# ex_muldiv_iter

ex_muldiv_iter/pdn.png
Scale: 2 px per µm. Pins as bars on the die edge.
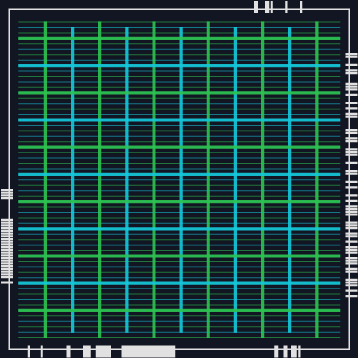
ex_muldiv_iter/cell_classes.png
Scale: 1.5 px per µm. Fill, decap, tap and diode cells in grey.
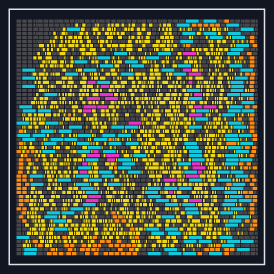
--- src/rtl/ex_muldiv_iter.sv ---
// ex_muldiv_iter
//   Iterative radix-2 multiply/divide unit for the EX stage. Holds the HI/LO
//   result pair and requests a pipeline stall while an operation is running.
//   One shift-add (multiply) or restoring-subtract (divide) step per cycle.
//
// Ports
//   clk        system clock, rising edge
//   rst        asynchronous reset, active-low
//   start      request a new operation (sampled only in IDLE)
//   op         00 mult, 01 multu, 10 div, 11 divu
//   cancel     abort the operation in flight
//   a, b       rs / rt operands
//   busy       operation in progress (CALC or FIX)
//   stall_req  combinational stall request to the pipeline
//   done       one-cycle pulse when hi/lo have been updated
//   hi, lo     product high/low half, or remainder/quotient
module ex_muldiv_iter #(
    parameter int WIDTH = 32,
    parameter int CNT_W = 6
) (
    input  logic             clk,
    input  logic             rst,
    input  logic             start,
    input  logic [1:0]       op,
    input  logic             cancel,
    input  logic [WIDTH-1:0] a,
    input  logic [WIDTH-1:0] b,
    output logic             busy,
    output logic             stall_req,
    output logic             done,
    output logic [WIDTH-1:0] hi,
    output logic [WIDTH-1:0] lo
);

    localparam int               W2       = 2 * WIDTH;
    localparam logic [CNT_W-1:0] CNT_LOAD = CNT_W'(WIDTH);
    localparam logic [CNT_W-1:0] CNT_ONE  = CNT_W'(1);

    typedef enum logic [1:0] {
        S_IDLE = 2'd0,
        S_CALC = 2'd1,
        S_FIX  = 2'd2
    } state_t;

    state_t           r_state;
    state_t           w_state_nxt;
    logic [CNT_W-1:0] r_cnt;
    logic [W2-1:0]    r_acc;        // mult: {partial product, multiplier}; div: {remainder, quotient}
    logic [WIDTH-1:0] r_opnd;       // mult: |multiplicand|; div: |divisor|
    logic             r_is_div;
    logic             r_neg_q;      // result (product/quotient) must be negated
    logic             r_neg_r;      // remainder takes the dividend's sign
    logic             r_dvsr_zero;
    logic             r_done;
    logic [WIDTH-1:0] r_hi;
    logic [WIDTH-1:0] r_lo;

    logic             w_sgn;
    logic [WIDTH-1:0] w_abs_a;
    logic [WIDTH-1:0] w_abs_b;
    logic [W2-1:0]    w_prod;
    logic [WIDTH-1:0] w_hi_fix;
    logic [WIDTH-1:0] w_lo_fix;

    function automatic logic [WIDTH-1:0] f_abs(input logic [WIDTH-1:0] x, input logic is_signed);
        return (is_signed && x[WIDTH-1]) ? -x : x;
    endfunction

    // Add the multiplicand into the upper half when the multiplier LSB is set,
    // then shift the whole accumulator right; the carry becomes the new MSB.
    function automatic logic [W2-1:0] f_mul_step(input logic [W2-1:0] acc,
                                                 input logic [WIDTH-1:0] mcand);
        logic [WIDTH:0] sum;
        sum = {1'b0, acc[W2-1:WIDTH]} + (acc[0] ? {1'b0, mcand} : {(WIDTH+1){1'b0}});
        return {sum, acc[WIDTH-1:1]};
    endfunction

    // Shift left, trial-subtract the divisor from the upper WIDTH+1 bits and
    // shift in the quotient bit. The partial remainder always stays below the
    // divisor, so WIDTH bits are enough to hold it back.
    function automatic logic [W2-1:0] f_div_step(input logic [W2-1:0] acc,
                                                 input logic [WIDTH-1:0] dvsr);
        logic [WIDTH:0]   part;
        logic [WIDTH+1:0] diff;
        part = acc[W2-1:WIDTH-1];
        diff = {1'b0, part} - {2'b00, dvsr};
        if (!diff[WIDTH+1])
            return {diff[WIDTH-1:0], acc[WIDTH-2:0], 1'b1};
        else
            return {part[WIDTH-1:0], acc[WIDTH-2:0], 1'b0};
    endfunction

    assign w_sgn   = ~op[0];
    assign w_abs_a = f_abs(a, w_sgn);
    assign w_abs_b = f_abs(b, w_sgn);

    // Sign fix-up of the finished magnitude result. A zero divisor keeps the
    // raw all-ones quotient; the remainder fix-up then reproduces a exactly.
    always_comb begin
        w_prod   = r_acc;
        w_hi_fix = '0;
        w_lo_fix = '0;
        if (!r_is_div) begin
            if (r_neg_q)
                w_prod = -r_acc;
            w_hi_fix = w_prod[W2-1:WIDTH];
            w_lo_fix = w_prod[WIDTH-1:0];
        end else begin
            w_hi_fix = r_neg_r ? -r_acc[W2-1:WIDTH] : r_acc[W2-1:WIDTH];
            w_lo_fix = (r_neg_q && !r_dvsr_zero) ? -r_acc[WIDTH-1:0] : r_acc[WIDTH-1:0];
        end
    end

    always_ff @(posedge clk or negedge rst) begin
        if (!rst)
            r_state <= S_IDLE;
        else
            r_state <= w_state_nxt;
    end

    always_comb begin
        w_state_nxt = r_state;
        case (r_state)
            S_IDLE: begin
                if (start && !cancel)
                    w_state_nxt = S_CALC;
            end
            S_CALC: begin
                if (cancel)
                    w_state_nxt = S_IDLE;
                else if (r_cnt == CNT_ONE)
                    w_state_nxt = S_FIX;
            end
            S_FIX:   w_state_nxt = S_IDLE;
            default: w_state_nxt = S_IDLE;
        endcase
    end

    always_ff @(posedge clk or negedge rst) begin
        if (!rst) begin
            r_cnt       <= '0;
            r_acc       <= '0;
            r_opnd      <= '0;
            r_is_div    <= 1'b0;
            r_neg_q     <= 1'b0;
            r_neg_r     <= 1'b0;
            r_dvsr_zero <= 1'b0;
            r_done      <= 1'b0;
            r_hi        <= '0;
            r_lo        <= '0;
        end else begin
            r_done <= 1'b0;
            case (r_state)
                S_IDLE: begin
                    if (start && !cancel) begin
                        r_cnt       <= CNT_LOAD;
                        r_is_div    <= op[1];
                        r_neg_q     <= w_sgn & (a[WIDTH-1] ^ b[WIDTH-1]);
                        r_neg_r     <= w_sgn & a[WIDTH-1];
                        r_dvsr_zero <= (b == '0);
                        if (op[1]) begin
                            r_acc  <= {{WIDTH{1'b0}}, w_abs_a};
                            r_opnd <= w_abs_b;
                        end else begin
                            r_acc  <= {{WIDTH{1'b0}}, w_abs_b};
                            r_opnd <= w_abs_a;
                        end
                    end
                end
                S_CALC: begin
                    if (!cancel) begin
                        r_cnt <= r_cnt - CNT_ONE;
                        r_acc <= r_is_div ? f_div_step(r_acc, r_opnd)
                                          : f_mul_step(r_acc, r_opnd);
                    end
                end
                S_FIX: begin
                    if (!cancel) begin
                        r_hi   <= w_hi_fix;
                        r_lo   <= w_lo_fix;
                        r_done <= 1'b1;
                    end
                end
                default: ;
            endcase
        end
    end

    assign busy      = (r_state != S_IDLE);
    assign stall_req = (start && (r_state == S_IDLE) && !cancel) || busy;
    assign done      = r_done;
    assign hi        = r_hi;
    assign lo        = r_lo;

endmodule

--- config.mk ---
export PLATFORM = sky130hd
export DESIGN_NAME = ex_muldiv_iter
export DESIGN_NICKNAME = d
export VERILOG_FILES = /design/src/rtl/ex_muldiv_iter.sv
export SDC_FILE = /design/constraint.sdc
export NUM_CORES = 1
export LEC_CHECK = 0
export CAP_MARGIN = 20
export CORE_MARGIN = 4
export CORE_UTILIZATION = 55
export DETAILED_ROUTE_END_ITERATION = 12
export PLACE_DENSITY = 0.77
export SLEW_MARGIN = 20
export SYNTH_ARGS = -nofsm -noshare
export SYNTH_HDL_FRONTEND = slang
export SYNTH_SLANG_ARGS = --single-unit
--- constraint.sdc ---
create_clock -name clk -period 10.2 [get_ports clk]
set_input_delay 3.06 -clock clk [delete_from_list [all_inputs] [get_ports clk]]
set_output_delay 3.06 -clock clk [all_outputs]
set_load 0.05 [all_outputs]
==> GITHUB_STEP_SUMMARY <==
## Synthesis and layout report

| Metric | Value |
|---|---|
| Number of warnings issued by yosys | `0` |
| Area occupied by registers | `0.00433 mm²` |
| Most instantiated logic cell after routing | `sky130_fd_sc_hd__nand2_1` |
| Power drawn by the sequential cells | `around 1.3 mW` |
| Number of global-route vias before repair | `12983` |
| Status | `finished clean` |
| Critical Path Stages | `4` |
| Depth of the worst register-to-register path | `12` |
| Layout cell share with drive strength beyond 1 | `around 4.0%` |
| Top Usage Layer GRT | `met2` |
| Reg2Reg Launch Point | `r_acc[0]` |
| Critical register-to-register path endpoint | `r_acc[63]` |
| Proportion of final cell area spent on non-clock buffers | `under 10%` |
| Largest net degree at the start of global routing | `128` |
| Clock sink total | `roughly 170` |
| Clock power frac | `15.1%` |
| Latency at later pin | `450 ps` |
## Picture notes: ex_muldiv_iter/pdn.png
legend:
  green:
    net: VSS
  cyan:
    net: VDD
rows: 58
met1 rails: 59
met5 straps: 11
met4 straps: 11
signal pins: 137
Floorplan Core Area: 0.0254 mm²
die extent in x: 169 µm

## Picture notes: ex_muldiv_iter/cell_classes.png
legend:
  cyan:
    class: flops
    cells: 173
  orange:
    class: other buffers and delay cells
    cells: 147
  magenta:
    class: clock drivers and dummy loads
    cells: 32
  yellow:
    class: all other logic
    cells: 1529
Core Util, Final: 64.6%
row count: 58
Final Cell Area: 0.0164 mm²
flip-flop and latch share of the layout cell area: 26.4%

[stage by stage]
step / util (%) / instance area [µm²] / power [mW] / worst slack, ps / hold slack [ps]
after floorplan: - / 14300 / 3.17 / 3590 / 449
after global placement: 62.0 / 15700 / 3.88 / 2530 / 460
after detailed placement: 62.0 / 15700 / 3.92 / 2480 / 469
after CTS: 64.5 / 16400 / 4.64 / 2480 / 486
after global routing: 64.6 / 16400 / 5.01 / 2420 / 500
final: 64.6 / 16400 / 4.69 / 2500 / 479

# logicunit_sched

**src/rtl/lu_pkg.sv**
```systemverilog
// Shared definitions for the shared logic-unit scheduler.
// Contents:
//   LU_AND/LU_OR/LU_NOR/LU_XOR - 2-bit control encodings (same as logicunit)
//   state_t                    - scheduler FSM state encoding
package lu_pkg;

    localparam logic [1:0] LU_AND = 2'b00;
    localparam logic [1:0] LU_OR  = 2'b01;
    localparam logic [1:0] LU_NOR = 2'b10;
    localparam logic [1:0] LU_XOR = 2'b11;

    typedef enum logic [1:0] {
        S_IDLE = 2'b00,
        S_RUN  = 2'b01,
        S_DONE = 2'b10
    } state_t;

endpackage

```
**src/rtl/logicunit_slice.sv**
```systemverilog
// Combinational SLICE-bit logic unit: out = op(a, b) bitwise.
// Ports:
//   a, b     in  SLICE  operand slices
//   control  in  2      00 AND, 01 OR, 10 NOR, 11 XOR
//   out      out SLICE  result slice
module logicunit_slice
    import lu_pkg::*;
#(
    parameter int SLICE = 8
) (
    input  logic [SLICE-1:0] a,
    input  logic [SLICE-1:0] b,
    input  logic [1:0]       control,
    output logic [SLICE-1:0] out
);

    // Bitwise operation selected by control.
    always_comb begin
        out = {SLICE{1'b0}};
        case (control)
            LU_AND:  out = a & b;
            LU_OR:   out = a | b;
            LU_NOR:  out = ~(a | b);
            LU_XOR:  out = a ^ b;
            default: out = {SLICE{1'b0}};
        endcase
    end

endmodule

```
**src/rtl/logicunit_sched.sv**
```systemverilog
// Shares one SLICE-bit logic-unit slice between two requesters. Requests are
// arbitrated round-robin, operands are streamed through the slice SLICE bits
// per cycle, and the assembled WIDTH-bit result is returned on a valid/ready
// response channel tagged with the requester id.
// Ports:
//   clk, reset                      clock, async active-high reset
//   reqN_valid/ready/a/b/control    request channel of requester N (N=0,1)
//   resp_valid/ready/id/out         response channel
//   busy                            FSM not idle
module logicunit_sched
    import lu_pkg::*;
#(
    parameter int WIDTH = 32,
    parameter int SLICE = 8
) (
    input  logic             clk,
    input  logic             reset,
    input  logic             req0_valid,
    output logic             req0_ready,
    input  logic [WIDTH-1:0] req0_a,
    input  logic [WIDTH-1:0] req0_b,
    input  logic [1:0]       req0_control,
    input  logic             req1_valid,
    output logic             req1_ready,
    input  logic [WIDTH-1:0] req1_a,
    input  logic [WIDTH-1:0] req1_b,
    input  logic [1:0]       req1_control,
    output logic             resp_valid,
    input  logic             resp_ready,
    output logic             resp_id,
    output logic [WIDTH-1:0] resp_out,
    output logic             busy
);

    localparam int N  = WIDTH / SLICE;
    localparam int CW = (N > 1) ? $clog2(N) : 1;
    localparam logic [CW-1:0] LAST = CW'(N - 1);

    if ((WIDTH % SLICE) != 0) begin : g_width_check
        $error("logicunit_sched: WIDTH must be a multiple of SLICE");
    end

    state_t           state_r;
    logic [CW-1:0]    cnt_r;
    logic [WIDTH-1:0] a_r;
    logic [WIDTH-1:0] b_r;
    logic [1:0]       ctrl_r;
    logic             id_r;
    logic [WIDTH-1:0] result_r;
    logic             ptr_r;

    logic             grant0_s;
    logic             grant1_s;
    logic [31:0]      base_s;
    logic [SLICE-1:0] sl_a_s;
    logic [SLICE-1:0] sl_b_s;
    logic [SLICE-1:0] sl_out_s;

    // Arbitration: a lone requester wins; under contention the pointer decides.
    always_comb begin
        grant0_s = 1'b0;
        grant1_s = 1'b0;
        if (req0_valid && req1_valid) begin
            grant0_s = ~ptr_r;
            grant1_s = ptr_r;
        end else begin
            grant0_s = req0_valid;
            grant1_s = req1_valid;
        end
    end

    // Ready is only offered in IDLE and is forced low while reset is asserted.
    assign req0_ready = ~reset & (state_r == S_IDLE) & grant0_s;
    assign req1_ready = ~reset & (state_r == S_IDLE) & grant1_s;

    assign base_s = 32'(cnt_r) * 32'(SLICE);
    assign sl_a_s = a_r[base_s +: SLICE];
    assign sl_b_s = b_r[base_s +: SLICE];

    logicunit_slice #(
        .SLICE(SLICE)
    ) u_slice (
        .a       (sl_a_s),
        .b       (sl_b_s),
        .control (ctrl_r),
        .out     (sl_out_s)
    );

    // Scheduler FSM: accept in IDLE, stream slices in RUN, hold result in DONE.
    always_ff @(posedge clk or posedge reset) begin
        if (reset) begin
            state_r  <= S_IDLE;
            cnt_r    <= {CW{1'b0}};
            a_r      <= {WIDTH{1'b0}};
            b_r      <= {WIDTH{1'b0}};
            ctrl_r   <= 2'b00;
            id_r     <= 1'b0;
            result_r <= {WIDTH{1'b0}};
            ptr_r    <= 1'b0;
        end else begin
            case (state_r)
                S_IDLE: begin
                    if (grant0_s || grant1_s) begin
                        a_r     <= grant1_s ? req1_a : req0_a;
                        b_r     <= grant1_s ? req1_b : req0_b;
                        ctrl_r  <= grant1_s ? req1_control : req0_control;
                        id_r    <= grant1_s;
                        cnt_r   <= {CW{1'b0}};
                        state_r <= S_RUN;
                    end
                end
                S_RUN: begin
                    result_r[base_s +: SLICE] <= sl_out_s;
                    if (cnt_r == LAST) begin
                        state_r <= S_DONE;
                    end else begin
                        cnt_r <= cnt_r + {{(CW-1){1'b0}}, 1'b1};
                    end
                end
                S_DONE: begin
                    // Pointer moves only on completion, giving strict alternation.
                    if (resp_ready) begin
                        ptr_r   <= ~id_r;
                        state_r <= S_IDLE;
                    end
                end
                default: begin
                    state_r <= S_IDLE;
                end
            endcase
        end
    end

    assign resp_valid = (state_r == S_DONE);
    assign resp_id    = id_r;
    assign resp_out   = result_r;
    assign busy       = (state_r != S_IDLE);

endmodule

```
**config.mk**
```make
export PLATFORM = sky130hd
export DESIGN_NAME = logicunit_sched
export DESIGN_NICKNAME = d
export VERILOG_FILES = /design/src/rtl/lu_pkg.sv /design/src/rtl/logicunit_slice.sv /design/src/rtl/logicunit_sched.sv
export SDC_FILE = /design/constraint.sdc
export NUM_CORES = 1
export LEC_CHECK = 0
export CAP_MARGIN = 20
export CORE_MARGIN = 8
export CORE_UTILIZATION = 38
export CTS_CLUSTER_SIZE = 12
export DETAILED_ROUTE_END_ITERATION = 16
export PLACE_DENSITY = 0.79
export SETUP_SLACK_MARGIN = 0.05
export SLEW_MARGIN = 10
export SYNTH_ARGS = -nofsm -noshare
export SYNTH_HDL_FRONTEND = slang
export SYNTH_SLANG_ARGS = --single-unit
```
**constraint.sdc**
```tcl
create_clock -name clk -period 4.4 [get_ports clk]
set_input_delay 0.88 -clock clk [delete_from_list [all_inputs] [get_ports clk]]
set_output_delay 0.88 -clock clk [all_outputs]
set_load 0.03 [all_outputs]
```
logicunit_sched/pdn.png
Scale: 2 px per µm. Pins as bars on the die edge.
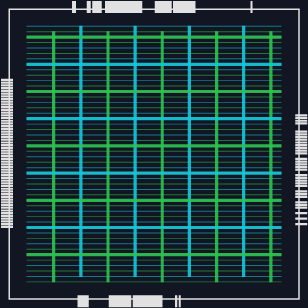
legend:
  green:
    net: VSS
  cyan:
    net: VDD
signal pins: 174
met5 straps: 9
Floorplan Core Area: 0.0163 mm²
largest vdd supply drop: 0.274 mV
die extent in x: 144 µm

==> GITHUB_STEP_SUMMARY <==
## Synthesis and layout report

| Metric | Value |
|---|---|
| Placed cell count | `963` |
| Clock sink total | `104` |
| OpenROAD warnings | `a little over 40` |
| Highest Signal Layer | `met5` |
| Multi-input gate share of total cell area | `between 30% and 40%` |
| Critical path's top delay family | `buffers and inverters` |
| Sum of routed wire length over all layers | `18600 µm` |
| Met3 track demand over resource in global routing | `4.42%` |
| Layout cell share with drive strength beyond 1 | `11.5%` |
| Number of buffers and inverters on the critical path | `2` |
| Via count of the routed design | `5330` |
| Largest net degree at the start of global routing | `133` |
| Area occupied by registers | `around 0.0026 mm²` |
| Max-slew violation count | `0` |
| Clock transition at the registers of the reported paths | `70 ps` |
| Flops out of synthesis | `104` |
| Setup-violating endpoint count in the final report | `0` |
| Status | `finished clean` |
| Overall fraction of global-route tracks in use | `17.9%` |
| Slowest cell on crit path | `sky130_fd_sc_hd__clkdlybuf4s50_1` |
| Post-detailed-placement cell area | `0.00804 mm²` |
| Number of inserted filler cells in the final layout | `1491` |
| Fmax | `0.289 GHz` |
| Final routed wire length divided by cell count | `approximately 19 µm` |
| Final tally of hold violations | `0` |
| Cells after synthesis | `~620` |
| Layout clock area frac | `3.59%` |
| Final cell count without fillers | `978` |
logicunit_sched/cell_classes.png
Scale: 2 px per µm. Fill, decap, tap and diode cells in grey.
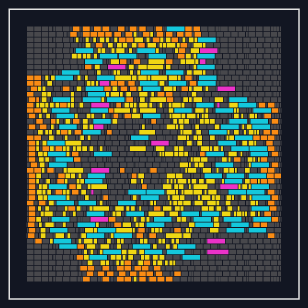
legend:
  yellow:
    class: all other logic
    cells: 455
  magenta:
    class: clock drivers and dummy loads
    cells: 15
  orange:
    class: other buffers and delay cells
    cells: 184
  cyan:
    class: flops
    cells: 104
row count: 47
Core Util, Final: 51.2%
flip-flop and latch share of the layout cell area: 31.2%

## registers in the layout, summed over array words and instances, names as in the netlist
register	flops
state_r	2
a_r	32
ptr_r	1
ctrl_r	2
resp_id	1
cnt_r	2
b_r	32
resp_out	32
## path summary, 6_finish.rpt
check / endpoint / cells past startpoint / from / slack [ps]
worst max register to register: resp_out[14] / 7 / cnt_r[0] / 1270
max in group asynchronous: resp_id / 4 / reset / 2050
min in group asynchronous: a_r[31] / 3 / reset / 1100
worst min register to register: resp_out[8] / 2 / resp_out[8] / 470
worst max-delay path: req1_ready / 5 / req0_valid / 940
worst min-delay path: resp_out[8] / 2 / resp_out[8] / 470

# cpu_selfcheck_monitor

===== src/rtl/cpu_selfcheck_pkg.sv =====
// Shared types for the writeback self-check monitor.
// Optional PC trace checking is built when SELFCHECK_PC_TRACE_EN is defined.
package cpu_selfcheck_pkg;

  localparam logic [4:0] X0 = 5'd0;

  // Widest supported datapath; narrower cores zero-extend into it.
  localparam int XLEN_MAX = 64;

  typedef enum logic [1:0] {
    IDLE = 2'd0,
    RUN  = 2'd1,
    DONE = 2'd2
  } state_e;

  typedef struct packed {
    logic [4:0]          rd;
    logic [XLEN_MAX-1:0] value;
  } chk_entry_t;

endpackage


===== src/rtl/selfcheck_watchdog.sv =====
// Loadable, clearable up-counter; expire flags the increment that hits LIMIT.
// Shared by the self-check monitors.
module selfcheck_watchdog #(
  parameter  int LIMIT = 1024,
  localparam int W     = $clog2(LIMIT + 1)
) (
  input  logic         clk,
  input  logic         reset,
  input  logic         clr,
  input  logic         load,
  input  logic [W-1:0] load_val,
  input  logic         inc,
  output logic [W-1:0] count,
  output logic         expire
);

  assign expire = inc && !clr && !load
                  && (count == W'(LIMIT - 1));

  always_ff @(posedge clk) begin
    if (reset || clr) begin
      count <= '0;
    end else if (load) begin
      count <= load_val;
    end else if (inc) begin
      count <= count + W'(1);
    end
  end

endmodule


===== src/rtl/cpu_selfcheck_monitor.sv =====
// Writeback self-check monitor: ordered (rd, value) table, counters, watchdog.
// Define SELFCHECK_PC_TRACE_EN to also check the PC sequence during a run.
module cpu_selfcheck_monitor
  import cpu_selfcheck_pkg::*;
#(
  parameter  int XLEN           = 32,
  parameter  int NUM_CHECKS     = 8,
  parameter  int TIMEOUT_CYCLES = 1024,
  localparam int AW = (NUM_CHECKS > 1) ? $clog2(NUM_CHECKS) : 1,
  localparam int CW = $clog2(NUM_CHECKS + 1),
  localparam int TW = $clog2(TIMEOUT_CYCLES + 1)
) (
  input  logic            clk,
  input  logic            reset,
  input  logic            start,
  input  logic            chk_we,
  input  logic [AW-1:0]   chk_addr,
  input  logic [4:0]      chk_rd,
  input  logic [XLEN-1:0] chk_value,
  input  logic            wb_valid,
  input  logic [4:0]      wb_rd,
  input  logic [XLEN-1:0] wb_data,
  input  logic [XLEN-1:0] pc,
  input  logic            pc_redirect,
  output logic            busy,
  output logic            done,
  output logic            pass,
  output logic            timeout,
  output logic [CW-1:0]   pass_count,
  output logic [CW-1:0]   fail_count,
  output logic [AW-1:0]   first_fail_idx,
  output logic [15:0]     pc_err_count
);

  state_e        state_q;
  chk_entry_t    tbl_q [NUM_CHECKS];
  chk_entry_t    cur;
  logic [CW-1:0] idx_q;
  logic          run;
  logic          enter;
  logic          hit;
  logic          match;
  logic          last;
  logic          wd_exp;
  logic [TW-1:0] wd_count_unused;

  assign run   = state_q == RUN;
  assign enter = start && !run;
  assign cur   = tbl_q[idx_q[AW-1:0]];
  assign hit   = run && wb_valid && (wb_rd != X0)
                 && (wb_rd == cur.rd);
  assign match = cur.value == XLEN_MAX'(wb_data);
  assign last  = idx_q == CW'(NUM_CHECKS - 1);

  assign busy = run;
  assign done = state_q == DONE;
  assign pass = done && (fail_count == '0)
                && !timeout && (pc_err_count == '0);

  // Table has no reset so expectations survive a core reset.
  always_ff @(posedge clk) begin
    if (chk_we && !run) begin
      tbl_q[chk_addr] <= '{rd: chk_rd,
                           value: XLEN_MAX'(chk_value)};
    end
  end

  selfcheck_watchdog #(
    .LIMIT (TIMEOUT_CYCLES)
  ) u_wd (
    .clk      (clk),
    .reset    (reset),
    .clr      (enter || hit),
    .load     (1'b0),
    .load_val ('0),
    .inc      (run && !hit),
    .count    (wd_count_unused),
    .expire   (wd_exp)
  );

  always_ff @(posedge clk) begin
    if (reset) begin
      state_q        <= IDLE;
      idx_q          <= '0;
      pass_count     <= '0;
      fail_count     <= '0;
      first_fail_idx <= '0;
      timeout        <= 1'b0;
    end else if (enter) begin
      state_q        <= RUN;
      idx_q          <= '0;
      pass_count     <= '0;
      fail_count     <= '0;
      first_fail_idx <= '0;
      timeout        <= 1'b0;
    end else if (hit) begin
      idx_q <= idx_q + CW'(1);
      if (match) begin
        pass_count <= pass_count + CW'(1);
      end else begin
        fail_count <= fail_count + CW'(1);
        if (fail_count == '0) begin
          first_fail_idx <= idx_q[AW-1:0];
        end
      end
      if (last) begin
        state_q <= DONE;
      end
    end else if (wd_exp) begin
      // Every check still outstanding counts as failed.
      timeout    <= 1'b1;
      fail_count <= fail_count + (CW'(NUM_CHECKS) - idx_q);
      if (fail_count == '0) begin
        first_fail_idx <= idx_q[AW-1:0];
      end
      state_q <= DONE;
    end
  end

`ifdef SELFCHECK_PC_TRACE_EN
  logic [XLEN-1:0] prev_pc_q;
  logic            prev_redir_q;
  logic            prev_run_q;
  logic            pc_bad;

  // A stall (pc unchanged) or a prior redirect is never an error.
  assign pc_bad = run && prev_run_q && !prev_redir_q
                  && (pc != prev_pc_q)
                  && (pc != prev_pc_q + XLEN'(4));

  always_ff @(posedge clk) begin
    if (reset) begin
      prev_pc_q    <= '0;
      prev_redir_q <= 1'b0;
      prev_run_q   <= 1'b0;
      pc_err_count <= '0;
    end else begin
      prev_pc_q    <= pc;
      prev_redir_q <= pc_redirect;
      prev_run_q   <= run;
      if (enter) begin
        pc_err_count <= '0;
      end else if (pc_bad && pc_err_count != 16'hFFFF) begin
        pc_err_count <= pc_err_count + 16'd1;
      end
    end
  end
`else
  logic unused_pc;
  assign unused_pc    = ^{pc, pc_redirect};
  assign pc_err_count = '0;
`endif

endmodule


===== config.mk =====
export PLATFORM = sky130hd
export DESIGN_NAME = cpu_selfcheck_monitor
export DESIGN_NICKNAME = d
export VERILOG_FILES = /design/src/rtl/cpu_selfcheck_pkg.sv /design/src/rtl/selfcheck_watchdog.sv /design/src/rtl/cpu_selfcheck_monitor.sv
export SDC_FILE = /design/constraint.sdc
export NUM_CORES = 1
export LEC_CHECK = 0
export ABC_AREA = 1
export CAP_MARGIN = 25
export CORE_MARGIN = 5
export CORE_UTILIZATION = 50
export DETAILED_ROUTE_END_ITERATION = 10
export HOLD_SLACK_MARGIN = 0.05
export MAX_ROUTING_LAYER = met4
export PLACE_DENSITY = 0.85
export SYNTH_ARGS = -nofsm -noshare
export SYNTH_HDL_FRONTEND = slang
export SYNTH_SLANG_ARGS = --single-unit

===== constraint.sdc =====
create_clock -name clk -period 3 [get_ports clk]
set_clock_uncertainty 0.15 [all_clocks]
set_input_delay 0.75 -clock clk [delete_from_list [all_inputs] [get_ports clk]]
set_output_delay 0.75 -clock clk [all_outputs]
set_load 0.02 [all_outputs]

cpu_selfcheck_monitor/pdn.png
Scale: 2 px per µm. Pins as bars on the die edge.
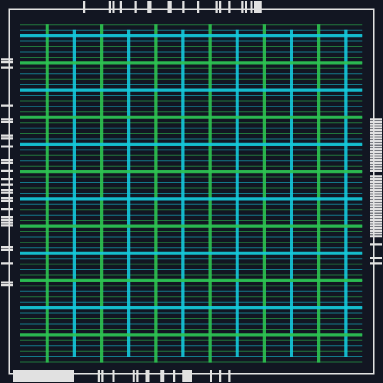
legend:
  cyan:
    net: VDD
  green:
    net: VSS
met1 rails: 63
met4 straps: 12
signal pins: 146
met5 straps: 12
rows: 62
largest vdd supply drop: 0.432 mV
Floorplan Core Area: 0.0289 mm²
vertical die size: 181 µm
die extent in x: 181 µm

final cells by class:
class                      instances  area [µm²]
inverter                         178         671
tap                              384         480
antenna                            6        15.0
clock buffer                      40         895
clock inverter                    16         183
fill                            2161       11500
sequential                       328        9540
multi-input combinational        922        4110
timing repair buffer             133        1510
sequential cells by signal (all words and copies together) (netlist names), named ones only:
signal and count:
fail_count 4, timeout 1, first_fail_idx 3, idx_q 4, pass_count 4, state_q 2, tbl_q 296, u_wd.count 11
where the power goes:
group	internal [mW]	total [mW]	switching, mW
logic	0.172	0.432	0.260
clock network	2.41	4.13	1.72
registers	5.06	5.08	0.0194
==> GITHUB_STEP_SUMMARY <==
## Synthesis and layout report

| Metric | Value |
|---|---|
| Status | `finished clean` |
| Final tally of hold violations | `0` |
| Final weighted congestion of routability-driven global placement | `just over 0.8` |
| Top FF cell, synth | `sky130_fd_sc_hd__edfxtp_1` |
| Final hold slack | `between 300 and 400 ps` |
| Worst Setup End Kind | `flip-flop` |
| Global routing met1 resource utilization | `24.7%` |
| Maxcap violations | `0` |
| HPWL Detailed | `20900 µm` |
| Post-detailed-placement cell area | `0.0163 mm²` |
| Num CTS Buffers | `35` |
| Residual antenna-violating net count after detailed routing | `0` |
| Final Cell Area | `about 0.017 mm²` |
| Main kind of combinational logic by area | `simple AND/OR/NAND/NOR gates` |
| Total length of routed met2 wires | `17200 µm` |
| Number of hold-repair buffers added at the cts stage | `0` |

# tt_um_adder_tester

tt_um_adder_tester/pdn.png
Scale: 4 px per µm. Pins as bars on the die edge.
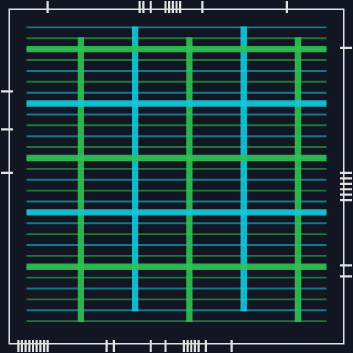
tt_um_adder_tester/cell_classes.png
Scale: 3 px per µm. Fill, decap, tap and diode cells in grey.
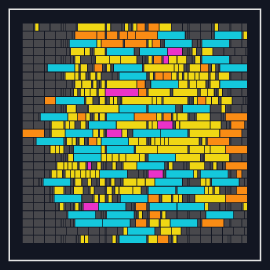
tt_um_adder_tester/clock_map.png
Scale: 6 px per µm.
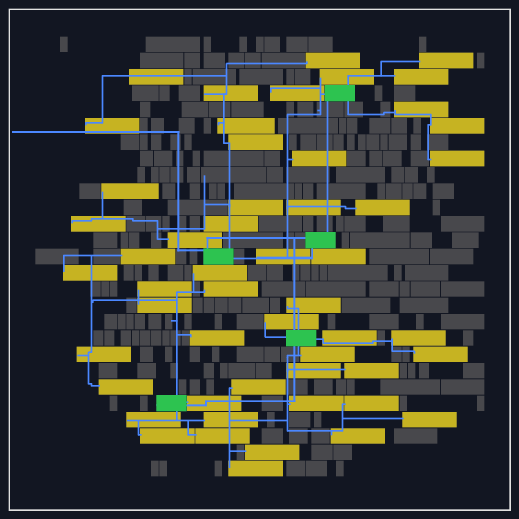
[config.mk]
export PLATFORM = sky130hd
export DESIGN_NAME = tt_um_adder_tester
export DESIGN_NICKNAME = d
export VERILOG_FILES = /design/src/rtl/tt_um_adder_tester.sv
export SDC_FILE = /design/constraint.sdc
export NUM_CORES = 1
export LEC_CHECK = 0
export CORE_MARGIN = 4
export CORE_UTILIZATION = 47
export DETAILED_ROUTE_END_ITERATION = 16
export HOLD_SLACK_MARGIN = 0.12
export PLACE_DENSITY = 0.83
export SETUP_SLACK_MARGIN = 0.05
export SLEW_MARGIN = 20
export SYNTH_ARGS = -nofsm -noshare
export SYNTH_HDL_FRONTEND = slang
export SYNTH_SLANG_ARGS = --single-unit
[constraint.sdc]
create_clock -name clk -period 2.3 [get_ports clk]
set_clock_uncertainty 0.15 [all_clocks]
set_input_delay 0.46 -clock clk [delete_from_list [all_inputs] [get_ports clk]]
set_output_delay 0.46 -clock clk [all_outputs]
set_load 0.05 [all_outputs]
[src/rtl/tt_um_adder_tester.sv]
// Exhaustive tester for an external 4-bit adder: drives every operand pair,
// checks the returned sums after LAT cycles and reports error count / first failure.
module tt_um_adder_tester #(
  parameter int LAT = 1
) (
  input  logic       clk,
  input  logic       rst_n,
  input  logic       ena,
  input  logic [7:0] ui_in,
  output logic [7:0] uo_out,
  input  logic [7:0] uio_in,
  output logic [7:0] uio_out,
  output logic [7:0] uio_oe
);

  typedef enum logic [1:0] {S_IDLE, S_RUN, S_DRAIN, S_DONE} state_t;

  state_t      r_state;
  logic        r_start_q;
  logic [7:0]  r_cnt;
  logic [7:0]  r_uo;
  logic [7:0]  r_err_cnt;
  logic [7:0]  r_first_fail;
  logic        r_fail;
  logic [1:0]  r_dcnt;
  logic        r_vld  [LAT];
  logic [4:0]  r_exp  [LAT];
  logic [7:0]  r_pair [LAT];

  logic        w_start_pulse;
  logic        w_active;
  logic        w_mismatch;
  logic [4:0]  w_exp;
  logic        w_unused;

  assign w_start_pulse = ui_in[0] & ~r_start_q;
  assign w_active      = (r_state == S_RUN) || (r_state == S_DRAIN);
  assign w_exp         = {1'b0, r_uo[7:4]} + {1'b0, r_uo[3:0]};
  assign w_mismatch    = w_active && r_vld[LAT-1] && (uio_in[4:0] != r_exp[LAT-1]);
  assign w_unused      = &{1'b0, ena, ui_in[7:3], uio_in[7:5]};

  // Stage 0 captures the pair driven during the cycle just ending; the last
  // stage lines up with the adder's returned sum LAT cycles later.
  always_ff @(posedge clk or negedge rst_n) begin
    if (!rst_n) begin
      r_state      <= S_IDLE;
      r_start_q    <= 1'b1;
      r_cnt        <= 8'd0;
      r_uo         <= 8'd0;
      r_err_cnt    <= 8'd0;
      r_first_fail <= 8'd0;
      r_fail       <= 1'b0;
      r_dcnt       <= 2'd0;
      for (int i = 0; i < LAT; i++) begin
        r_vld[i]  <= 1'b0;
        r_exp[i]  <= 5'd0;
        r_pair[i] <= 8'd0;
      end
    end else begin
      r_start_q <= ui_in[0];

      r_vld[0]  <= (r_state == S_RUN);
      r_exp[0]  <= w_exp;
      r_pair[0] <= r_uo;
      for (int i = 1; i < LAT; i++) begin
        r_vld[i]  <= r_vld[i-1];
        r_exp[i]  <= r_exp[i-1];
        r_pair[i] <= r_pair[i-1];
      end

      if (w_mismatch) begin
        if (r_err_cnt != 8'hFF) r_err_cnt <= r_err_cnt + 8'd1;
        r_fail <= 1'b1;
        if (!r_fail) r_first_fail <= r_pair[LAT-1];
      end

      case (r_state)
        S_IDLE, S_DONE: begin
          if (w_start_pulse) begin
            r_state      <= S_RUN;
            r_uo         <= 8'd0;
            r_cnt        <= 8'd1;
            r_err_cnt    <= 8'd0;
            r_first_fail <= 8'd0;
            r_fail       <= 1'b0;
            for (int i = 0; i < LAT; i++) r_vld[i] <= 1'b0;
          end
        end
        S_RUN: begin
          if (r_uo == 8'hFF) begin
            r_state <= S_DRAIN;
            r_dcnt  <= 2'd0;
          end else begin
            r_uo  <= r_cnt;
            r_cnt <= r_cnt + 8'd1;
          end
        end
        S_DRAIN: begin
          if (r_dcnt == 2'(LAT)) r_state <= S_DONE;
          else                   r_dcnt  <= r_dcnt + 2'd1;
        end
        default: r_state <= S_IDLE;
      endcase

      // Abort on error wins over normal sequencing; in-flight compares are dropped.
      if (w_mismatch && ui_in[1]) begin
        r_state <= S_DONE;
        for (int i = 0; i < LAT; i++) r_vld[i] <= 1'b0;
      end
    end
  end

  always_comb begin
    uo_out = r_uo;
    case (r_state)
      S_IDLE:  uo_out = 8'd0;
      S_DONE:  uo_out = ui_in[2] ? r_first_fail : r_err_cnt;
      default: uo_out = r_uo;
    endcase
  end

  assign uio_out = {r_fail, (r_state == S_DONE), w_active, 5'b00000};
  assign uio_oe  = 8'hE0;

endmodule

==> GITHUB_STEP_SUMMARY <==
## Synthesis and layout report

| Metric | Value |
|---|---|
| Status | `finished clean` |
| Share of Yosys cell area claimed by the top area cell type | `48.0%` |
| Aoi/oai-family share of the synthesized area | `15.0%` |
| Met1 wire length | `2440 µm` |
| Root Driver | `sky130_fd_sc_hd__clkbuf_8` |
| Most frequent cell after synthesis | `sky130_fd_sc_hd__dfrtp_1` |
| Post-detailed-placement cell area | `0.00314 mm²` |
| Reg2reg setup slack | `200 ps` |
| Power density over the cells | `1180 mW/mm²` |
| Adder and majority gate portion of the synthesized area | `around 5.5%` |
| Met2 Use GR | `32.9%` |
| Setup-violating endpoint count in the final report | `0` |
| Maxcap violations | `0` |
| Final tally of hold violations | `0` |
| PnR Total Power | `4.09 mW` |
| Pre-placement core utilization | `approximately 48%` |
| Flip-flop and latch share of the layout cell area | `37.6%` |
| Number of multi-input combinational cells | `187` |
| Reg2Reg Launch Point | `r_state[0]` |
| Worst endpoint required time | `between 1500 and 2000 ps` |
| Syn avg cell area | `just over 10 µm²` |
| Area occupied by registers | `0.00130 mm²` |
| Proportion of synthesized flip-flops having asynchronous set or reset | `100%` |
| Buffers outside the clock class | `approximately 40` |
| Top FF cell, synth | `sky130_fd_sc_hd__dfrtp_1` |
About tt_um_adder_tester/pdn.png:
legend:
  cyan:
    net: VDD
  green:
    net: VSS
met4 straps: 5
rows: 27
met5 straps: 5
Floorplan Core Area: 0.00551 mm²
die extent in x: 83.2 µm
largest vdd supply drop: 0.799 mV

About tt_um_adder_tester/cell_classes.png:
legend:
  yellow:
    class: all other logic
    cells: 195
  magenta:
    class: clock drivers and dummy loads
    cells: 8
  cyan:
    class: flops
    cells: 52
  orange:
    class: other buffers and delay cells
    cells: 40
Core Util, Final: 62.9%
Final Cell Area: 0.00346 mm²

About tt_um_adder_tester/clock_map.png:
legend:
  blue:
    item: clock wires
    length: 649 µm
  yellow:
    item: flip-flops
    count: 52
  green:
    item: cells driving clock nets
    count: 5
routed clock nets: 6
Clock power frac: 15.3%
clock group total power: 0.627 mW
Latency at later pin: 310 ps

==> worst max-delay path: cells and delay by family (launching register included) <==
family | cells | cell delay [ps]
AND-OR/OR-AND | 1 | 160
adder cells (fa/ha/maj) | 1 | 320
buffers and inverters | 2 | 310
flip-flops | 1 | 460
AND/OR/NAND/NOR | 1 | 70
==> power by group <==
group,switching (mW),total (mW),internal [mW]
combinational,1.25,2.14,0.890
sequential,0.219,1.32,1.11
clock,0.304,0.627,0.323

# fetch_stage_flat

fetch_stage_flat/pdn.png
Scale: 3 px per µm. Pins as bars on the die edge.
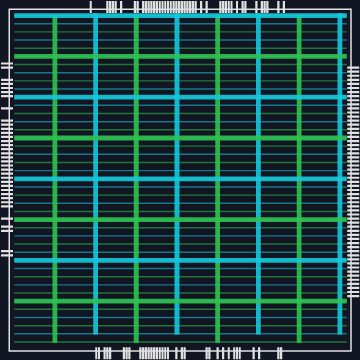
fetch_stage_flat/cell_classes.png
Scale: 2 px per µm. Fill, decap, tap and diode cells in grey.
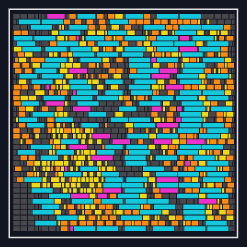
## src/rtl/fetch_stage_if.sv

```systemverilog
// -----------------------------------------------------------------------------
// fetch_stage_if
//
// Bus bundle around the fetch stage:
//   rom_addr_o / rom_data_i : combinational instruction ROM port. The ROM
//                             returns the word at rom_addr_o in the same cycle.
//   valid_o / ready_i       : decode handshake. A transfer happens in every
//                             cycle where valid_o && ready_i at the rising
//                             clock edge. valid_o may drop without a transfer
//                             (redirect flush). ready_i may be held high or
//                             low freely and never depends on anything else.
//   instr_o / pc_o          : head entry payload, meaningful while valid_o=1.
//
// Modports:
//   master : the fetch stage (drives address and handshake payload)
//   slave  : the ROM/decode side
// -----------------------------------------------------------------------------
interface fetch_stage_if #(
  parameter int unsigned ADDR_W  = 32,
  parameter int unsigned INSTR_W = 32
);
  logic [ADDR_W-1:0]  rom_addr_o;
  logic [INSTR_W-1:0] rom_data_i;
  logic               valid_o;
  logic               ready_i;
  logic [INSTR_W-1:0] instr_o;
  logic [ADDR_W-1:0]  pc_o;

  modport master (
    output rom_addr_o,
    input  rom_data_i,
    output valid_o,
    input  ready_i,
    output instr_o,
    output pc_o
  );

  modport slave (
    input  rom_addr_o,
    output rom_data_i,
    input  valid_o,
    output ready_i,
    input  instr_o,
    input  pc_o
  );
endinterface

```

## src/rtl/fetch_stage.sv

```systemverilog
// -----------------------------------------------------------------------------
// fetch_stage
//
// Instruction-fetch stage. Owns the PC, presents it to a combinational
// instruction ROM, and captures {pc, word} pairs into a DEPTH-entry FIFO that
// decode drains through the valid/ready handshake on the bus interface.
//
// Ports:
//   clk_i           : clock, rising edge
//   rst_ni          : asynchronous active-low reset
//   fetch_en_i      : permit fetching; when low the PC holds and nothing is pushed
//   redirect_i      : branch/jump taken; flushes the FIFO and loads target_i
//   target_i        : redirect byte address (low two bits dropped)
//   misaligned_o    : one-cycle pulse after a redirect whose target_i[1:0]!=0
//   out_of_range_o  : level, PC is outside the ROM window so fetching stops
//   dbg_count_o     : current FIFO occupancy, for observation only
//   bus (master)    : rom_addr_o/rom_data_i ROM port and
//                     valid_o/ready_i/instr_o/pc_o decode handshake
//
// Timing: a word fetched at PC p in cycle n is at the FIFO head (instr_o) in
// cycle n+1. With ready_i held high the stage sustains one word per cycle,
// because a full FIFO that is popped accepts a push in the same cycle.
// -----------------------------------------------------------------------------
module fetch_stage #(
  parameter int unsigned       ADDR_W    = 32,
  parameter int unsigned       INSTR_W   = 32,
  parameter int unsigned       DEPTH     = 2,
  parameter logic [ADDR_W-1:0] ROM_BASE  = 32'hBFC00000,
  parameter int unsigned       ROM_BYTES = 4096
) (
  input  logic                         clk_i,
  input  logic                         rst_ni,
  input  logic                         fetch_en_i,
  input  logic                         redirect_i,
  input  logic [ADDR_W-1:0]            target_i,
  output logic                         misaligned_o,
  output logic                         out_of_range_o,
  output logic [$clog2(DEPTH+1)-1:0]   dbg_count_o,
  fetch_stage_if.master                bus
);

  localparam int unsigned       PTR_W    = $clog2(DEPTH);
  localparam int unsigned       CNT_W    = $clog2(DEPTH + 1);
  localparam logic [CNT_W-1:0]  DEPTH_C  = CNT_W'(DEPTH);
  // Last word-aligned byte address that still lies inside the ROM.
  localparam logic [ADDR_W-1:0] ROM_LAST = ROM_BASE + ADDR_W'(ROM_BYTES - 4);

  // ---------------------------------------------------------------------------
  // State
  // ---------------------------------------------------------------------------
  logic [ADDR_W-1:0]  pc_q;
  logic [PTR_W-1:0]   wr_ptr_q;
  logic [PTR_W-1:0]   rd_ptr_q;
  logic [CNT_W-1:0]   count_q;
  logic               misaligned_q;

  // FIFO storage carries no reset: the head outputs are forced to zero while
  // the FIFO is empty, so stale contents are never observable.
  logic [ADDR_W-1:0]  pc_mem    [DEPTH];
  logic [INSTR_W-1:0] instr_mem [DEPTH];

  // ---------------------------------------------------------------------------
  // Combinational control
  // ---------------------------------------------------------------------------
  logic              in_range;
  logic              empty;
  logic              valid;
  logic              pop;
  logic              push;
  logic              has_room;
  logic [CNT_W-1:0]  count_d;
  logic [ADDR_W-1:0] pc_next;
  logic [ADDR_W-1:0] redirect_pc;

  assign in_range = (pc_q >= ROM_BASE) && (pc_q <= ROM_LAST);
  assign empty    = (count_q == '0);

  // A redirect hides the head in the same cycle it arrives, so decode can
  // never consume an entry from the path being flushed.
  assign valid    = !empty && !redirect_i;
  assign pop      = valid && bus.ready_i;

  // A full FIFO can still take a word when the head leaves in the same cycle.
  assign has_room = (count_q < DEPTH_C) || pop;
  assign push     = fetch_en_i && in_range && !redirect_i && has_room;

  // PC advance wraps modulo 2^ADDR_W; a wrap lands outside the ROM window and
  // is then caught by in_range.
  assign pc_next     = pc_q + ADDR_W'(4);
  assign redirect_pc = {target_i[ADDR_W-1:2], 2'b00};

  always_comb begin
    count_d = count_q;
    unique case ({push, pop})
      2'b10:   count_d = count_q + CNT_W'(1);
      2'b01:   count_d = count_q - CNT_W'(1);
      default: count_d = count_q;
    endcase
  end

  // ---------------------------------------------------------------------------
  // Control registers
  // ---------------------------------------------------------------------------
  always_ff @(posedge clk_i or negedge rst_ni) begin
    if (!rst_ni) begin
      pc_q         <= ROM_BASE;
      wr_ptr_q     <= '0;
      rd_ptr_q     <= '0;
      count_q      <= '0;
      misaligned_q <= 1'b0;
    end else if (redirect_i) begin
      // Redirect overrides everything: flush, reload PC, flag misalignment.
      pc_q         <= redirect_pc;
      wr_ptr_q     <= '0;
      rd_ptr_q     <= '0;
      count_q      <= '0;
      misaligned_q <= (target_i[1:0] != 2'b00);
    end else begin
      misaligned_q <= 1'b0;
      count_q      <= count_d;
      if (push) begin
        pc_q     <= pc_next;
        wr_ptr_q <= wr_ptr_q + PTR_W'(1);
      end
      if (pop) begin
        rd_ptr_q <= rd_ptr_q + PTR_W'(1);
      end
    end
  end

  // ---------------------------------------------------------------------------
  // FIFO storage
  // ---------------------------------------------------------------------------
  always_ff @(posedge clk_i) begin
    if (push) begin
      pc_mem[wr_ptr_q]    <= pc_q;
      instr_mem[wr_ptr_q] <= bus.rom_data_i;
    end
  end

  // ---------------------------------------------------------------------------
  // Outputs
  // ---------------------------------------------------------------------------
  assign bus.rom_addr_o = pc_q;
  assign bus.valid_o    = valid;
  assign bus.instr_o    = empty ? '0 : instr_mem[rd_ptr_q];
  assign bus.pc_o       = empty ? '0 : pc_mem[rd_ptr_q];

  assign misaligned_o   = misaligned_q;
  assign out_of_range_o = !in_range;
  assign dbg_count_o    = count_q;

endmodule
```

## src/flat_wrapper.sv

```systemverilog
// flat-port wrapper written by rule: the top's interface ports become plain ports
module fetch_stage_flat 
#(
  parameter int unsigned       ADDR_W    = 32,
  parameter int unsigned       INSTR_W   = 32,
  parameter int unsigned       DEPTH     = 2,
  parameter logic [ADDR_W-1:0] ROM_BASE  = 32'hBFC00000,
  parameter int unsigned       ROM_BYTES = 4096
)
  (clk_i, rst_ni, fetch_en_i, redirect_i, target_i, misaligned_o, out_of_range_o, dbg_count_o, bus_rom_addr_o, bus_rom_data_i, bus_valid_o, bus_ready_i, bus_instr_o, bus_pc_o);
  fetch_stage_if #(.ADDR_W(ADDR_W), .INSTR_W(INSTR_W)) bus_i ();
  input  logic clk_i;
  input  logic rst_ni;
  input  logic fetch_en_i;
  input  logic redirect_i;
  input  logic [ADDR_W-1:0] target_i;
  output logic misaligned_o;
  output logic out_of_range_o;
  output logic [$clog2(DEPTH+1)-1:0] dbg_count_o;
  output wire logic [$bits(bus_i.rom_addr_o)-1:0] bus_rom_addr_o;
  input wire logic [$bits(bus_i.rom_data_i)-1:0] bus_rom_data_i;
  output wire logic [$bits(bus_i.valid_o)-1:0] bus_valid_o;
  input wire logic [$bits(bus_i.ready_i)-1:0] bus_ready_i;
  output wire logic [$bits(bus_i.instr_o)-1:0] bus_instr_o;
  output wire logic [$bits(bus_i.pc_o)-1:0] bus_pc_o;
  assign bus_rom_addr_o = bus_i.rom_addr_o;
  assign bus_i.rom_data_i = bus_rom_data_i;
  assign bus_valid_o = bus_i.valid_o;
  assign bus_i.ready_i = bus_ready_i;
  assign bus_instr_o = bus_i.instr_o;
  assign bus_pc_o = bus_i.pc_o;
  fetch_stage #(.ADDR_W(ADDR_W), .INSTR_W(INSTR_W), .DEPTH(DEPTH), .ROM_BASE(ROM_BASE), .ROM_BYTES(ROM_BYTES)) u_core (.clk_i(clk_i), .rst_ni(rst_ni), .fetch_en_i(fetch_en_i), .redirect_i(redirect_i), .target_i(target_i), .misaligned_o(misaligned_o), .out_of_range_o(out_of_range_o), .dbg_count_o(dbg_count_o), .bus(bus_i));
endmodule
```

## config.mk

```make
export PLATFORM = sky130hd
export DESIGN_NAME = fetch_stage_flat
export DESIGN_NICKNAME = d
export VERILOG_FILES = /design/src/rtl/fetch_stage_if.sv /design/src/rtl/fetch_stage.sv /design/src/flat_wrapper.sv
export SDC_FILE = /design/constraint.sdc
export NUM_CORES = 1
export LEC_CHECK = 0
export CAP_MARGIN = 20
export CORE_UTILIZATION = 52
export CTS_BUF_LIST = sky130_fd_sc_hd__clkbuf_4 sky130_fd_sc_hd__clkbuf_8 sky130_fd_sc_hd__clkbuf_16
export DETAILED_ROUTE_END_ITERATION = 16
export GPL_ROUTABILITY_DRIVEN = 0
export GPL_TIMING_DRIVEN = 0
export PLACE_DENSITY = 0.85
export SLEW_MARGIN = 15
export SYNTH_ARGS = -nofsm -noshare
export SYNTH_HDL_FRONTEND = slang
export SYNTH_SLANG_ARGS = --single-unit
```

## constraint.sdc

```tcl
create_clock -name clk_i -period 19.45 [get_ports clk_i]
set_input_delay 1.945 -clock clk_i [delete_from_list [all_inputs] [get_ports clk_i]]
set_output_delay 1.945 -clock clk_i [all_outputs]
set_load 0.01 [all_outputs]
```

==> GITHUB_STEP_SUMMARY <==
## Synthesis and layout report

| Metric | Value |
|---|---|
| Status | `finished clean` |
| Met2 Use GR | `between 40% and 50%` |
| Sequential fraction of design power | `49.9%` |
| Power drawn by the sequential cells | `between 0.3 and 0.4 mW` |
| Main area contributors after synthesis | `sky130_fd_sc_hd__edfxtp_1, sky130_fd_sc_hd__dfrtp_1, sky130_fd_sc_hd__mux2i_1, sky130_fd_sc_hd__nor2_1, sky130_fd_sc_hd__dfstp_2` |
| OpenROAD warnings | `28` |
| Top FF cell, synth | `sky130_fd_sc_hd__edfxtp_1` |
| Class of the worst hold path | `flip-flop to flip-flop` |
| Seq/Total Area, Yosys | `approximately 71%` |
| Largest vdd supply drop | `0.0562 mV` |
| LEAKAGE | `between 3 and 4 nW` |
| Area taken by multi-input logic gates | `0.00172 mm²` |
| First-pass GRT wire length | `23000 µm` |
| Fraction of power consumed by combinational cells | `6.4%` |
| Placed cell count | `793` |
| Launch point of the critical path | `redirect_i` |
| Power in combinational cells | `around 0.05 mW` |
| Overall fraction of global-route tracks in use | `24.1%` |
| Cell-internal power | `0.624 mW` |
| Summed standard-cell area reported by yosys | `0.00645 mm²` |
| Number of multi-input combinational cells | `between 200 and 250` |
| Cell area after technology mapping | `0.00645 mm²` |
| # IOs | `roughly 170` |
| Switching power as a share of total power | `19.7%` |
| DRC errors left | `0` |
| Largest Pwr Group | `sequential cells` |
| First-pass detailed-route iteration total | `5` |
| Met3 wire length | `1030 µm` |
Notes on fetch_stage_flat/pdn.png above:
legend:
  green:
    net: VSS
  cyan:
    net: VDD
met5 straps: 8
met1 rails: 41
signal pins: 170
rows: 40
met4 straps: 8
die extent in x: 113 µm
vertical die size: 113 µm

Notes on fetch_stage_flat/cell_classes.png above:
legend:
  cyan:
    class: flops
    cells: 159
  orange:
    class: other buffers and delay cells
    cells: 213
  yellow:
    class: all other logic
    cells: 253
  magenta:
    class: clock drivers and dummy loads
    cells: 32
Floorplan Core Area: 0.0121 mm²
Final Cell Area: 0.00908 mm²
flip-flop and latch share of the layout cell area: 50.8%

-- worst paths after layout --
| check | cells past startpoint | slack (ps) | end |
|---|---|---|---|
| worst max register to register | 8 | 15650 | u_core.instr_mem[1][13] |
| max in group asynchronous | 2 | 17540 | u_core.bus.rom_addr_o[31] |
| worst min register to register | 0 | 530 | u_core.pc_mem[1][18] |
| min in group asynchronous | 1 | 1400 | u_core.bus.rom_addr_o[30] |
| worst max-delay path | 4 | 14070 | bus_valid_o |
| worst min-delay path | 0 | 530 | u_core.pc_mem[1][18] |

# uart_tx_arbiter

uart_tx_arbiter/clock_map.png
Scale: 6 px per µm.
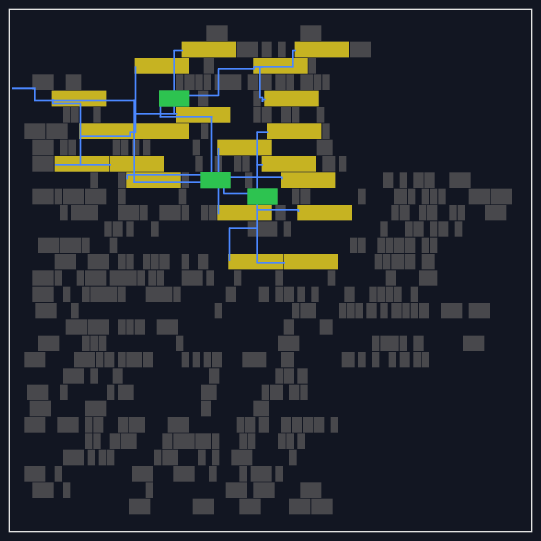
**config.mk**
```make
export PLATFORM = sky130hd
export DESIGN_NAME = uart_tx_arbiter
export DESIGN_NICKNAME = d
export VERILOG_FILES = /design/src/rtl/uart_tx_arbiter.sv
export SDC_FILE = /design/constraint.sdc
export NUM_CORES = 1
export LEC_CHECK = 0
export ABC_AREA = 1
export CELL_PAD_IN_SITES_DETAIL_PLACEMENT = 0
export CELL_PAD_IN_SITES_GLOBAL_PLACEMENT = 2
export CORE_MARGIN = 2
export CORE_UTILIZATION = 24
export DETAILED_ROUTE_END_ITERATION = 7
export PLACE_DENSITY = 0.85
export SYNTH_ARGS = -nofsm -noshare
export SYNTH_HDL_FRONTEND = slang
export SYNTH_SLANG_ARGS = --single-unit
```
**constraint.sdc**
```tcl
create_clock -name clk -period 5.8 [get_ports clk]
set_clock_uncertainty 0.1 [all_clocks]
set_input_delay 1.16 -clock clk [delete_from_list [all_inputs] [get_ports clk]]
set_output_delay 1.16 -clock clk [all_outputs]
set_load 0.01 [all_outputs]
```
**src/rtl/uart_tx_arbiter.sv**
```systemverilog
// uart_tx_arbiter: round-robin, packet-locked sharing of one UART transmitter among NUM_REQ byte streams.
module uart_tx_arbiter #(
  parameter int NUM_REQ = 4,
  parameter int BUSY_TIMEOUT = 4,
  localparam int IW = $clog2(NUM_REQ),
  localparam int CW = $clog2(BUSY_TIMEOUT + 1)
) (
  input  logic                 clk,
  input  logic                 rst_n,
  input  logic [NUM_REQ-1:0]   req_valid,
  input  logic [8*NUM_REQ-1:0] req_data,
  input  logic [NUM_REQ-1:0]   req_last,
  output logic [NUM_REQ-1:0]   req_ready,
  output logic                 tx_start,
  output logic [7:0]           tx_data,
  input  logic                 tx_busy,
  output logic [IW-1:0]        grant_id,
  output logic                 locked,
  output logic                 timeout_err
);
  typedef enum logic [1:0] {IDLE, ISSUE, WAIT_ASSERT, WAIT_IDLE} state_t;
  state_t state;
  logic [IW-1:0] ptr, cand, nxt_ptr;
  logic [IW:0] s;
  logic cand_ok, accept;
  logic [CW-1:0] cnt;
  // Scan from the highest offset down so the nearest valid requester after ptr wins.
  always_comb begin
    cand = grant_id;
    cand_ok = locked && req_valid[grant_id];
    s = '0;
    if (!locked)
      for (int i = NUM_REQ - 1; i >= 0; i--) begin
        s = {1'b0, ptr} + (IW+1)'(i);
        s = (s >= (IW+1)'(NUM_REQ)) ? s - (IW+1)'(NUM_REQ) : s;
        if (req_valid[s[IW-1:0]]) begin
          cand = s[IW-1:0];
          cand_ok = 1'b1;
        end
      end
  end
  assign accept = rst_n && state == IDLE && !tx_busy && cand_ok;
  assign req_ready = accept ? {{(NUM_REQ-1){1'b0}}, 1'b1} << cand : '0;
  assign nxt_ptr = (cand == IW'(NUM_REQ - 1)) ? '0 : cand + 1'b1;
  always_ff @(posedge clk or negedge rst_n) begin
    if (!rst_n) begin
      state <= IDLE;
      tx_start <= 1'b0;
      tx_data <= '0;
      grant_id <= '0;
      locked <= 1'b0;
      timeout_err <= 1'b0;
      ptr <= '0;
      cnt <= '0;
    end else begin
      tx_start <= 1'b0;
      timeout_err <= 1'b0;
      case (state)
        IDLE: if (accept) begin
          tx_data <= req_data[{cand, 3'b000} +: 8];
          grant_id <= cand;
          locked <= !req_last[cand];
          ptr <= req_last[cand] ? nxt_ptr : ptr;
          tx_start <= 1'b1;
          state <= ISSUE;
        end
        ISSUE: begin
          cnt <= '0;
          state <= WAIT_ASSERT;
        end
        // Timeout lands on the BUSY_TIMEOUT-th cycle after the start pulse.
        WAIT_ASSERT: if (tx_busy) state <= WAIT_IDLE;
          else if (int'(cnt) + 2 >= BUSY_TIMEOUT) begin
            timeout_err <= 1'b1;
            state <= IDLE;
          end else cnt <= cnt + 1'b1;
        WAIT_IDLE: if (!tx_busy) state <= IDLE;
        default: state <= IDLE;
      endcase
    end
  end
endmodule

```
==> GITHUB_STEP_SUMMARY <==
## Synthesis and layout report

| Metric | Value |
|---|---|
| Number of warnings issued by yosys | `0` |
| Final cell count without fillers | `~400` |
| CP startpoint kind | `input pin` |
| Slowest cell on crit path | `sky130_fd_sc_hd__clkdlybuf4s50_1` |
| Simple-gate portion of the synthesized area | `42.6%` |
| Residual antenna-violating net count after detailed routing | `0` |
| Floorplan Core Area | `0.00672 mm²` |
| Number of well taps | `roughly 80` |
| Setup-violating endpoint count in the final report | `0` |
| Number of antenna diodes | `0` |
| Most frequent cells after synthesis | `sky130_fd_sc_hd__nand2_1, sky130_fd_sc_hd__inv_1, sky130_fd_sc_hd__nand3_1` |
| Status | `finished clean` |
| Post-CTS repair timing setup buffer count | `0` |
| Cell Chain, Critical Path | `clkdlybuf4s50_1, inv_1, nand2_1, nand3_1, nand2_1, inv_1, nand3_1, nand2_1, nand2_1, nand2_1, nand2_2, nand2_4, inv_1, ha_1, inv_1, nor2_1, clkdlybuf4s50_1` |
| Post-detailed-route via-to-cell ratio | `4.38` |
| Switching power as a share of total power | `51.7%` |
| Final weighted congestion of routability-driven global placement | `0.818` |
| First-pass GRT wire length | `roughly 8000 µm` |
| Sequential fraction of design power | `21.7%` |
| DRC errors left | `0` |
| Buffers outside the clock class | `62` |
| Largest registers in the final layout | `tx_data (8), cnt (3)` |
| Seq/Total Area, Yosys | `30.4%` |
About uart_tx_arbiter/clock_map.png:
legend:
  green:
    item: cells driving clock nets
    count: 3
  yellow:
    item: flip-flops
    count: 20
  blue:
    item: clock wires
    length: 267 µm
routed clock nets: 4
Latency at later pin: 250 ps
Clock power frac: 9.0%
clock group total power: 0.105 mW

metrics by stage:
stage | area [µm²] | setup WS [ps] | hold slack (ps)
final | 2340 | 700 | 356
after global routing | 2340 | 338 | 375
after CTS | 2340 | 692 | 359
after detailed placement | 2280 | 717 | 349
after global placement | 2280 | 745 | 355
after floorplan | 1650 | 2080 | 332
layer usage:
metal	up-vias	GRT usage (%)	share of wire, %
met3	4	3.62	7.2
met5	-	0	0
met1	764	17.0	48
met2	60	22.0	45
li1	925	-	-
met4	0	1.70	0.49

# lut_eval_seq

$ cat src/rtl/lut_eval_seq.sv
// lut_eval_seq: serially loaded N_IN-input truth table with single-cycle
// evaluation and a full-table sweep that counts the true minterms.
//
// Ports:
//   clk          rising-edge clock for all state
//   rst_n        asynchronous active-low reset (release is synchronised)
//   cfg_valid    a configuration bit is offered
//   cfg_bit      truth-table bit, minterm 0 first
//   cfg_ready    configuration bit accepted this cycle (IDLE/LOAD, out of reset)
//   tt_valid     a complete truth table is loaded
//   in_valid     evaluation request
//   in_vec       minterm index to evaluate, bit 0 = LSB
//   out_valid    one-cycle pulse, out_bit holds a result
//   out_bit      evaluation result (complemented when OUT_INV=1)
//   sweep_start  request a full-table sweep
//   busy         block is in LOAD or SWEEP
//   sweep_done   one-cycle pulse at sweep completion
//   ones_count   number of true minterms found by the last sweep
module lut_eval_seq #(
    parameter int N_IN    = 4,
    parameter bit OUT_INV = 1'b0
) (
    input  logic            clk,
    input  logic            rst_n,
    input  logic            cfg_valid,
    input  logic            cfg_bit,
    output logic            cfg_ready,
    output logic            tt_valid,
    input  logic            in_valid,
    input  logic [N_IN-1:0] in_vec,
    output logic            out_valid,
    output logic            out_bit,
    input  logic            sweep_start,
    output logic            busy,
    output logic            sweep_done,
    output logic [N_IN:0]   ones_count
);
    localparam int TT_W = 2 ** N_IN;

    typedef enum logic [1:0] {IDLE, LOAD, SWEEP} state_t;

    state_t          state;
    logic [TT_W-1:0] tt;
    logic [N_IN-1:0] load_ptr;
    logic [N_IN-1:0] sweep_ptr;
    logic [N_IN:0]   acc;
    logic [N_IN:0]   acc_next;
    logic [1:0]      rst_sync;
    logic            rst_int_n;
    logic            cfg_acc;
    logic            eval_acc;

    // Assertion is immediate; release reaches the FSM only after two edges.
    always_ff @(posedge clk or negedge rst_n) begin
        if (!rst_n) rst_sync <= 2'b00;
        else        rst_sync <= {rst_sync[0], 1'b1};
    end
    assign rst_int_n = rst_sync[1];

    // cfg_ready is held low until the synchronised reset releases so that
    // the handshake never reports an accept the FSM would not take.
    assign cfg_ready = rst_int_n && (state != SWEEP);
    assign busy      = (state != IDLE);
    assign cfg_acc   = cfg_valid && cfg_ready;
    assign eval_acc  = in_valid && (state == IDLE) && tt_valid;
    assign acc_next  = acc + {{N_IN{1'b0}}, tt[sweep_ptr]};

    always_ff @(posedge clk or negedge rst_int_n) begin
        if (!rst_int_n) begin
            state      <= IDLE;
            tt         <= '0;
            load_ptr   <= '0;
            sweep_ptr  <= '0;
            acc        <= '0;
            tt_valid   <= 1'b0;
            out_valid  <= 1'b0;
            out_bit    <= 1'b0;
            sweep_done <= 1'b0;
            ones_count <= '0;
        end else begin
            out_valid  <= eval_acc;
            sweep_done <= 1'b0;
            // Reads the table as it stood before any write on this edge.
            if (eval_acc) out_bit <= tt[in_vec] ^ OUT_INV;
            case (state)
                IDLE: begin
                    if (cfg_acc) begin
                        tt[load_ptr] <= cfg_bit;
                        load_ptr     <= load_ptr + 1'b1;
                        tt_valid     <= 1'b0;
                        state        <= LOAD;
                    end else if (sweep_start && tt_valid) begin
                        sweep_ptr <= '0;
                        acc       <= '0;
                        state     <= SWEEP;
                    end
                end
                LOAD: begin
                    if (cfg_acc) begin
                        tt[load_ptr] <= cfg_bit;
                        load_ptr     <= load_ptr + 1'b1;
                        if (&load_ptr) begin
                            tt_valid <= 1'b1;
                            state    <= IDLE;
                        end
                    end
                end
                SWEEP: begin
                    acc       <= acc_next;
                    sweep_ptr <= sweep_ptr + 1'b1;
                    if (&sweep_ptr) begin
                        ones_count <= acc_next;
                        sweep_done <= 1'b1;
                        state      <= IDLE;
                    end
                end
                default: state <= IDLE;
            endcase
        end
    end
endmodule

$ cat config.mk
export PLATFORM = sky130hd
export DESIGN_NAME = lut_eval_seq
export DESIGN_NICKNAME = d
export VERILOG_FILES = /design/src/rtl/lut_eval_seq.sv
export SDC_FILE = /design/constraint.sdc
export NUM_CORES = 1
export LEC_CHECK = 0
export CORE_ASPECT_RATIO = 0.6
export CORE_MARGIN = 2
export CORE_UTILIZATION = 50
export CTS_BUF_LIST = sky130_fd_sc_hd__clkbuf_2 sky130_fd_sc_hd__clkbuf_4 sky130_fd_sc_hd__clkbuf_8
export DETAILED_ROUTE_END_ITERATION = 8
export HOLD_SLACK_MARGIN = 0.12
export PLACE_DENSITY = 0.7
export SYNTH_ARGS = -nofsm -noshare
export SYNTH_HDL_FRONTEND = slang
export SYNTH_SLANG_ARGS = --single-unit
$ cat constraint.sdc
create_clock -name clk -period 4.4 [get_ports clk]
set_clock_uncertainty 0.05 [all_clocks]
set_input_delay 0.44 -clock clk [delete_from_list [all_inputs] [get_ports clk]]
set_output_delay 0.44 -clock clk [all_outputs]
set_load 0.03 [all_outputs]
lut_eval_seq/pdn.png
Scale: 6 px per µm. Pins as bars on the die edge.
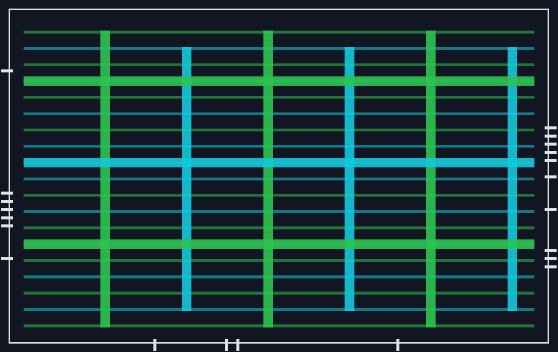
legend:
  green:
    net: VSS
  cyan:
    net: VDD
met5 straps: 3
met4 straps: 6
Floorplan Core Area: 0.00417 mm²
die extent in x: 89.6 µm
largest vdd supply drop: 0.255 mV
vertical die size: 55.4 µm

==> GITHUB_STEP_SUMMARY <==
## Synthesis and layout report

| Metric | Value |
|---|---|
| Setup slack after layout | `approximately 1800 ps` |
| Layout clock buffers | `6` |
| Simple-gate portion of the synthesized area | `16.8%` |
| Non-clock inverter count in the final layout | `4` |
| Cell-internal power | `0.810 mW` |
| Post-placement setup slack | `just under 2000 ps` |
| # IOs | `21` |
| Pre-placement core utilization | `52.8%` |
| Share of Yosys cell area claimed by the top area cell type | `47.8%` |
| Count of routing violations after the opening detailed-route iteration | `roughly 130` |
| Fmax | `0.390 GHz` |
| Switching power as a share of total power | `a little over a third` |
| Cell Chain, Critical Path | `nand2b_1, and2_1, clkdlybuf4s50_1` |
| Number of cells in the yosys synthesis report | `187` |
| Flip-flop and latch share of the layout cell area | `41.5%` |
| Final routed wire length divided by cell count | `about 17 µm` |
| Slowest cell on crit path | `sky130_fd_sc_hd__clkdlybuf4s50_1` |
| Status | `finished clean` |
| Layout clock area frac | `3.76%` |
| Worst endpoint required time | `around 4000 ps` |
lut_eval_seq/clock_map.png
Scale: 8 px per µm.
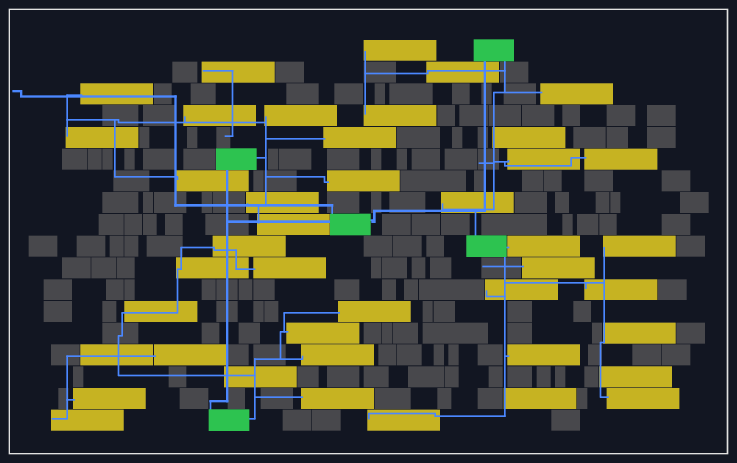
legend:
  yellow:
    item: flip-flops
    count: 42
  green:
    item: cells driving clock nets
    count: 5
  blue:
    item: clock wires
    length: 514 µm
flops lie: widely spread
clock group total power: 0.260 mW
Clock power frac: 20.7%
Latency at later pin: 300 ps

[path summary, 6_finish.rpt]
check	from	endpoint	slack, ps	cells after the start
max reg2reg	sweep_ptr[0]	ones_count[4]	1950	8
max in group asynchronous	rst_sync[1]	tt[0]	3210	1
min	rst_n	rst_sync[1]	240	1
max	state[0]	cfg_ready	1840	3
min reg2reg	rst_sync[1]	tt_valid	270	0
min in group clk	rst_sync[0]	rst_sync[1]	310	0

# seq2_core

seq2_core/pdn.png
Scale: 4 px per µm. Pins as bars on the die edge.
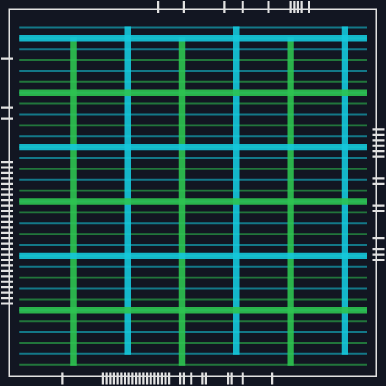
$ cat config.mk
export PLATFORM = sky130hd
export DESIGN_NAME = seq2_core
export DESIGN_NICKNAME = d
export VERILOG_FILES = /design/src/rtl/seq2_pkg.sv /design/src/rtl/seq2_ireg_mux.sv /design/src/rtl/seq2_core.sv
export SDC_FILE = /design/constraint.sdc
export NUM_CORES = 1
export LEC_CHECK = 0
export CAP_MARGIN = 20
export CELL_PAD_IN_SITES_DETAIL_PLACEMENT = 2
export CELL_PAD_IN_SITES_GLOBAL_PLACEMENT = 2
export CORE_MARGIN = 2
export CORE_UTILIZATION = 23
export DETAILED_ROUTE_END_ITERATION = 10
export GPL_TIMING_DRIVEN = 0
export PLACE_DENSITY_LB_ADDON = 0.12
export REMOVE_ABC_BUFFERS = 1
export SYNTH_ARGS = -nofsm -noshare
export SYNTH_HDL_FRONTEND = slang
export SYNTH_HIERARCHICAL = 1
export SYNTH_SLANG_ARGS = --single-unit
$ cat constraint.sdc
create_clock -name clock -period 2.7 [get_ports clock]
set_input_delay 0.27 -clock clock [delete_from_list [all_inputs] [get_ports clock]]
set_output_delay 0.27 -clock clock [all_outputs]
set_load 0.02 [all_outputs]
$ cat src/rtl/seq2_pkg.sv
`default_nettype none
// ============================================================================
//  Module   : seq2_pkg
//  Brief    : Shared opcodes, state encoding and instruction field positions
//             for the seq2 instruction sequencer.
//  Revision : 1.0  initial release
// ============================================================================
package seq2_pkg;

    localparam logic [3:0] c_op_no = 4'd0;
    localparam logic [3:0] c_op_ci = 4'd1;
    localparam logic [3:0] c_op_cr = 4'd2;
    localparam logic [3:0] c_op_ji = 4'd3;
    localparam logic [3:0] c_op_jr = 4'd4;
    localparam logic [3:0] c_op_jz = 4'd5;
    localparam logic [3:0] c_op_wn = 4'd6;

    typedef enum logic [1:0] {
        ST_RESET = 2'd0,
        ST_READY = 2'd1,
        ST_ERROR = 2'd2
    } seq2_state_t;

    // Instruction field positions (msb/lsb)
    localparam int c_op_msb   = 19;
    localparam int c_op_lsb   = 16;
    localparam int c_addr_msb = 15;
    localparam int c_addr_lsb = 8;
    localparam int c_sel_msb  = 14;
    localparam int c_sel_lsb  = 12;
    localparam int c_hi_msb   = 11;
    localparam int c_hi_lsb   = 8;
    localparam int c_imm_msb  = 7;
    localparam int c_imm_lsb  = 0;
    localparam int c_reg_msb  = 1;
    localparam int c_reg_lsb  = 0;

    function automatic logic [7:0] sel_onehot(input logic [2:0] sel);
        return 8'd1 << sel;
    endfunction

endpackage
`default_nettype wire

$ cat src/rtl/seq2_ireg_mux.sv
`default_nettype none
// ============================================================================
//  Module   : seq2_ireg_mux
//  Brief    : Combinational 4:1 selector over the four 8-bit input registers.
//  Revision : 1.0  initial release
// ============================================================================
module seq2_ireg_mux (
    input  logic [1:0] i_sel,
    input  logic [7:0] i_ireg_0,
    input  logic [7:0] i_ireg_1,
    input  logic [7:0] i_ireg_2,
    input  logic [7:0] i_ireg_3,
    output logic [7:0] o_data
);

    always_comb begin
        o_data = i_ireg_0;
        case (i_sel)
            2'd0:    o_data = i_ireg_0;
            2'd1:    o_data = i_ireg_1;
            2'd2:    o_data = i_ireg_2;
            default: o_data = i_ireg_3;
        endcase
    end

endmodule
`default_nettype wire

$ cat src/rtl/seq2_core.sv
`default_nettype none
// ============================================================================
//  Module   : seq2_core
//  Brief    : One-instruction-per-clock sequencer driving the next-address
//             pointer and one-hot-addressed 12-bit command writes.
//  Revision : 1.0  initial release
// ============================================================================
module seq2_core
    import seq2_pkg::*;
(
    input  logic        clock,
    input  logic        reset,
    input  logic [19:0] inst,
    input  logic        inst_en,
    input  logic [7:0]  ireg_0,
    input  logic [7:0]  ireg_1,
    input  logic [7:0]  ireg_2,
    input  logic [7:0]  ireg_3,
    output logic [7:0]  next,
    output logic [11:0] oreg,
    output logic [7:0]  oreg_wen
);

    seq2_state_t r_state;
    seq2_state_t w_state_nxt;

    logic [7:0]  r_next;
    logic [11:0] r_oreg;
    logic [7:0]  r_oreg_wen;

    logic [7:0]  w_next_nxt;
    logic [11:0] w_oreg_nxt;
    logic [7:0]  w_oreg_wen_nxt;

    logic [3:0]  w_opcode;
    logic [7:0]  w_addr;
    logic [2:0]  w_sel;
    logic [3:0]  w_hi;
    logic [7:0]  w_imm;
    logic [1:0]  w_reg;
    logic [7:0]  w_ireg_val;
    logic [7:0]  w_next_inc;

    assign w_opcode   = inst[c_op_msb:c_op_lsb];
    assign w_addr     = inst[c_addr_msb:c_addr_lsb];
    assign w_sel      = inst[c_sel_msb:c_sel_lsb];
    assign w_hi       = inst[c_hi_msb:c_hi_lsb];
    assign w_imm      = inst[c_imm_msb:c_imm_lsb];
    assign w_reg      = inst[c_reg_msb:c_reg_lsb];
    assign w_next_inc = r_next + 8'd1;

    seq2_ireg_mux u_ireg_mux (
        .i_sel    (w_reg),
        .i_ireg_0 (ireg_0),
        .i_ireg_1 (ireg_1),
        .i_ireg_2 (ireg_2),
        .i_ireg_3 (ireg_3),
        .o_data   (w_ireg_val)
    );

    always_ff @(posedge clock) begin
        if (!reset) begin
            r_state    <= ST_RESET;
            r_next     <= 8'd0;
            r_oreg     <= 12'd0;
            r_oreg_wen <= 8'd0;
        end else begin
            r_state    <= w_state_nxt;
            r_next     <= w_next_nxt;
            r_oreg     <= w_oreg_nxt;
            r_oreg_wen <= w_oreg_wen_nxt;
        end
    end

    // Only the decoded opcode's own fields are consulted, so don't-care
    // operand bits never reach the outputs.
    always_comb begin
        w_state_nxt    = r_state;
        w_next_nxt     = r_next;
        w_oreg_nxt     = r_oreg;
        w_oreg_wen_nxt = 8'd0;
        case (r_state)
            ST_RESET: begin
                w_state_nxt = ST_READY;
            end
            ST_READY: begin
                if (inst_en) begin
                    case (w_opcode)
                        c_op_no: begin
                            w_next_nxt = w_next_inc;
                        end
                        c_op_ci: begin
                            w_oreg_nxt     = {w_hi, w_imm};
                            w_oreg_wen_nxt = sel_onehot(w_sel);
                            w_next_nxt     = w_next_inc;
                        end
                        c_op_cr: begin
                            w_oreg_nxt     = {w_hi, w_ireg_val};
                            w_oreg_wen_nxt = sel_onehot(w_sel);
                            w_next_nxt     = w_next_inc;
                        end
                        c_op_ji: begin
                            w_next_nxt = w_addr;
                        end
                        c_op_jr: begin
                            w_next_nxt = w_ireg_val;
                        end
                        c_op_jz: begin
                            w_next_nxt = (w_ireg_val == 8'd0) ? w_addr : w_next_inc;
                        end
                        c_op_wn: begin
                            // Controller re-presents WN until the register goes non-zero
                            if (w_ireg_val != 8'd0) begin
                                w_next_nxt = w_next_inc;
                            end
                        end
                        default: begin
                            w_state_nxt = ST_ERROR;
                        end
                    endcase
                end
            end
            default: begin
                w_state_nxt = ST_ERROR;
            end
        endcase
    end

    assign next     = r_next;
    assign oreg     = r_oreg;
    assign oreg_wen = r_oreg_wen;

endmodule
`default_nettype wire

==> GITHUB_STEP_SUMMARY <==
## Synthesis and layout report

| Metric | Value |
|---|---|
| Cell area after technology mapping | `roughly 0.0018 mm²` |
| # IOs | `a little over 80` |
| Initial antenna violation count | `0` |
| Launch point of the critical path | `ireg_3[1]` |
| Buffers outside the clock class | `84` |
| Area occupied by registers | `~600 µm²` |
| Number of antenna diodes | `0` |
| Met3 track demand over resource in global routing | `3.82%` |
| Number of cells on the worst hold path | `2` |
| Number of multi-input combinational cells | `140` |
| Post-detailed-placement cell area | `roughly 0.0026 mm²` |
| Residual antenna-violating net count after detailed routing | `0` |
| Seq/Total Area, Yosys | `roughly a third` |
| Main area contributors after synthesis | `sky130_fd_sc_hd__dfxtp_1, sky130_fd_sc_hd__mux4_2, sky130_fd_sc_hd__nand2_1, sky130_fd_sc_hd__o211a_1, sky130_fd_sc_hd__mux2i_1` |
| Multiplexer fraction of the synthesized cell area | `between 10% and 20%` |
| Share of Yosys cell area claimed by the top area cell type | `34.2%` |
| Syn avg cell area | `9.55 µm²` |
| Power density over the cells | `384 mW/mm²` |
| Post-detailed-route via-to-cell ratio | `4.96` |
| Number of buffers and inverters on the critical path | `1` |
| Total length of routed met2 wires | `3380 µm` |
| Most frequent cell after synthesis | `sky130_fd_sc_hd__dfxtp_1` |
| Status | `finished clean` |
| Post-route fraction of the period consumed by the critical path | `95.2%` |
| OpenROAD warnings | `25` |
| Largest Pwr Group | `sequential cells` |
Notes on seq2_core/pdn.png above:
legend:
  green:
    net: VSS
  cyan:
    net: VDD
met1 rails: 32
signal pins: 83
rows: 31
largest vdd supply drop: 0.165 mV
Floorplan Core Area: 0.00733 mm²
vertical die size: 91.4 µm

[placed cells by master (no fill, tap or decap), drive strengths merged, types with 3 or more instances in the layout]
cell           synthesis  final
clkdlybuf4s50          0     80
nor3                   9      9
dfxtp                 30     30
mux4                   8      8
mux2i                  8      8
o22ai                  3      3
clkbuf                 6      6
a21oi                  7      7
o21ai                  5      5
and3                   3      3
nor2                   9      9
nand2                 29     29
o211a                 10     10
a21boi                 4      4
buf                    6      3
a31oi                  4      4
nor2b                  3      3
nand3                  6      6

# jpeg_mcu_scheduler

## src/rtl/jpeg_sched_pkg.sv

```systemverilog
// Shared definitions for the JPEG MCU scheduler: FSM states, component
// codes, block size and the per-subsampling slot tables.
package jpeg_sched_pkg;

    typedef enum logic [2:0] {
        IDLE,
        SELECT,
        STREAM,
        RESTART,
        DONE
    } sched_state_t;

    localparam logic [1:0] COMP_Y  = 2'd0;
    localparam logic [1:0] COMP_CB = 2'd1;
    localparam logic [1:0] COMP_CR = 2'd2;

    localparam int unsigned BEATS_PER_BLOCK = 64;

    localparam int unsigned SLOTS_420_LEN = 6;
    localparam int unsigned SLOTS_444_LEN = 3;

    // Entry [0] is the first slot of an MCU.
    localparam logic [5:0][1:0] SLOTS_420 = {COMP_CR, COMP_CB, COMP_Y, COMP_Y, COMP_Y, COMP_Y};
    localparam logic [2:0][1:0] SLOTS_444 = {COMP_CR, COMP_CB, COMP_Y};

    // Component served by a slot of the MCU walk.
    function automatic logic [1:0] slot_comp(input logic is_420, input logic [2:0] slot);
        logic [1:0] c;
        c = COMP_Y;
        if (is_420) begin
            if (slot < 3'(SLOTS_420_LEN)) c = SLOTS_420[slot];
        end else begin
            if (slot < 3'(SLOTS_444_LEN)) c = SLOTS_444[slot[1:0]];
        end
        return c;
    endfunction

endpackage

```

## src/rtl/jpeg_sched_oreg.sv

```systemverilog
// One-entry output register slice towards the DCT input. Loads a beat
// with its side-band tags and holds it until downstream accepts.
module jpeg_sched_oreg
    import jpeg_sched_pkg::*;
#(
    parameter int unsigned DW = 12
) (
    input  logic          clk,
    input  logic          rst_n,
    input  logic          clr,
    input  logic          load,
    input  logic [DW-1:0] in_data,
    input  logic [1:0]    in_comp,
    input  logic          in_qsel,
    input  logic          in_first,
    input  logic          in_last,
    input  logic          out_ready,
    output logic          out_valid,
    output logic [DW-1:0] out_data,
    output logic [1:0]    out_comp,
    output logic          out_qsel,
    output logic          out_first,
    output logic          out_last
);

    // Register slice: clear has priority, then load, then drain on ready.
    always_ff @(posedge clk or negedge rst_n) begin
        if (!rst_n) begin
            out_valid <= 1'b0;
            out_data  <= '0;
            out_comp  <= COMP_Y;
            out_qsel  <= 1'b0;
            out_first <= 1'b0;
            out_last  <= 1'b0;
        end else if (clr) begin
            out_valid <= 1'b0;
            out_data  <= '0;
            out_comp  <= COMP_Y;
            out_qsel  <= 1'b0;
            out_first <= 1'b0;
            out_last  <= 1'b0;
        end else if (load) begin
            out_valid <= 1'b1;
            out_data  <= in_data;
            out_comp  <= in_comp;
            out_qsel  <= in_qsel;
            out_first <= in_first;
            out_last  <= in_last;
        end else if (out_ready) begin
            out_valid <= 1'b0;
        end
    end

endmodule

```

## src/rtl/jpeg_mcu_scheduler.sv

```systemverilog
// JPEG MCU scheduler: walks Y/Cb/Cr block buffers in 4:4:4 or 4:2:0 MCU
// order into the shared DCT pipeline, 64 beats per block, with restart
// marker handshakes every rst_interval MCUs.
// Optional macro JPEG_SCHED_PERF_EN adds perf_stall / perf_starve counters.
module jpeg_mcu_scheduler
    import jpeg_sched_pkg::*;
#(
    parameter int unsigned DW    = 12,
    parameter int unsigned MCU_W = 16
) (
    input  logic             clk,
    input  logic             rst_n,
    input  logic             start,
    input  logic             abort,
    input  logic             subsamp_420,
    input  logic [MCU_W-1:0] mcu_total,
    input  logic [MCU_W-1:0] rst_interval,
    input  logic [2:0]       src_valid,
    input  logic [3*DW-1:0]  src_data,
    output logic [2:0]       src_ready,
    output logic [2:0]       block_done,
    output logic             dct_valid,
    input  logic             dct_ready,
    output logic [DW-1:0]    dct_data,
    output logic [1:0]       dct_comp,
    output logic             dct_qsel,
    output logic             dct_first,
    output logic             dct_last,
    output logic             rst_marker_req,
    input  logic             rst_marker_ack,
    output logic [2:0]       rst_idx,
    output logic             busy,
    output logic             done
`ifdef JPEG_SCHED_PERF_EN
   ,output logic [31:0]      perf_stall,
    output logic [31:0]      perf_starve
`endif
);

    sched_state_t     state, state_nxt;

    logic             cfg_420;
    logic [MCU_W-1:0] cfg_total;
    logic [MCU_W-1:0] cfg_interval;
    logic [2:0]       slot;
    logic [5:0]       beat_cnt;
    logic [MCU_W-1:0] mcu_cnt;
    logic [MCU_W-1:0] int_cnt;
    logic [1:0]       sel;

    logic [2:0]       sel_mask;
    logic [DW-1:0]    sel_data;
    logic             slice_free;
    logic             accept;
    logic             block_end;
    logic             final_slot;
    logic [MCU_W-1:0] mcu_nxt;
    logic [MCU_W-1:0] int_nxt;
    logic             mcu_last;
    logic             interval_hit;
    logic             start_acc;

    // Handshake, slot and counter decode for the current cycle.
    always_comb begin
        sel_mask     = 3'b001 << sel;
        slice_free   = !dct_valid || dct_ready;
        src_ready    = (state == STREAM && slice_free) ? sel_mask : 3'b000;
        accept       = |(src_valid & src_ready);
        block_end    = accept && (beat_cnt == 6'(BEATS_PER_BLOCK - 1));
        final_slot   = cfg_420 ? (slot == 3'(SLOTS_420_LEN - 1))
                               : (slot == 3'(SLOTS_444_LEN - 1));
        mcu_nxt      = mcu_cnt + MCU_W'(1);
        int_nxt      = int_cnt + MCU_W'(1);
        mcu_last     = (mcu_nxt == cfg_total);
        interval_hit = (cfg_interval != '0) && (int_nxt == cfg_interval);
        start_acc    = (state == IDLE) && start && !abort;
        sel_data     = src_data[DW-1:0];
        case (sel)
            COMP_CB: sel_data = src_data[2*DW-1:DW];
            COMP_CR: sel_data = src_data[3*DW-1:2*DW];
            default: sel_data = src_data[DW-1:0];
        endcase
    end

    // Next-state logic; abort overrides every transition.
    always_comb begin
        state_nxt = state;
        case (state)
            IDLE:    if (start) state_nxt = (mcu_total == '0) ? DONE : SELECT;
            SELECT:  state_nxt = STREAM;
            STREAM: begin
                if (block_end) begin
                    if (!final_slot)       state_nxt = SELECT;
                    else if (mcu_last)     state_nxt = DONE;
                    else if (interval_hit) state_nxt = RESTART;
                    else                   state_nxt = SELECT;
                end
            end
            RESTART: if (rst_marker_req && rst_marker_ack) state_nxt = SELECT;
            DONE:    if (!dct_valid) state_nxt = IDLE;
            default: state_nxt = IDLE;
        endcase
        if (abort) state_nxt = IDLE;
    end

    // State register.
    always_ff @(posedge clk or negedge rst_n) begin
        if (!rst_n) state <= IDLE;
        else        state <= state_nxt;
    end

    // Configuration, slot/beat/MCU counters, marker handshake and status pulses.
    always_ff @(posedge clk or negedge rst_n) begin
        if (!rst_n) begin
            cfg_420        <= 1'b0;
            cfg_total      <= '0;
            cfg_interval   <= '0;
            slot           <= '0;
            beat_cnt       <= '0;
            mcu_cnt        <= '0;
            int_cnt        <= '0;
            sel            <= COMP_Y;
            block_done     <= '0;
            rst_marker_req <= 1'b0;
            rst_idx        <= '0;
            busy           <= 1'b0;
            done           <= 1'b0;
        end else begin
            block_done <= '0;
            done       <= 1'b0;
            if (abort) begin
                busy           <= 1'b0;
                rst_marker_req <= 1'b0;
            end else begin
                case (state)
                    IDLE: begin
                        if (start_acc) begin
                            cfg_420      <= subsamp_420;
                            cfg_total    <= mcu_total;
                            cfg_interval <= rst_interval;
                            slot         <= '0;
                            beat_cnt     <= '0;
                            mcu_cnt      <= '0;
                            int_cnt      <= '0;
                            busy         <= 1'b1;
                        end
                    end
                    SELECT: sel <= slot_comp(cfg_420, slot);
                    STREAM: begin
                        if (accept) beat_cnt <= beat_cnt + 6'd1;
                        if (block_end) begin
                            block_done <= sel_mask;
                            if (final_slot) begin
                                slot    <= '0;
                                mcu_cnt <= mcu_nxt;
                                int_cnt <= interval_hit ? '0 : int_nxt;
                            end else begin
                                slot <= slot + 3'd1;
                            end
                        end
                    end
                    RESTART: begin
                        // Request only once the slice has drained; ack is
                        // only honoured while the request is up.
                        if (!rst_marker_req && !dct_valid) begin
                            rst_marker_req <= 1'b1;
                        end else if (rst_marker_req && rst_marker_ack) begin
                            rst_marker_req <= 1'b0;
                            rst_idx        <= rst_idx + 3'd1;
                        end
                    end
                    DONE: begin
                        if (!dct_valid) begin
                            done <= 1'b1;
                            busy <= 1'b0;
                        end
                    end
                    default: ;
                endcase
            end
        end
    end

    jpeg_sched_oreg #(
        .DW(DW)
    ) u_oreg (
        .clk       (clk),
        .rst_n     (rst_n),
        .clr       (abort),
        .load      (accept),
        .in_data   (sel_data),
        .in_comp   (sel),
        .in_qsel   (sel != COMP_Y),
        .in_first  (beat_cnt == '0),
        .in_last   (beat_cnt == 6'(BEATS_PER_BLOCK - 1)),
        .out_ready (dct_ready),
        .out_valid (dct_valid),
        .out_data  (dct_data),
        .out_comp  (dct_comp),
        .out_qsel  (dct_qsel),
        .out_first (dct_first),
        .out_last  (dct_last)
    );

`ifdef JPEG_SCHED_PERF_EN
    // Saturating stall/starve counters, cleared when a frame starts.
    always_ff @(posedge clk or negedge rst_n) begin
        if (!rst_n) begin
            perf_stall  <= '0;
            perf_starve <= '0;
        end else if (start_acc) begin
            perf_stall  <= '0;
            perf_starve <= '0;
        end else begin
            if (dct_valid && !dct_ready && perf_stall != '1)
                perf_stall <= perf_stall + 32'd1;
            if (state == STREAM && !(|(src_valid & sel_mask)) && perf_starve != '1)
                perf_starve <= perf_starve + 32'd1;
        end
    end
`endif

endmodule

```

## config.mk

```make
export PLATFORM = sky130hd
export DESIGN_NAME = jpeg_mcu_scheduler
export DESIGN_NICKNAME = d
export VERILOG_FILES = /design/src/rtl/jpeg_sched_pkg.sv /design/src/rtl/jpeg_sched_oreg.sv /design/src/rtl/jpeg_mcu_scheduler.sv
export SDC_FILE = /design/constraint.sdc
export NUM_CORES = 1
export LEC_CHECK = 0
export ABC_AREA = 1
export CAP_MARGIN = 20
export CORE_UTILIZATION = 58
export DETAILED_ROUTE_END_ITERATION = 10
export GPL_TIMING_DRIVEN = 0
export PLACE_DENSITY = 0.95
export SYNTH_ARGS = -nofsm -noshare
export SYNTH_HDL_FRONTEND = slang
export SYNTH_HIERARCHICAL = 1
export SYNTH_SLANG_ARGS = --single-unit
```

## constraint.sdc

```tcl
create_clock -name clk -period 3.12 [get_ports clk]
set_input_delay 0.78 -clock clk [delete_from_list [all_inputs] [get_ports clk]]
set_output_delay 0.78 -clock clk [all_outputs]
set_load 0.02 [all_outputs]
```

jpeg_mcu_scheduler/clock_map.png
Scale: 6 px per µm.
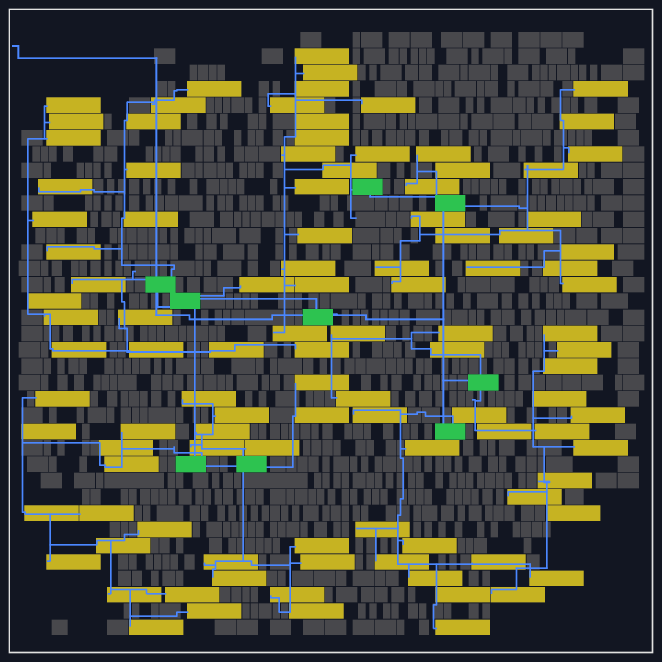
legend:
  green:
    item: cells driving clock nets
    count: 9
  yellow:
    item: flip-flops
    count: 106
  blue:
    item: clock wires
    length: 1230 µm
routed clock nets: 10
clock group total power: 0.887 mW
Clock power frac: 17.6%
Latency at later pin: 370 ps
Layout Skew: 12.9 ps

==> GITHUB_STEP_SUMMARY <==
## Synthesis and layout report

| Metric | Value |
|---|---|
| Total congestion overflow after global routing | `0` |
| Seq/Total Area, Yosys | `41.5%` |
| Status | `finished clean` |
| DIE AREA | `0.0114 mm²` |
| Worst Path Arrival | `2280 ps` |
| Setup TNS | `0 ps` |
| Max clock buf depth | `2` |
| Final routed wire length divided by cell count | `14.3 µm` |
| Post-detailed-placement cell area | `between 0.007 and 0.008 mm²` |
| Most frequently placed logic cells in the final layout | `sky130_fd_sc_hd__nand2_1, sky130_fd_sc_hd__dfrtp_1, sky130_fd_sc_hd__clkdlybuf4s50_1, sky130_fd_sc_hd__inv_1, sky130_fd_sc_hd__nand3_1` |
| Adder and majority gate portion of the synthesized area | `2.15%` |
| TritonCTS clock tree | `built` |
| Area occupied by registers | `between 0.002 and 0.003 mm²` |
| LEAKAGE | `3.71 nW` |
| PnR Total Power | `5.04 mW` |
| Via count of the routed design | `approximately 6400` |
| Setup repair after global routing missed its margin | `no` |
| Number of inserted filler cells in the final layout | `789` |
| Fmax | `~0.33 GHz` |
| Placed cell count | `1142` |
| Final min period | `around 3100 ps` |
| Post-route fraction of the period consumed by the critical path | `98.1%` |
| OpenROAD warnings | `31` |
| Cells after synthesis | `~900` |
jpeg_mcu_scheduler/cell_classes.png
Scale: 2 px per µm. Fill, decap, tap and diode cells in grey.
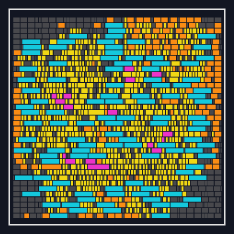
legend:
  yellow:
    class: all other logic
    cells: 768
  cyan:
    class: flops
    cells: 106
  orange:
    class: other buffers and delay cells
    cells: 132
  magenta:
    class: clock drivers and dummy loads
    cells: 16
Core Util, Final: 74.9%
row count: 37

-- power breakdown --
group / total, mW / internal [mW] / switching [mW]
Clock: 0.887 / 0.400 / 0.487
Combinational: 2.23 / 0.809 / 1.42
Sequential: 1.92 / 1.67 / 0.249
-- final cells by class --
| type | count | share of cell area (%) |
|---|---|---|
| Clock inverter | 5 | 0.795 |
| Tap cell | 136 | 2.16 |
| Inverter | 109 | 5.25 |
| Sequential cell | 106 | 33.7 |
| Multi-Input combinational cell | 659 | 40.4 |
| Clock buffer | 11 | 1.80 |
| Timing Repair Buffer | 108 | 14.0 |
| Buffer | 24 | 1.86 |

# pokey_audio_mixer_flat

pokey_audio_mixer_flat/pdn.png
Scale: 4 px per µm. Pins as bars on the die edge.
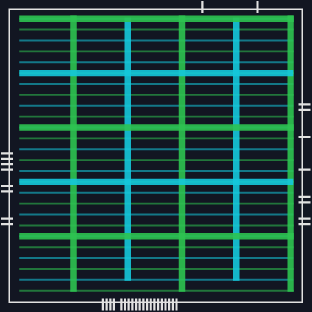
pokey_audio_mixer_flat/cell_classes.png
Scale: 4 px per µm. Fill, decap, tap and diode cells in grey.
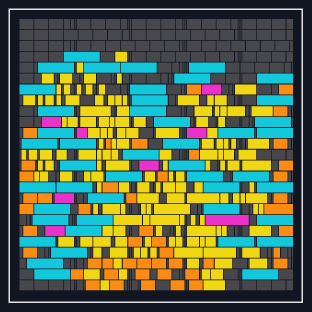
--- config.mk ---
export PLATFORM = sky130hd
export DESIGN_NAME = pokey_audio_mixer_flat
export DESIGN_NICKNAME = d
export VERILOG_FILES = /design/src/rtl/pokey_audio_mixer_if.sv /design/src/rtl/pokey_audio_mixer.sv /design/src/flat_wrapper.sv
export SDC_FILE = /design/constraint.sdc
export NUM_CORES = 1
export LEC_CHECK = 0
export CORE_MARGIN = 2
export CORE_UTILIZATION = 48
export DETAILED_ROUTE_END_ITERATION = 6
export GPL_TIMING_DRIVEN = 0
export PLACE_DENSITY = 0.83
export SLEW_MARGIN = 5
export SYNTH_ARGS = -nofsm -noshare
export SYNTH_HDL_FRONTEND = slang
export SYNTH_SLANG_ARGS = --single-unit
export TNS_END_PERCENT = 10
--- constraint.sdc ---
create_clock -name clk179 -period 3 [get_ports clk179]
set_clock_uncertainty 0.15 [all_clocks]
set_input_delay 0.3 -clock clk179 [delete_from_list [all_inputs] [get_ports clk179]]
set_output_delay 0.3 -clock clk179 [all_outputs]
set_load 0.1 [all_outputs]
--- src/rtl/pokey_audio_mixer_if.sv ---
// PCM sample stream between the POKEY mixer and its downstream consumer.
// Valid/ready handshake: a transfer happens on a rising clock edge where both are high.
interface pokey_audio_mixer_if;
    logic [5:0] sample;
    logic       sampleValid;
    logic       sampleReady;

    modport master (
        output sample,
        output sampleValid,
        input  sampleReady
    );

    modport slave (
        input  sample,
        input  sampleValid,
        output sampleReady
    );
endinterface

--- src/rtl/pokey_audio_mixer.sv ---
// Mixes the four POKEY channels into a 6-bit level. The level drives a first-order
// sigma-delta DAC and a decimated PCM stream with valid/ready and a sticky overrun flag.
module pokey_audio_mixer #(
    parameter int SAMPLE_DIV  = 40,
    parameter int SYNC_STAGES = 2
) (
    input  logic        clk179,
    input  logic        init_L,
    input  logic        audio1,
    input  logic        audio2,
    input  logic        audio3,
    input  logic        audio4,
    input  logic [3:0]  vol1,
    input  logic [3:0]  vol2,
    input  logic [3:0]  vol3,
    input  logic [3:0]  vol4,
    input  logic [3:0]  volOnly,
    input  logic        mute,
    output logic        dacOut,
    output logic        overrun,
    input  logic        overrunClr,
    pokey_audio_mixer_if.master pcm
);

    localparam logic [15:0] DIV_LAST = 16'(SAMPLE_DIV - 1);

    logic [3:0]       w_audio;
    logic [3:0]       w_audio_s;
    logic [3:0][3:0]  w_vol;
    logic [3:0][3:0]  w_lvl;
    logic [5:0]       w_mix_next;
    logic [6:0]       w_acc_next;
    logic             w_strb;
    logic             w_xfer;
    logic             w_ovr_set;

    logic [5:0]       r_mix;
    logic [6:0]       r_acc;
    logic [15:0]      r_div;
    logic [5:0]       r_sample;
    logic             r_valid;
    logic             r_overrun;

    assign w_audio = {audio4, audio3, audio2, audio1};
    assign w_vol   = {vol4, vol3, vol2, vol1};

    genvar gi;
    generate
        for (gi = 0; gi < 4; gi++) begin : g_chan
            logic [SYNC_STAGES-1:0] r_sync;

            always_ff @(posedge clk179 or negedge init_L) begin
                if (!init_L) begin
                    r_sync <= '0;
                end else begin
                    r_sync <= {r_sync[SYNC_STAGES-2:0], w_audio[gi]};
                end
            end

            assign w_audio_s[gi] = r_sync[SYNC_STAGES-1];
            // Volume-only mode bypasses the waveform and outputs a DC level.
            assign w_lvl[gi] = (volOnly[gi] || w_audio_s[gi]) ? w_vol[gi] : 4'd0;
        end
    endgenerate

    assign w_mix_next = mute ? 6'd0
                      : 6'(w_lvl[0]) + 6'(w_lvl[1]) + 6'(w_lvl[2]) + 6'(w_lvl[3]);

    // Bit 6 of the accumulator is the carry out, so it is the DAC bit itself.
    assign w_acc_next = {1'b0, r_acc[5:0]} + {1'b0, r_mix};

    assign w_strb    = (r_div == DIV_LAST);
    assign w_xfer    = r_valid && pcm.sampleReady;
    assign w_ovr_set = w_strb && r_valid && !w_xfer;

    always_ff @(posedge clk179 or negedge init_L) begin
        if (!init_L) begin
            r_mix <= '0;
            r_acc <= '0;
            r_div <= '0;
        end else begin
            r_mix <= w_mix_next;
            r_acc <= w_acc_next;
            r_div <= w_strb ? 16'd0 : r_div + 16'd1;
        end
    end

    always_ff @(posedge clk179 or negedge init_L) begin
        if (!init_L) begin
            r_sample <= '0;
            r_valid  <= 1'b0;
        end else if (w_strb && (!r_valid || w_xfer)) begin
            r_sample <= r_mix;
            r_valid  <= 1'b1;
        end else if (w_xfer) begin
            r_valid  <= 1'b0;
        end
    end

    // A new overrun event takes priority over a simultaneous clear.
    always_ff @(posedge clk179 or negedge init_L) begin
        if (!init_L) begin
            r_overrun <= 1'b0;
        end else if (w_ovr_set) begin
            r_overrun <= 1'b1;
        end else if (overrunClr) begin
            r_overrun <= 1'b0;
        end
    end

    assign dacOut          = r_acc[6];
    assign overrun         = r_overrun;
    assign pcm.sample      = r_sample;
    assign pcm.sampleValid = r_valid;

endmodule

--- src/flat_wrapper.sv ---
// flat-port wrapper written by rule: the top's interface ports become plain ports
module pokey_audio_mixer_flat 
#(
    parameter int SAMPLE_DIV  = 40,
    parameter int SYNC_STAGES = 2
)
  (clk179, init_L, audio1, audio2, audio3, audio4, vol1, vol2, vol3, vol4, volOnly, mute, dacOut, overrun, overrunClr, pcm_sample, pcm_sampleValid, pcm_sampleReady);
  pokey_audio_mixer_if pcm_i ();
  input  logic clk179;
  input  logic init_L;
  input  logic audio1;
  input  logic audio2;
  input  logic audio3;
  input  logic audio4;
  input  logic [3:0] vol1;
  input  logic [3:0] vol2;
  input  logic [3:0] vol3;
  input  logic [3:0] vol4;
  input  logic [3:0] volOnly;
  input  logic mute;
  output logic dacOut;
  output logic overrun;
  input  logic overrunClr;
  output wire logic [$bits(pcm_i.sample)-1:0] pcm_sample;
  output wire logic [$bits(pcm_i.sampleValid)-1:0] pcm_sampleValid;
  input wire logic [$bits(pcm_i.sampleReady)-1:0] pcm_sampleReady;
  assign pcm_sample = pcm_i.sample;
  assign pcm_sampleValid = pcm_i.sampleValid;
  assign pcm_i.sampleReady = pcm_sampleReady;
  pokey_audio_mixer #(.SAMPLE_DIV(SAMPLE_DIV), .SYNC_STAGES(SYNC_STAGES)) u_core (.clk179(clk179), .init_L(init_L), .audio1(audio1), .audio2(audio2), .audio3(audio3), .audio4(audio4), .vol1(vol1), .vol2(vol2), .vol3(vol3), .vol4(vol4), .volOnly(volOnly), .mute(mute), .dacOut(dacOut), .overrun(overrun), .overrunClr(overrunClr), .pcm(pcm_i));
endmodule
==> GITHUB_STEP_SUMMARY <==
## Synthesis and layout report

| Metric | Value |
|---|---|
| Status | `finished clean` |
| Main area contributors after synthesis | `sky130_fd_sc_hd__dfrtp_1, sky130_fd_sc_hd__ha_1, sky130_fd_sc_hd__fa_1, sky130_fd_sc_hd__xnor2_1, sky130_fd_sc_hd__mux2_4` |
| Path type of the worst setup path | `flip-flop to flip-flop` |
| Die extent in x | `72.9 µm` |
| Aoi/oai-family share of the synthesized area | `about 6.3%` |
| Largest net degree at the start of global routing | `35` |
| Number of multi-input combinational cells | `about 130` |
| DIE AREA | `0.00531 mm²` |
| H-tree depth reported by CTS | `2` |
| Fmax | `between 0.3 and 0.4 GHz` |
| Fraction of power consumed by combinational cells | `39.8%` |
| Number of inserted filler cells in the final layout | `360` |
| First-pass detailed-route iteration total | `4` |
| Clock sink total | `between 40 and 50` |
| Number of resized instances in the post-cts repair step | `12` |
| Final tally of hold violations | `0` |
## Picture notes: pokey_audio_mixer_flat/pdn.png
legend:
  cyan:
    net: VDD
  green:
    net: VSS
met1 rails: 26
signal pins: 38
rows: 25
met4 straps: 5
Floorplan Core Area: 0.00466 mm²
largest vdd supply drop: 0.397 mV

## Picture notes: pokey_audio_mixer_flat/cell_classes.png
legend:
  cyan:
    class: flops
    cells: 45
  yellow:
    class: all other logic
    cells: 150
  magenta:
    class: clock drivers and dummy loads
    cells: 8
  orange:
    class: other buffers and delay cells
    cells: 47
Final Cell Area: 0.00298 mm²
row count: 25
Core Util, Final: 63.9%
flip-flop and latch share of the layout cell area: 37.8%

[flip-flops by register name, indices dropped and copies added (netlist names)]
signal and count:
u_core.pcm.sampleValid 1, u_core.r_acc 7, u_core.r_mix 6, u_core.overrun 1, u_core.r_div 16, u_core.g_chan.r_sync 8
u_core.pcm.sample 6

# rf_spi_master_flat

[config.mk]
export PLATFORM = sky130hd
export DESIGN_NAME = rf_spi_master_flat
export DESIGN_NICKNAME = d
export VERILOG_FILES = /design/src/rtl/rf_spi_master_pkg.sv /design/src/rtl/rf_spi_master_if.sv /design/src/rtl/rf_spi_master_sync2.sv /design/src/rtl/rf_spi_master.sv /design/src/flat_wrapper.sv
export SDC_FILE = /design/constraint.sdc
export NUM_CORES = 1
export LEC_CHECK = 0
export ABC_AREA = 1
export CORE_UTILIZATION = 45
export DETAILED_ROUTE_END_ITERATION = 10
export PLACE_DENSITY = 0.67
export SETUP_SLACK_MARGIN = 0.5
export SLEW_MARGIN = 20
export SYNTH_ARGS = -nofsm -noshare
export SYNTH_HDL_FRONTEND = slang
export SYNTH_SLANG_ARGS = --single-unit
export TNS_END_PERCENT = 100
[constraint.sdc]
create_clock -name clk -period 2.97 [get_ports clk]
set_input_delay 0.4455 -clock clk [delete_from_list [all_inputs] [get_ports clk]]
set_output_delay 0.4455 -clock clk [all_outputs]
set_load 0.01 [all_outputs]
[src/rtl/rf_spi_master_pkg.sv]
// Shared types and constants for the RF transceiver SPI master.
package rf_spi_master_pkg;

  typedef enum logic [1:0] {
    INST_SHORT_RD = 2'b00,
    INST_SHORT_WR = 2'b01,
    INST_LONG_RD  = 2'b10,
    INST_LONG_WR  = 2'b11
  } inst_e;

  typedef enum logic [2:0] {
    ST_IDLE,
    ST_SETUP,
    ST_SHIFT,
    ST_HOLD,
    ST_GAP
  } state_e;

  localparam int         SHORT_FRAME_BITS = 16;
  localparam int         LONG_FRAME_BITS  = 24;
  localparam logic [3:0] LONG_PAD         = 4'b0000;

  function automatic int max2(input int a, input int b);
    return (a > b) ? a : b;
  endfunction

  // Frame left-aligned in 24 bits so the MSB is always bit 23.
  function automatic logic [23:0] build_frame(input inst_e inst, input logic [9:0] addr,
                                              input logic [7:0] data);
    logic [7:0] dphase;
    dphase = inst[0] ? data : 8'h00;
    if (inst[1]) build_frame = {1'b1, addr, inst[0], LONG_PAD, dphase};
    else         build_frame = {1'b0, addr[5:0], inst[0], dphase, 8'h00};
  endfunction

endpackage

[src/rtl/rf_spi_master_if.sv]
// Command/response bus between the RF control FSM and the SPI master.
interface rf_spi_master_if;
  import rf_spi_master_pkg::*;

  inst_e      inst;
  logic [9:0] addr_in;
  logic [7:0] data_in;
  logic       cs_in;
  logic       ready;
  logic [7:0] rd_data;
  logic       rd_valid;

  modport master (output inst, addr_in, data_in, cs_in, input ready, rd_data, rd_valid);
  modport slave  (input inst, addr_in, data_in, cs_in, output ready, rd_data, rd_valid);
endinterface

[src/rtl/rf_spi_master_sync2.sv]
// Two-flop synchroniser for asynchronous pins, with selectable reset value.
module rf_spi_master_sync2 #(
  parameter logic RST_VAL = 1'b0
) (
  input  logic clk,
  input  logic rst,
  input  logic d,
  output logic q
);
  logic meta;

  always_ff @(posedge clk or posedge rst) begin
    if (rst) begin
      meta <= RST_VAL;
      q    <= RST_VAL;
    end else begin
      meta <= d;
      q    <= meta;
    end
  end
endmodule

[src/rtl/rf_spi_master.sv]
// SPI master: one {inst, addr, data} command becomes one mode-0 frame to the transceiver.
// states: IDLE wait cmd | SETUP cs_n low | SHIFT bits | HOLD sclk idle | GAP cs_n high
module rf_spi_master
  import rf_spi_master_pkg::*;
#(
  parameter int CLK_DIV  = 2,
  parameter int CS_SETUP = 2,
  parameter int CS_HOLD  = 2,
  parameter int CS_GAP   = 4
) (
  input  logic clk,
  input  logic rst,
  rf_spi_master_if.slave bus,
  output logic sclk,
  output logic mosi,
  input  logic miso,
  output logic cs_n,
  input  logic intr_n,
  output logic intr
);
  localparam int MAXP = max2(max2(CLK_DIV, CS_SETUP), max2(CS_HOLD, CS_GAP));
  localparam int CW   = $clog2(MAXP) + 1;

  state_e        state, state_n;
  logic [CW-1:0] cnt, cnt_n;
  logic [4:0]    bit_cnt, bit_n;
  logic [23:0]   shreg, shreg_n, frame;
  logic          wr_q, wr_n;
  logic          sclk_n, mosi_n, cs_n_n;
  logic [7:0]    rd_data_q, rd_data_n, rx;
  logic          rd_valid_q, rd_valid_n;
  logic          rise, rx_clr;
  logic [1:0]    rise_p;
  logic          miso_s, intr_s;

  rf_spi_master_sync2 #(.RST_VAL(1'b0)) u_sync_miso (.clk(clk), .rst(rst), .d(miso),   .q(miso_s));
  rf_spi_master_sync2 #(.RST_VAL(1'b1)) u_sync_intr (.clk(clk), .rst(rst), .d(intr_n), .q(intr_s));

  assign intr         = ~intr_s;
  assign bus.ready    = (state == ST_IDLE);
  assign bus.rd_data  = rd_data_q;
  assign bus.rd_valid = rd_valid_q;

  always_comb begin
    state_n    = state;
    cnt_n      = cnt;
    bit_n      = bit_cnt;
    shreg_n    = shreg;
    wr_n       = wr_q;
    sclk_n     = sclk;
    mosi_n     = mosi;
    cs_n_n     = cs_n;
    rd_data_n  = rd_data_q;
    rd_valid_n = 1'b0;
    rise       = 1'b0;
    rx_clr     = 1'b0;
    frame      = '0;
    case (state)
      ST_IDLE: begin
        cnt_n = '0;
        bit_n = '0;
        if (bus.cs_in) begin
          frame   = build_frame(bus.inst, bus.addr_in, bus.data_in);
          shreg_n = frame;
          mosi_n  = frame[23];
          cs_n_n  = 1'b0;
          wr_n    = bus.inst[0];
          bit_n   = bus.inst[1] ? 5'(LONG_FRAME_BITS - 1) : 5'(SHORT_FRAME_BITS - 1);
          cnt_n   = CW'(CS_SETUP - 1);
          rx_clr  = 1'b1;
          state_n = ST_SETUP;
        end
      end
      ST_SETUP: begin
        if (cnt == '0) begin
          cnt_n   = CW'(CLK_DIV - 1);
          state_n = ST_SHIFT;
        end else cnt_n = cnt - 1'b1;
      end
      ST_SHIFT: begin
        if (cnt != '0) cnt_n = cnt - 1'b1;
        else begin
          cnt_n = CW'(CLK_DIV - 1);
          if (!sclk) begin
            sclk_n = 1'b1;
            rise   = 1'b1;
          end else begin
            sclk_n = 1'b0;
            if (bit_cnt == '0) begin
              mosi_n  = 1'b0;
              cnt_n   = CW'(CS_HOLD - 1);
              state_n = ST_HOLD;
            end else begin
              bit_n   = bit_cnt - 5'd1;
              shreg_n = {shreg[22:0], 1'b0};
              mosi_n  = shreg[22];
            end
          end
        end
      end
      ST_HOLD: begin
        if (cnt == '0) begin
          cs_n_n  = 1'b1;
          cnt_n   = CW'(CS_GAP - 1);
          state_n = ST_GAP;
        end else cnt_n = cnt - 1'b1;
      end
      ST_GAP: begin
        if (cnt == '0) begin
          cnt_n   = '0;
          state_n = ST_IDLE;
          if (!wr_q) begin
            rd_data_n  = rx;
            rd_valid_n = 1'b1;
          end
        end else cnt_n = cnt - 1'b1;
      end
      default: state_n = ST_IDLE;
    endcase
  end

  // The sample strobe trails the sclk rise by the synchroniser depth, so rx
  // captures the miso level that was present at the rising edge itself.
  always_ff @(posedge clk or posedge rst) begin
    if (rst) begin
      state      <= ST_IDLE;
      cnt        <= '0;
      bit_cnt    <= '0;
      shreg      <= '0;
      wr_q       <= 1'b0;
      sclk       <= 1'b0;
      mosi       <= 1'b0;
      cs_n       <= 1'b1;
      rd_data_q  <= '0;
      rd_valid_q <= 1'b0;
      rx         <= '0;
      rise_p     <= '0;
    end else begin
      state      <= state_n;
      cnt        <= cnt_n;
      bit_cnt    <= bit_n;
      shreg      <= shreg_n;
      wr_q       <= wr_n;
      sclk       <= sclk_n;
      mosi       <= mosi_n;
      cs_n       <= cs_n_n;
      rd_data_q  <= rd_data_n;
      rd_valid_q <= rd_valid_n;
      rise_p     <= {rise_p[0], rise};
      if (rx_clr)         rx <= '0;
      else if (rise_p[1]) rx <= {rx[6:0], miso_s};
    end
  end
endmodule

[src/flat_wrapper.sv]
// flat-port wrapper written by rule: the top's interface ports become plain ports
module rf_spi_master_flat import rf_spi_master_pkg::*;
#(
  parameter int CLK_DIV  = 2,
  parameter int CS_SETUP = 2,
  parameter int CS_HOLD  = 2,
  parameter int CS_GAP   = 4
)
  (clk, rst, sclk, mosi, miso, cs_n, intr_n, intr, bus_inst, bus_addr_in, bus_data_in, bus_cs_in, bus_ready, bus_rd_data, bus_rd_valid);
  rf_spi_master_if bus_i ();
  input  logic clk;
  input  logic rst;
  output logic sclk;
  output logic mosi;
  input  logic miso;
  output logic cs_n;
  input  logic intr_n;
  output logic intr;
  input wire logic [$bits(bus_i.inst)-1:0] bus_inst;
  input wire logic [$bits(bus_i.addr_in)-1:0] bus_addr_in;
  input wire logic [$bits(bus_i.data_in)-1:0] bus_data_in;
  input wire logic [$bits(bus_i.cs_in)-1:0] bus_cs_in;
  output wire logic [$bits(bus_i.ready)-1:0] bus_ready;
  output wire logic [$bits(bus_i.rd_data)-1:0] bus_rd_data;
  output wire logic [$bits(bus_i.rd_valid)-1:0] bus_rd_valid;
  assign bus_i.inst = bus_inst;
  assign bus_i.addr_in = bus_addr_in;
  assign bus_i.data_in = bus_data_in;
  assign bus_i.cs_in = bus_cs_in;
  assign bus_ready = bus_i.ready;
  assign bus_rd_data = bus_i.rd_data;
  assign bus_rd_valid = bus_i.rd_valid;
  rf_spi_master #(.CLK_DIV(CLK_DIV), .CS_SETUP(CS_SETUP), .CS_HOLD(CS_HOLD), .CS_GAP(CS_GAP)) u_core (.clk(clk), .rst(rst), .bus(bus_i), .sclk(sclk), .mosi(mosi), .miso(miso), .cs_n(cs_n), .intr_n(intr_n), .intr(intr));
endmodule
rf_spi_master_flat/clock_map.png
Scale: 6 px per µm.
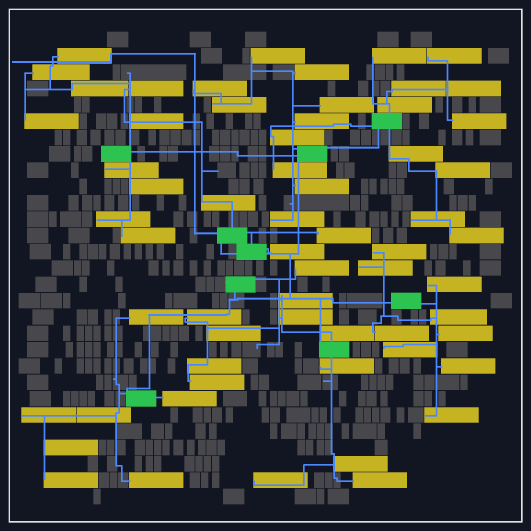
legend:
  green:
    item: cells driving clock nets
    count: 9
  blue:
    item: clock wires
    length: 817 µm
  yellow:
    item: flip-flops
    count: 61
flops lie: widely spread
routed clock nets: 10
Layout Skew: 7.48 ps
Latency at later pin: 340 ps

rf_spi_master_flat/pdn.png
Scale: 4 px per µm. Pins as bars on the die edge.
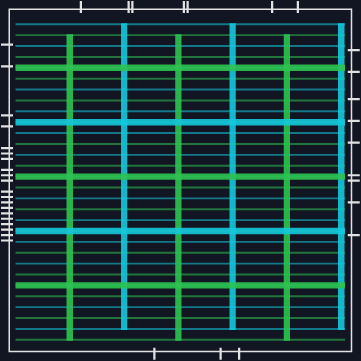
legend:
  cyan:
    net: VDD
  green:
    net: VSS
met5 straps: 5
rows: 29
met1 rails: 30
Floorplan Core Area: 0.00649 mm²
die extent in x: 85.2 µm
largest vdd supply drop: 0.342 mV
vertical die size: 85.2 µm

rf_spi_master_flat/metal_stack.png
Scale: 4 px per µm. Two of the layers only.
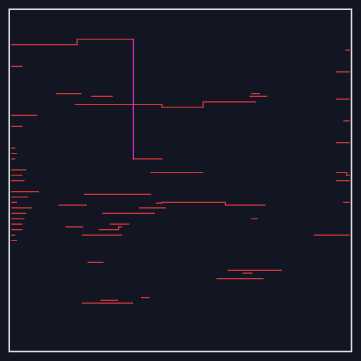
legend:
  red:
    layer: met3
    wire_length: 343 µm
  magenta:
    layer: met4
    wire_length: 29.9 µm
overall fraction of global-route tracks in use: 19.7%
sum of routed wire length over all layers: 6130 µm
final routed wire length divided by cell count: 11.5 µm
via count of the routed design: 2651

==> GITHUB_STEP_SUMMARY <==
## Synthesis and layout report

| Metric | Value |
|---|---|
| Status | `finished clean` |
| Quantity of I/O buffers inserted on ports | `38` |
| Layout clock area frac | `5.91%` |
| Clock transition at the registers of the reported paths | `70 ps` |
| Count of routing violations after the opening detailed-route iteration | `135` |
| Main kind of combinational logic by area | `simple AND/OR/NAND/NOR gates` |
| Met3 track demand over resource in global routing | `6.03%` |
| TritonCTS clock tree | `built` |
| H-tree depth reported by CTS | `3` |
| Layout overhead on the synthesized area | `20.4%` |
| Number of well taps | `77` |
| Share of Yosys cell area claimed by the top area cell type | `46.6%` |
| Switching power as a share of total power | `a little under a quarter` |
| Largest class | `flip-flops and latches` |
| Pre-placement core utilization | `47.9%` |
| Cells after synthesis | `417` |
| Buffers outside the clock class | `42` |
| Maxcap violations | `0` |
==> path summary, 6_finish.rpt <==
check                                             start                    to  slack [ps]  depth (start not counted)
worst max-delay path                    u_core.state[0]             bus_ready         830                          4
worst min-delay path            u_core.u_sync_miso.meta  u_core.u_sync_miso.q         350                          0
worst max register to register          u_core.state[2]       u_core.shreg[3]        1150                          7
worst min register to register  u_core.u_sync_miso.meta  u_core.u_sync_miso.q         350                          0
max in group asynchronous                           rst           u_core.cs_n        2170                          3
min in group asynchronous                           rst       u_core.shreg[9]         500                          3

# mymul_seq_flat

mymul_seq_flat/pdn.png
Scale: 6 px per µm. Pins as bars on the die edge.
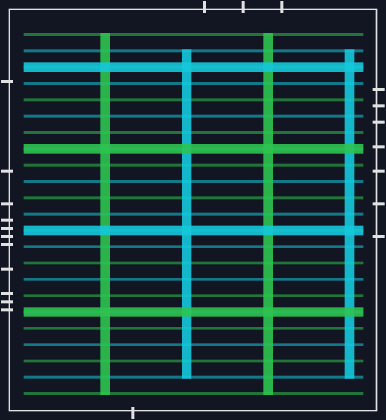
mymul_seq_flat/cell_classes.png
Scale: 4 px per µm. Fill, decap, tap and diode cells in grey.
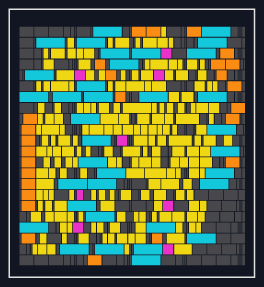
$ cat src/rtl/mymul_seq_if.sv
// Handshake and operand/result bundle for the sequential shift-add multiplier.
// The master issues start with operands; the slave returns p with busy/done.
interface mymul_seq_if #(
  parameter int W = 4
);
  logic           start;
  logic           sgn;
  logic [W-1:0]   a;
  logic [W-1:0]   b;
  logic [2*W-1:0] p;
  logic           busy;
  logic           done;

  modport master (output start, sgn, a, b, input p, busy, done);
  modport slave  (input start, sgn, a, b, output p, busy, done);
endinterface

$ cat src/rtl/mymul_seq.sv
// Sequential W x W shift-add multiplier, unsigned or two's-complement per operation.
// Operates on magnitudes for W cycles, then applies the sign when writing p.
module mymul_seq #(
  parameter int W = 4
) (
  input logic         clk,
  input logic         rst,
  mymul_seq_if.slave  bus
);
  localparam int CW = $clog2(W + 1);

  typedef enum logic {IDLE, RUN} state_t;

  state_t         state_reg;
  logic [CW-1:0]  cnt_reg;
  logic [2*W-1:0] acc_reg;
  logic [2*W-1:0] mcand_reg;
  logic [W-1:0]   mplier_reg;
  logic           neg_reg;
  logic [2*W-1:0] p_reg;
  logic           busy_reg;
  logic           done_reg;

  logic [W-1:0]   a_neg;
  logic [W-1:0]   b_neg;
  logic [W-1:0]   a_mag;
  logic [W-1:0]   b_mag;
  logic [2*W-1:0] addend;
  logic [2*W-1:0] acc_next;
  logic [2*W-1:0] acc_neg;
  logic [CW-1:0]  cnt_next;

  // -2^(W-1) negates to itself, which read as unsigned is the correct magnitude.
  assign a_neg = -bus.a;
  assign b_neg = -bus.b;
  assign a_mag = (bus.sgn && bus.a[W-1]) ? a_neg : bus.a;
  assign b_mag = (bus.sgn && bus.b[W-1]) ? b_neg : bus.b;

  genvar gi;
  generate
    for (gi = 0; gi < 2 * W; gi++) begin : g_pp
      assign addend[gi] = mcand_reg[gi] & mplier_reg[0];
    end
  endgenerate

  assign acc_next = acc_reg + addend;
  assign acc_neg  = -acc_next;
  assign cnt_next = cnt_reg + CW'(1);

  always_ff @(posedge clk) begin
    if (rst) begin
      state_reg  <= IDLE;
      cnt_reg    <= '0;
      acc_reg    <= '0;
      mcand_reg  <= '0;
      mplier_reg <= '0;
      neg_reg    <= 1'b0;
      p_reg      <= '0;
      busy_reg   <= 1'b0;
      done_reg   <= 1'b0;
    end else begin
      done_reg <= 1'b0;
      case (state_reg)
        IDLE: begin
          if (bus.start) begin
            mcand_reg  <= {{W{1'b0}}, a_mag};
            mplier_reg <= b_mag;
            neg_reg    <= bus.sgn & (bus.a[W-1] ^ bus.b[W-1]);
            acc_reg    <= '0;
            cnt_reg    <= '0;
            busy_reg   <= 1'b1;
            state_reg  <= RUN;
          end
        end
        RUN: begin
          acc_reg    <= acc_next;
          mcand_reg  <= mcand_reg << 1;
          mplier_reg <= mplier_reg >> 1;
          cnt_reg    <= cnt_next;
          // Final iteration: the sum including this step's partial product is the result.
          if (cnt_next == CW'(W)) begin
            p_reg     <= neg_reg ? acc_neg : acc_next;
            done_reg  <= 1'b1;
            busy_reg  <= 1'b0;
            state_reg <= IDLE;
          end
        end
        default: state_reg <= IDLE;
      endcase
    end
  end

  assign bus.p    = p_reg;
  assign bus.busy = busy_reg;
  assign bus.done = done_reg;
endmodule

$ cat src/flat_wrapper.sv
// flat-port wrapper written by rule: the top's interface ports become plain ports
module mymul_seq_flat 
#(
  parameter int W = 4
)
  (clk, rst, bus_start, bus_sgn, bus_a, bus_b, bus_p, bus_busy, bus_done);
  mymul_seq_if #(.W(W)) bus_i ();
  input logic clk;
  input logic rst;
  input wire logic [$bits(bus_i.start)-1:0] bus_start;
  input wire logic [$bits(bus_i.sgn)-1:0] bus_sgn;
  input wire logic [$bits(bus_i.a)-1:0] bus_a;
  input wire logic [$bits(bus_i.b)-1:0] bus_b;
  output wire logic [$bits(bus_i.p)-1:0] bus_p;
  output wire logic [$bits(bus_i.busy)-1:0] bus_busy;
  output wire logic [$bits(bus_i.done)-1:0] bus_done;
  assign bus_i.start = bus_start;
  assign bus_i.sgn = bus_sgn;
  assign bus_i.a = bus_a;
  assign bus_i.b = bus_b;
  assign bus_p = bus_i.p;
  assign bus_busy = bus_i.busy;
  assign bus_done = bus_i.done;
  mymul_seq #(.W(W)) u_core (.clk(clk), .rst(rst), .bus(bus_i));
endmodule
$ cat config.mk
export PLATFORM = sky130hd
export DESIGN_NAME = mymul_seq_flat
export DESIGN_NICKNAME = d
export VERILOG_FILES = /design/src/rtl/mymul_seq_if.sv /design/src/rtl/mymul_seq.sv /design/src/flat_wrapper.sv
export SDC_FILE = /design/constraint.sdc
export NUM_CORES = 1
export LEC_CHECK = 0
export CORE_ASPECT_RATIO = 1.1
export CORE_MARGIN = 2
export CORE_UTILIZATION = 56
export DETAILED_ROUTE_END_ITERATION = 6
export GPL_ROUTABILITY_DRIVEN = 0
export PLACE_DENSITY = 0.88
export SYNTH_ARGS = -nofsm -noshare
export SYNTH_HDL_FRONTEND = slang
export SYNTH_SLANG_ARGS = --single-unit
export TNS_END_PERCENT = 1
$ cat constraint.sdc
create_clock -name clk -period 2.8 [get_ports clk]
set_input_delay 0.56 -clock clk [delete_from_list [all_inputs] [get_ports clk]]
set_output_delay 0.56 -clock clk [all_outputs]
set_load 0.02 [all_outputs]
==> GITHUB_STEP_SUMMARY <==
## Synthesis and layout report

| Metric | Value |
|---|---|
| Status | `finished clean` |
| Number of nets produced by synthesis | `265` |
| Post-detailed-route via-to-cell ratio | `5.57` |
| Path type of the worst setup path | `flip-flop to flip-flop` |
| DRC errors left | `0` |
| Max clock buf depth | `2` |
| Clock sink total | `35` |
| Reg2Reg Launch Point | `u_core.mplier_reg[0]` |
| Proportion of synthesized flip-flops having asynchronous set or reset | `0%` |
| Layout clock buffers | `5` |
| Setup repair after global routing missed its margin | `no` |
| Residual antenna-violating net count after detailed routing | `0` |
| Number of buffers and inverters on the critical path | `0` |
| Number of warnings issued by yosys | `0` |
| Critical register-to-register path endpoint | `u_core.bus.p[6]` |
| Cell area after technology mapping | `approximately 0.0020 mm²` |
| Worst Setup End Kind | `flip-flop` |
| PnR Total Power | `a little over 0.9 mW` |
| Final hold slack | `~500 ps` |
| Count of routing violations after the opening detailed-route iteration | `83` |
| Largest net degree at the start of global routing | `46` |
| # IOs | `22` |
| Critical hold path startpoint | `u_core.mplier_reg[3]` |
| Post-route fraction of the period consumed by the critical path | `93.1%` |
| Syn avg cell area | `8.33 µm²` |
| Top Usage Layer GRT | `met2` |
| Num CTS Buffers | `5` |
| Critical path's top delay family | `AND-OR/OR-AND gates` |
| DIE AREA | `0.00406 mm²` |
| Number of distinct library cells after synthesis | `about 40` |
About mymul_seq_flat/pdn.png:
legend:
  green:
    net: VSS
  cyan:
    net: VDD
met5 straps: 4
met1 rails: 23
rows: 22
signal pins: 22
met4 straps: 4
die extent in x: 61.0 µm
Floorplan Core Area: 0.00339 mm²

About mymul_seq_flat/cell_classes.png:
legend:
  magenta:
    class: clock drivers and dummy loads
    cells: 8
  orange:
    class: other buffers and delay cells
    cells: 26
  cyan:
    class: flops
    cells: 35
  yellow:
    class: all other logic
    cells: 190
flip-flop and latch share of the layout cell area: 30.4%
row count: 22
Final Cell Area: 0.00230 mm²
Core Util, Final: 68.1%

==> cell families after synthesis <==
logic type / count (synthesis) / synth area share (%)
adder cells (fa/ha/maj): 13 / 8.52
flip-flops: 35 / 35.1
multiplexers: 6 / 3.01
AND/OR/NAND/NOR: 97 / 25.5
AND-OR/OR-AND: 56 / 19.0
buffers and inverters: 23 / 4.45
XOR/XNOR: 10 / 4.38
==> power by group <==
part / internal (mW) / switching (mW) / leakage, nW
combinational: 0.0454 / 0.0588 / 0.619
sequential: 0.510 / 0.00979 / 0.284
clock: 0.0957 / 0.185 / 0.0272
total: 0.651 / 0.254 / 0.930


==> notes/layouts.md <==
Pictures saved along the way, in no particular order.

Placed cells, one colour a class.
panel A
Scale: 4 px per µm. Fill, decap, tap and diode cells in grey.
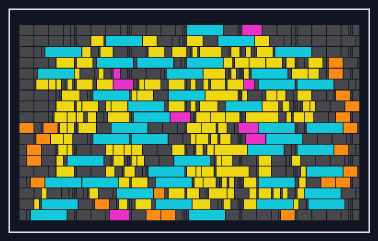
panel B
Scale: 1.5 px per µm. Fill, decap, tap and diode cells in grey.
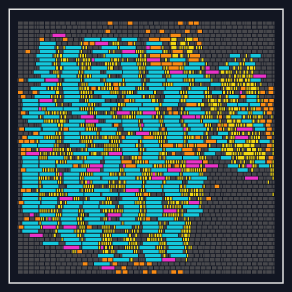
panel C
Scale: 3 px per µm. Fill, decap, tap and diode cells in grey.
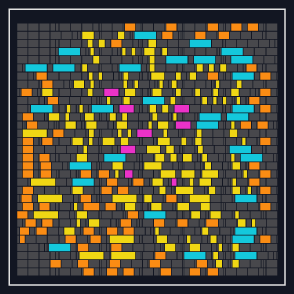
panel D
Scale: 3 px per µm. Fill, decap, tap and diode cells in grey.
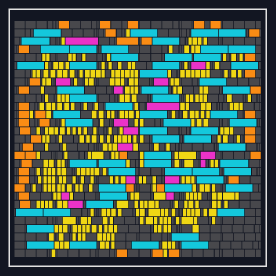
panel E
Scale: 3 px per µm. Fill, decap, tap and diode cells in grey.
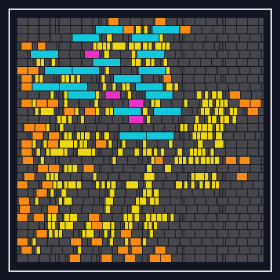
For cpu_selfcheck_monitor, see panel B.
For seq2_core, see panel C.
For uart_tx_arbiter, see panel E.
For rf_spi_master_flat, see panel D.
For lut_eval_seq, see panel A.
- fewest sequential cells: panel E
- smallest die: panel A


==> notes/layouts.md <==
Pictures saved along the way, in no particular order.

Cell outlines without signal wires.
image #1
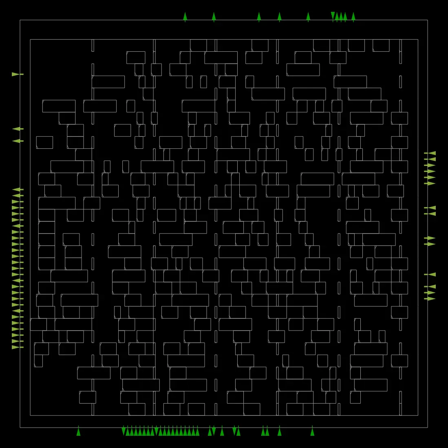
image #2
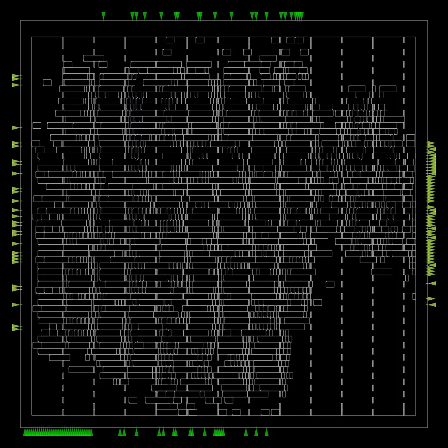
image #3
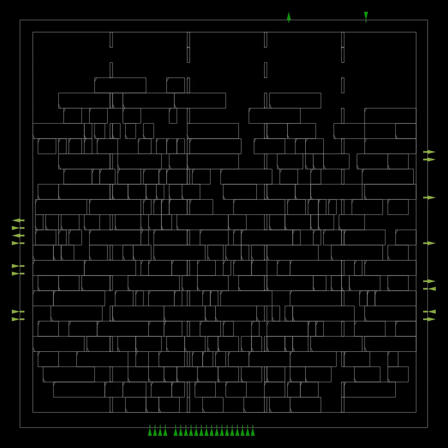
image #4
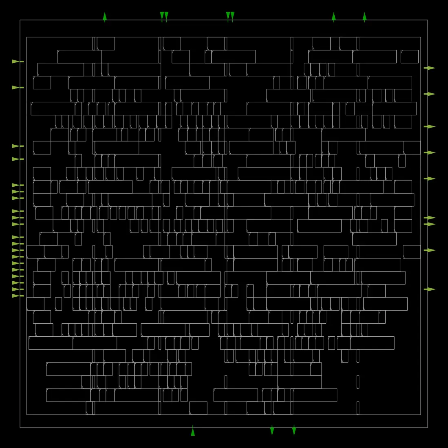
image #5
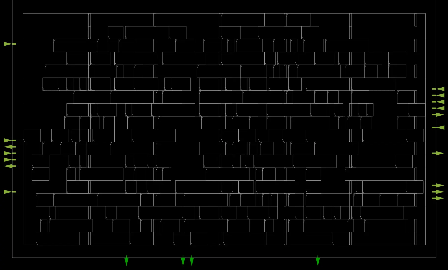
image #6
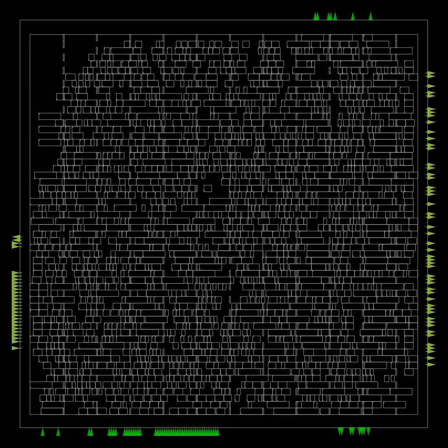
The one with the lowest utilization is image #1.
cpu_selfcheck_monitor is image #2.
ex_muldiv_iter is image #6.
rf_spi_master_flat is image #4.
pokey_audio_mixer_flat is image #3.
seq2_core is image #1.
lut_eval_seq is image #5.

Power and IR drop assume default switching activity.
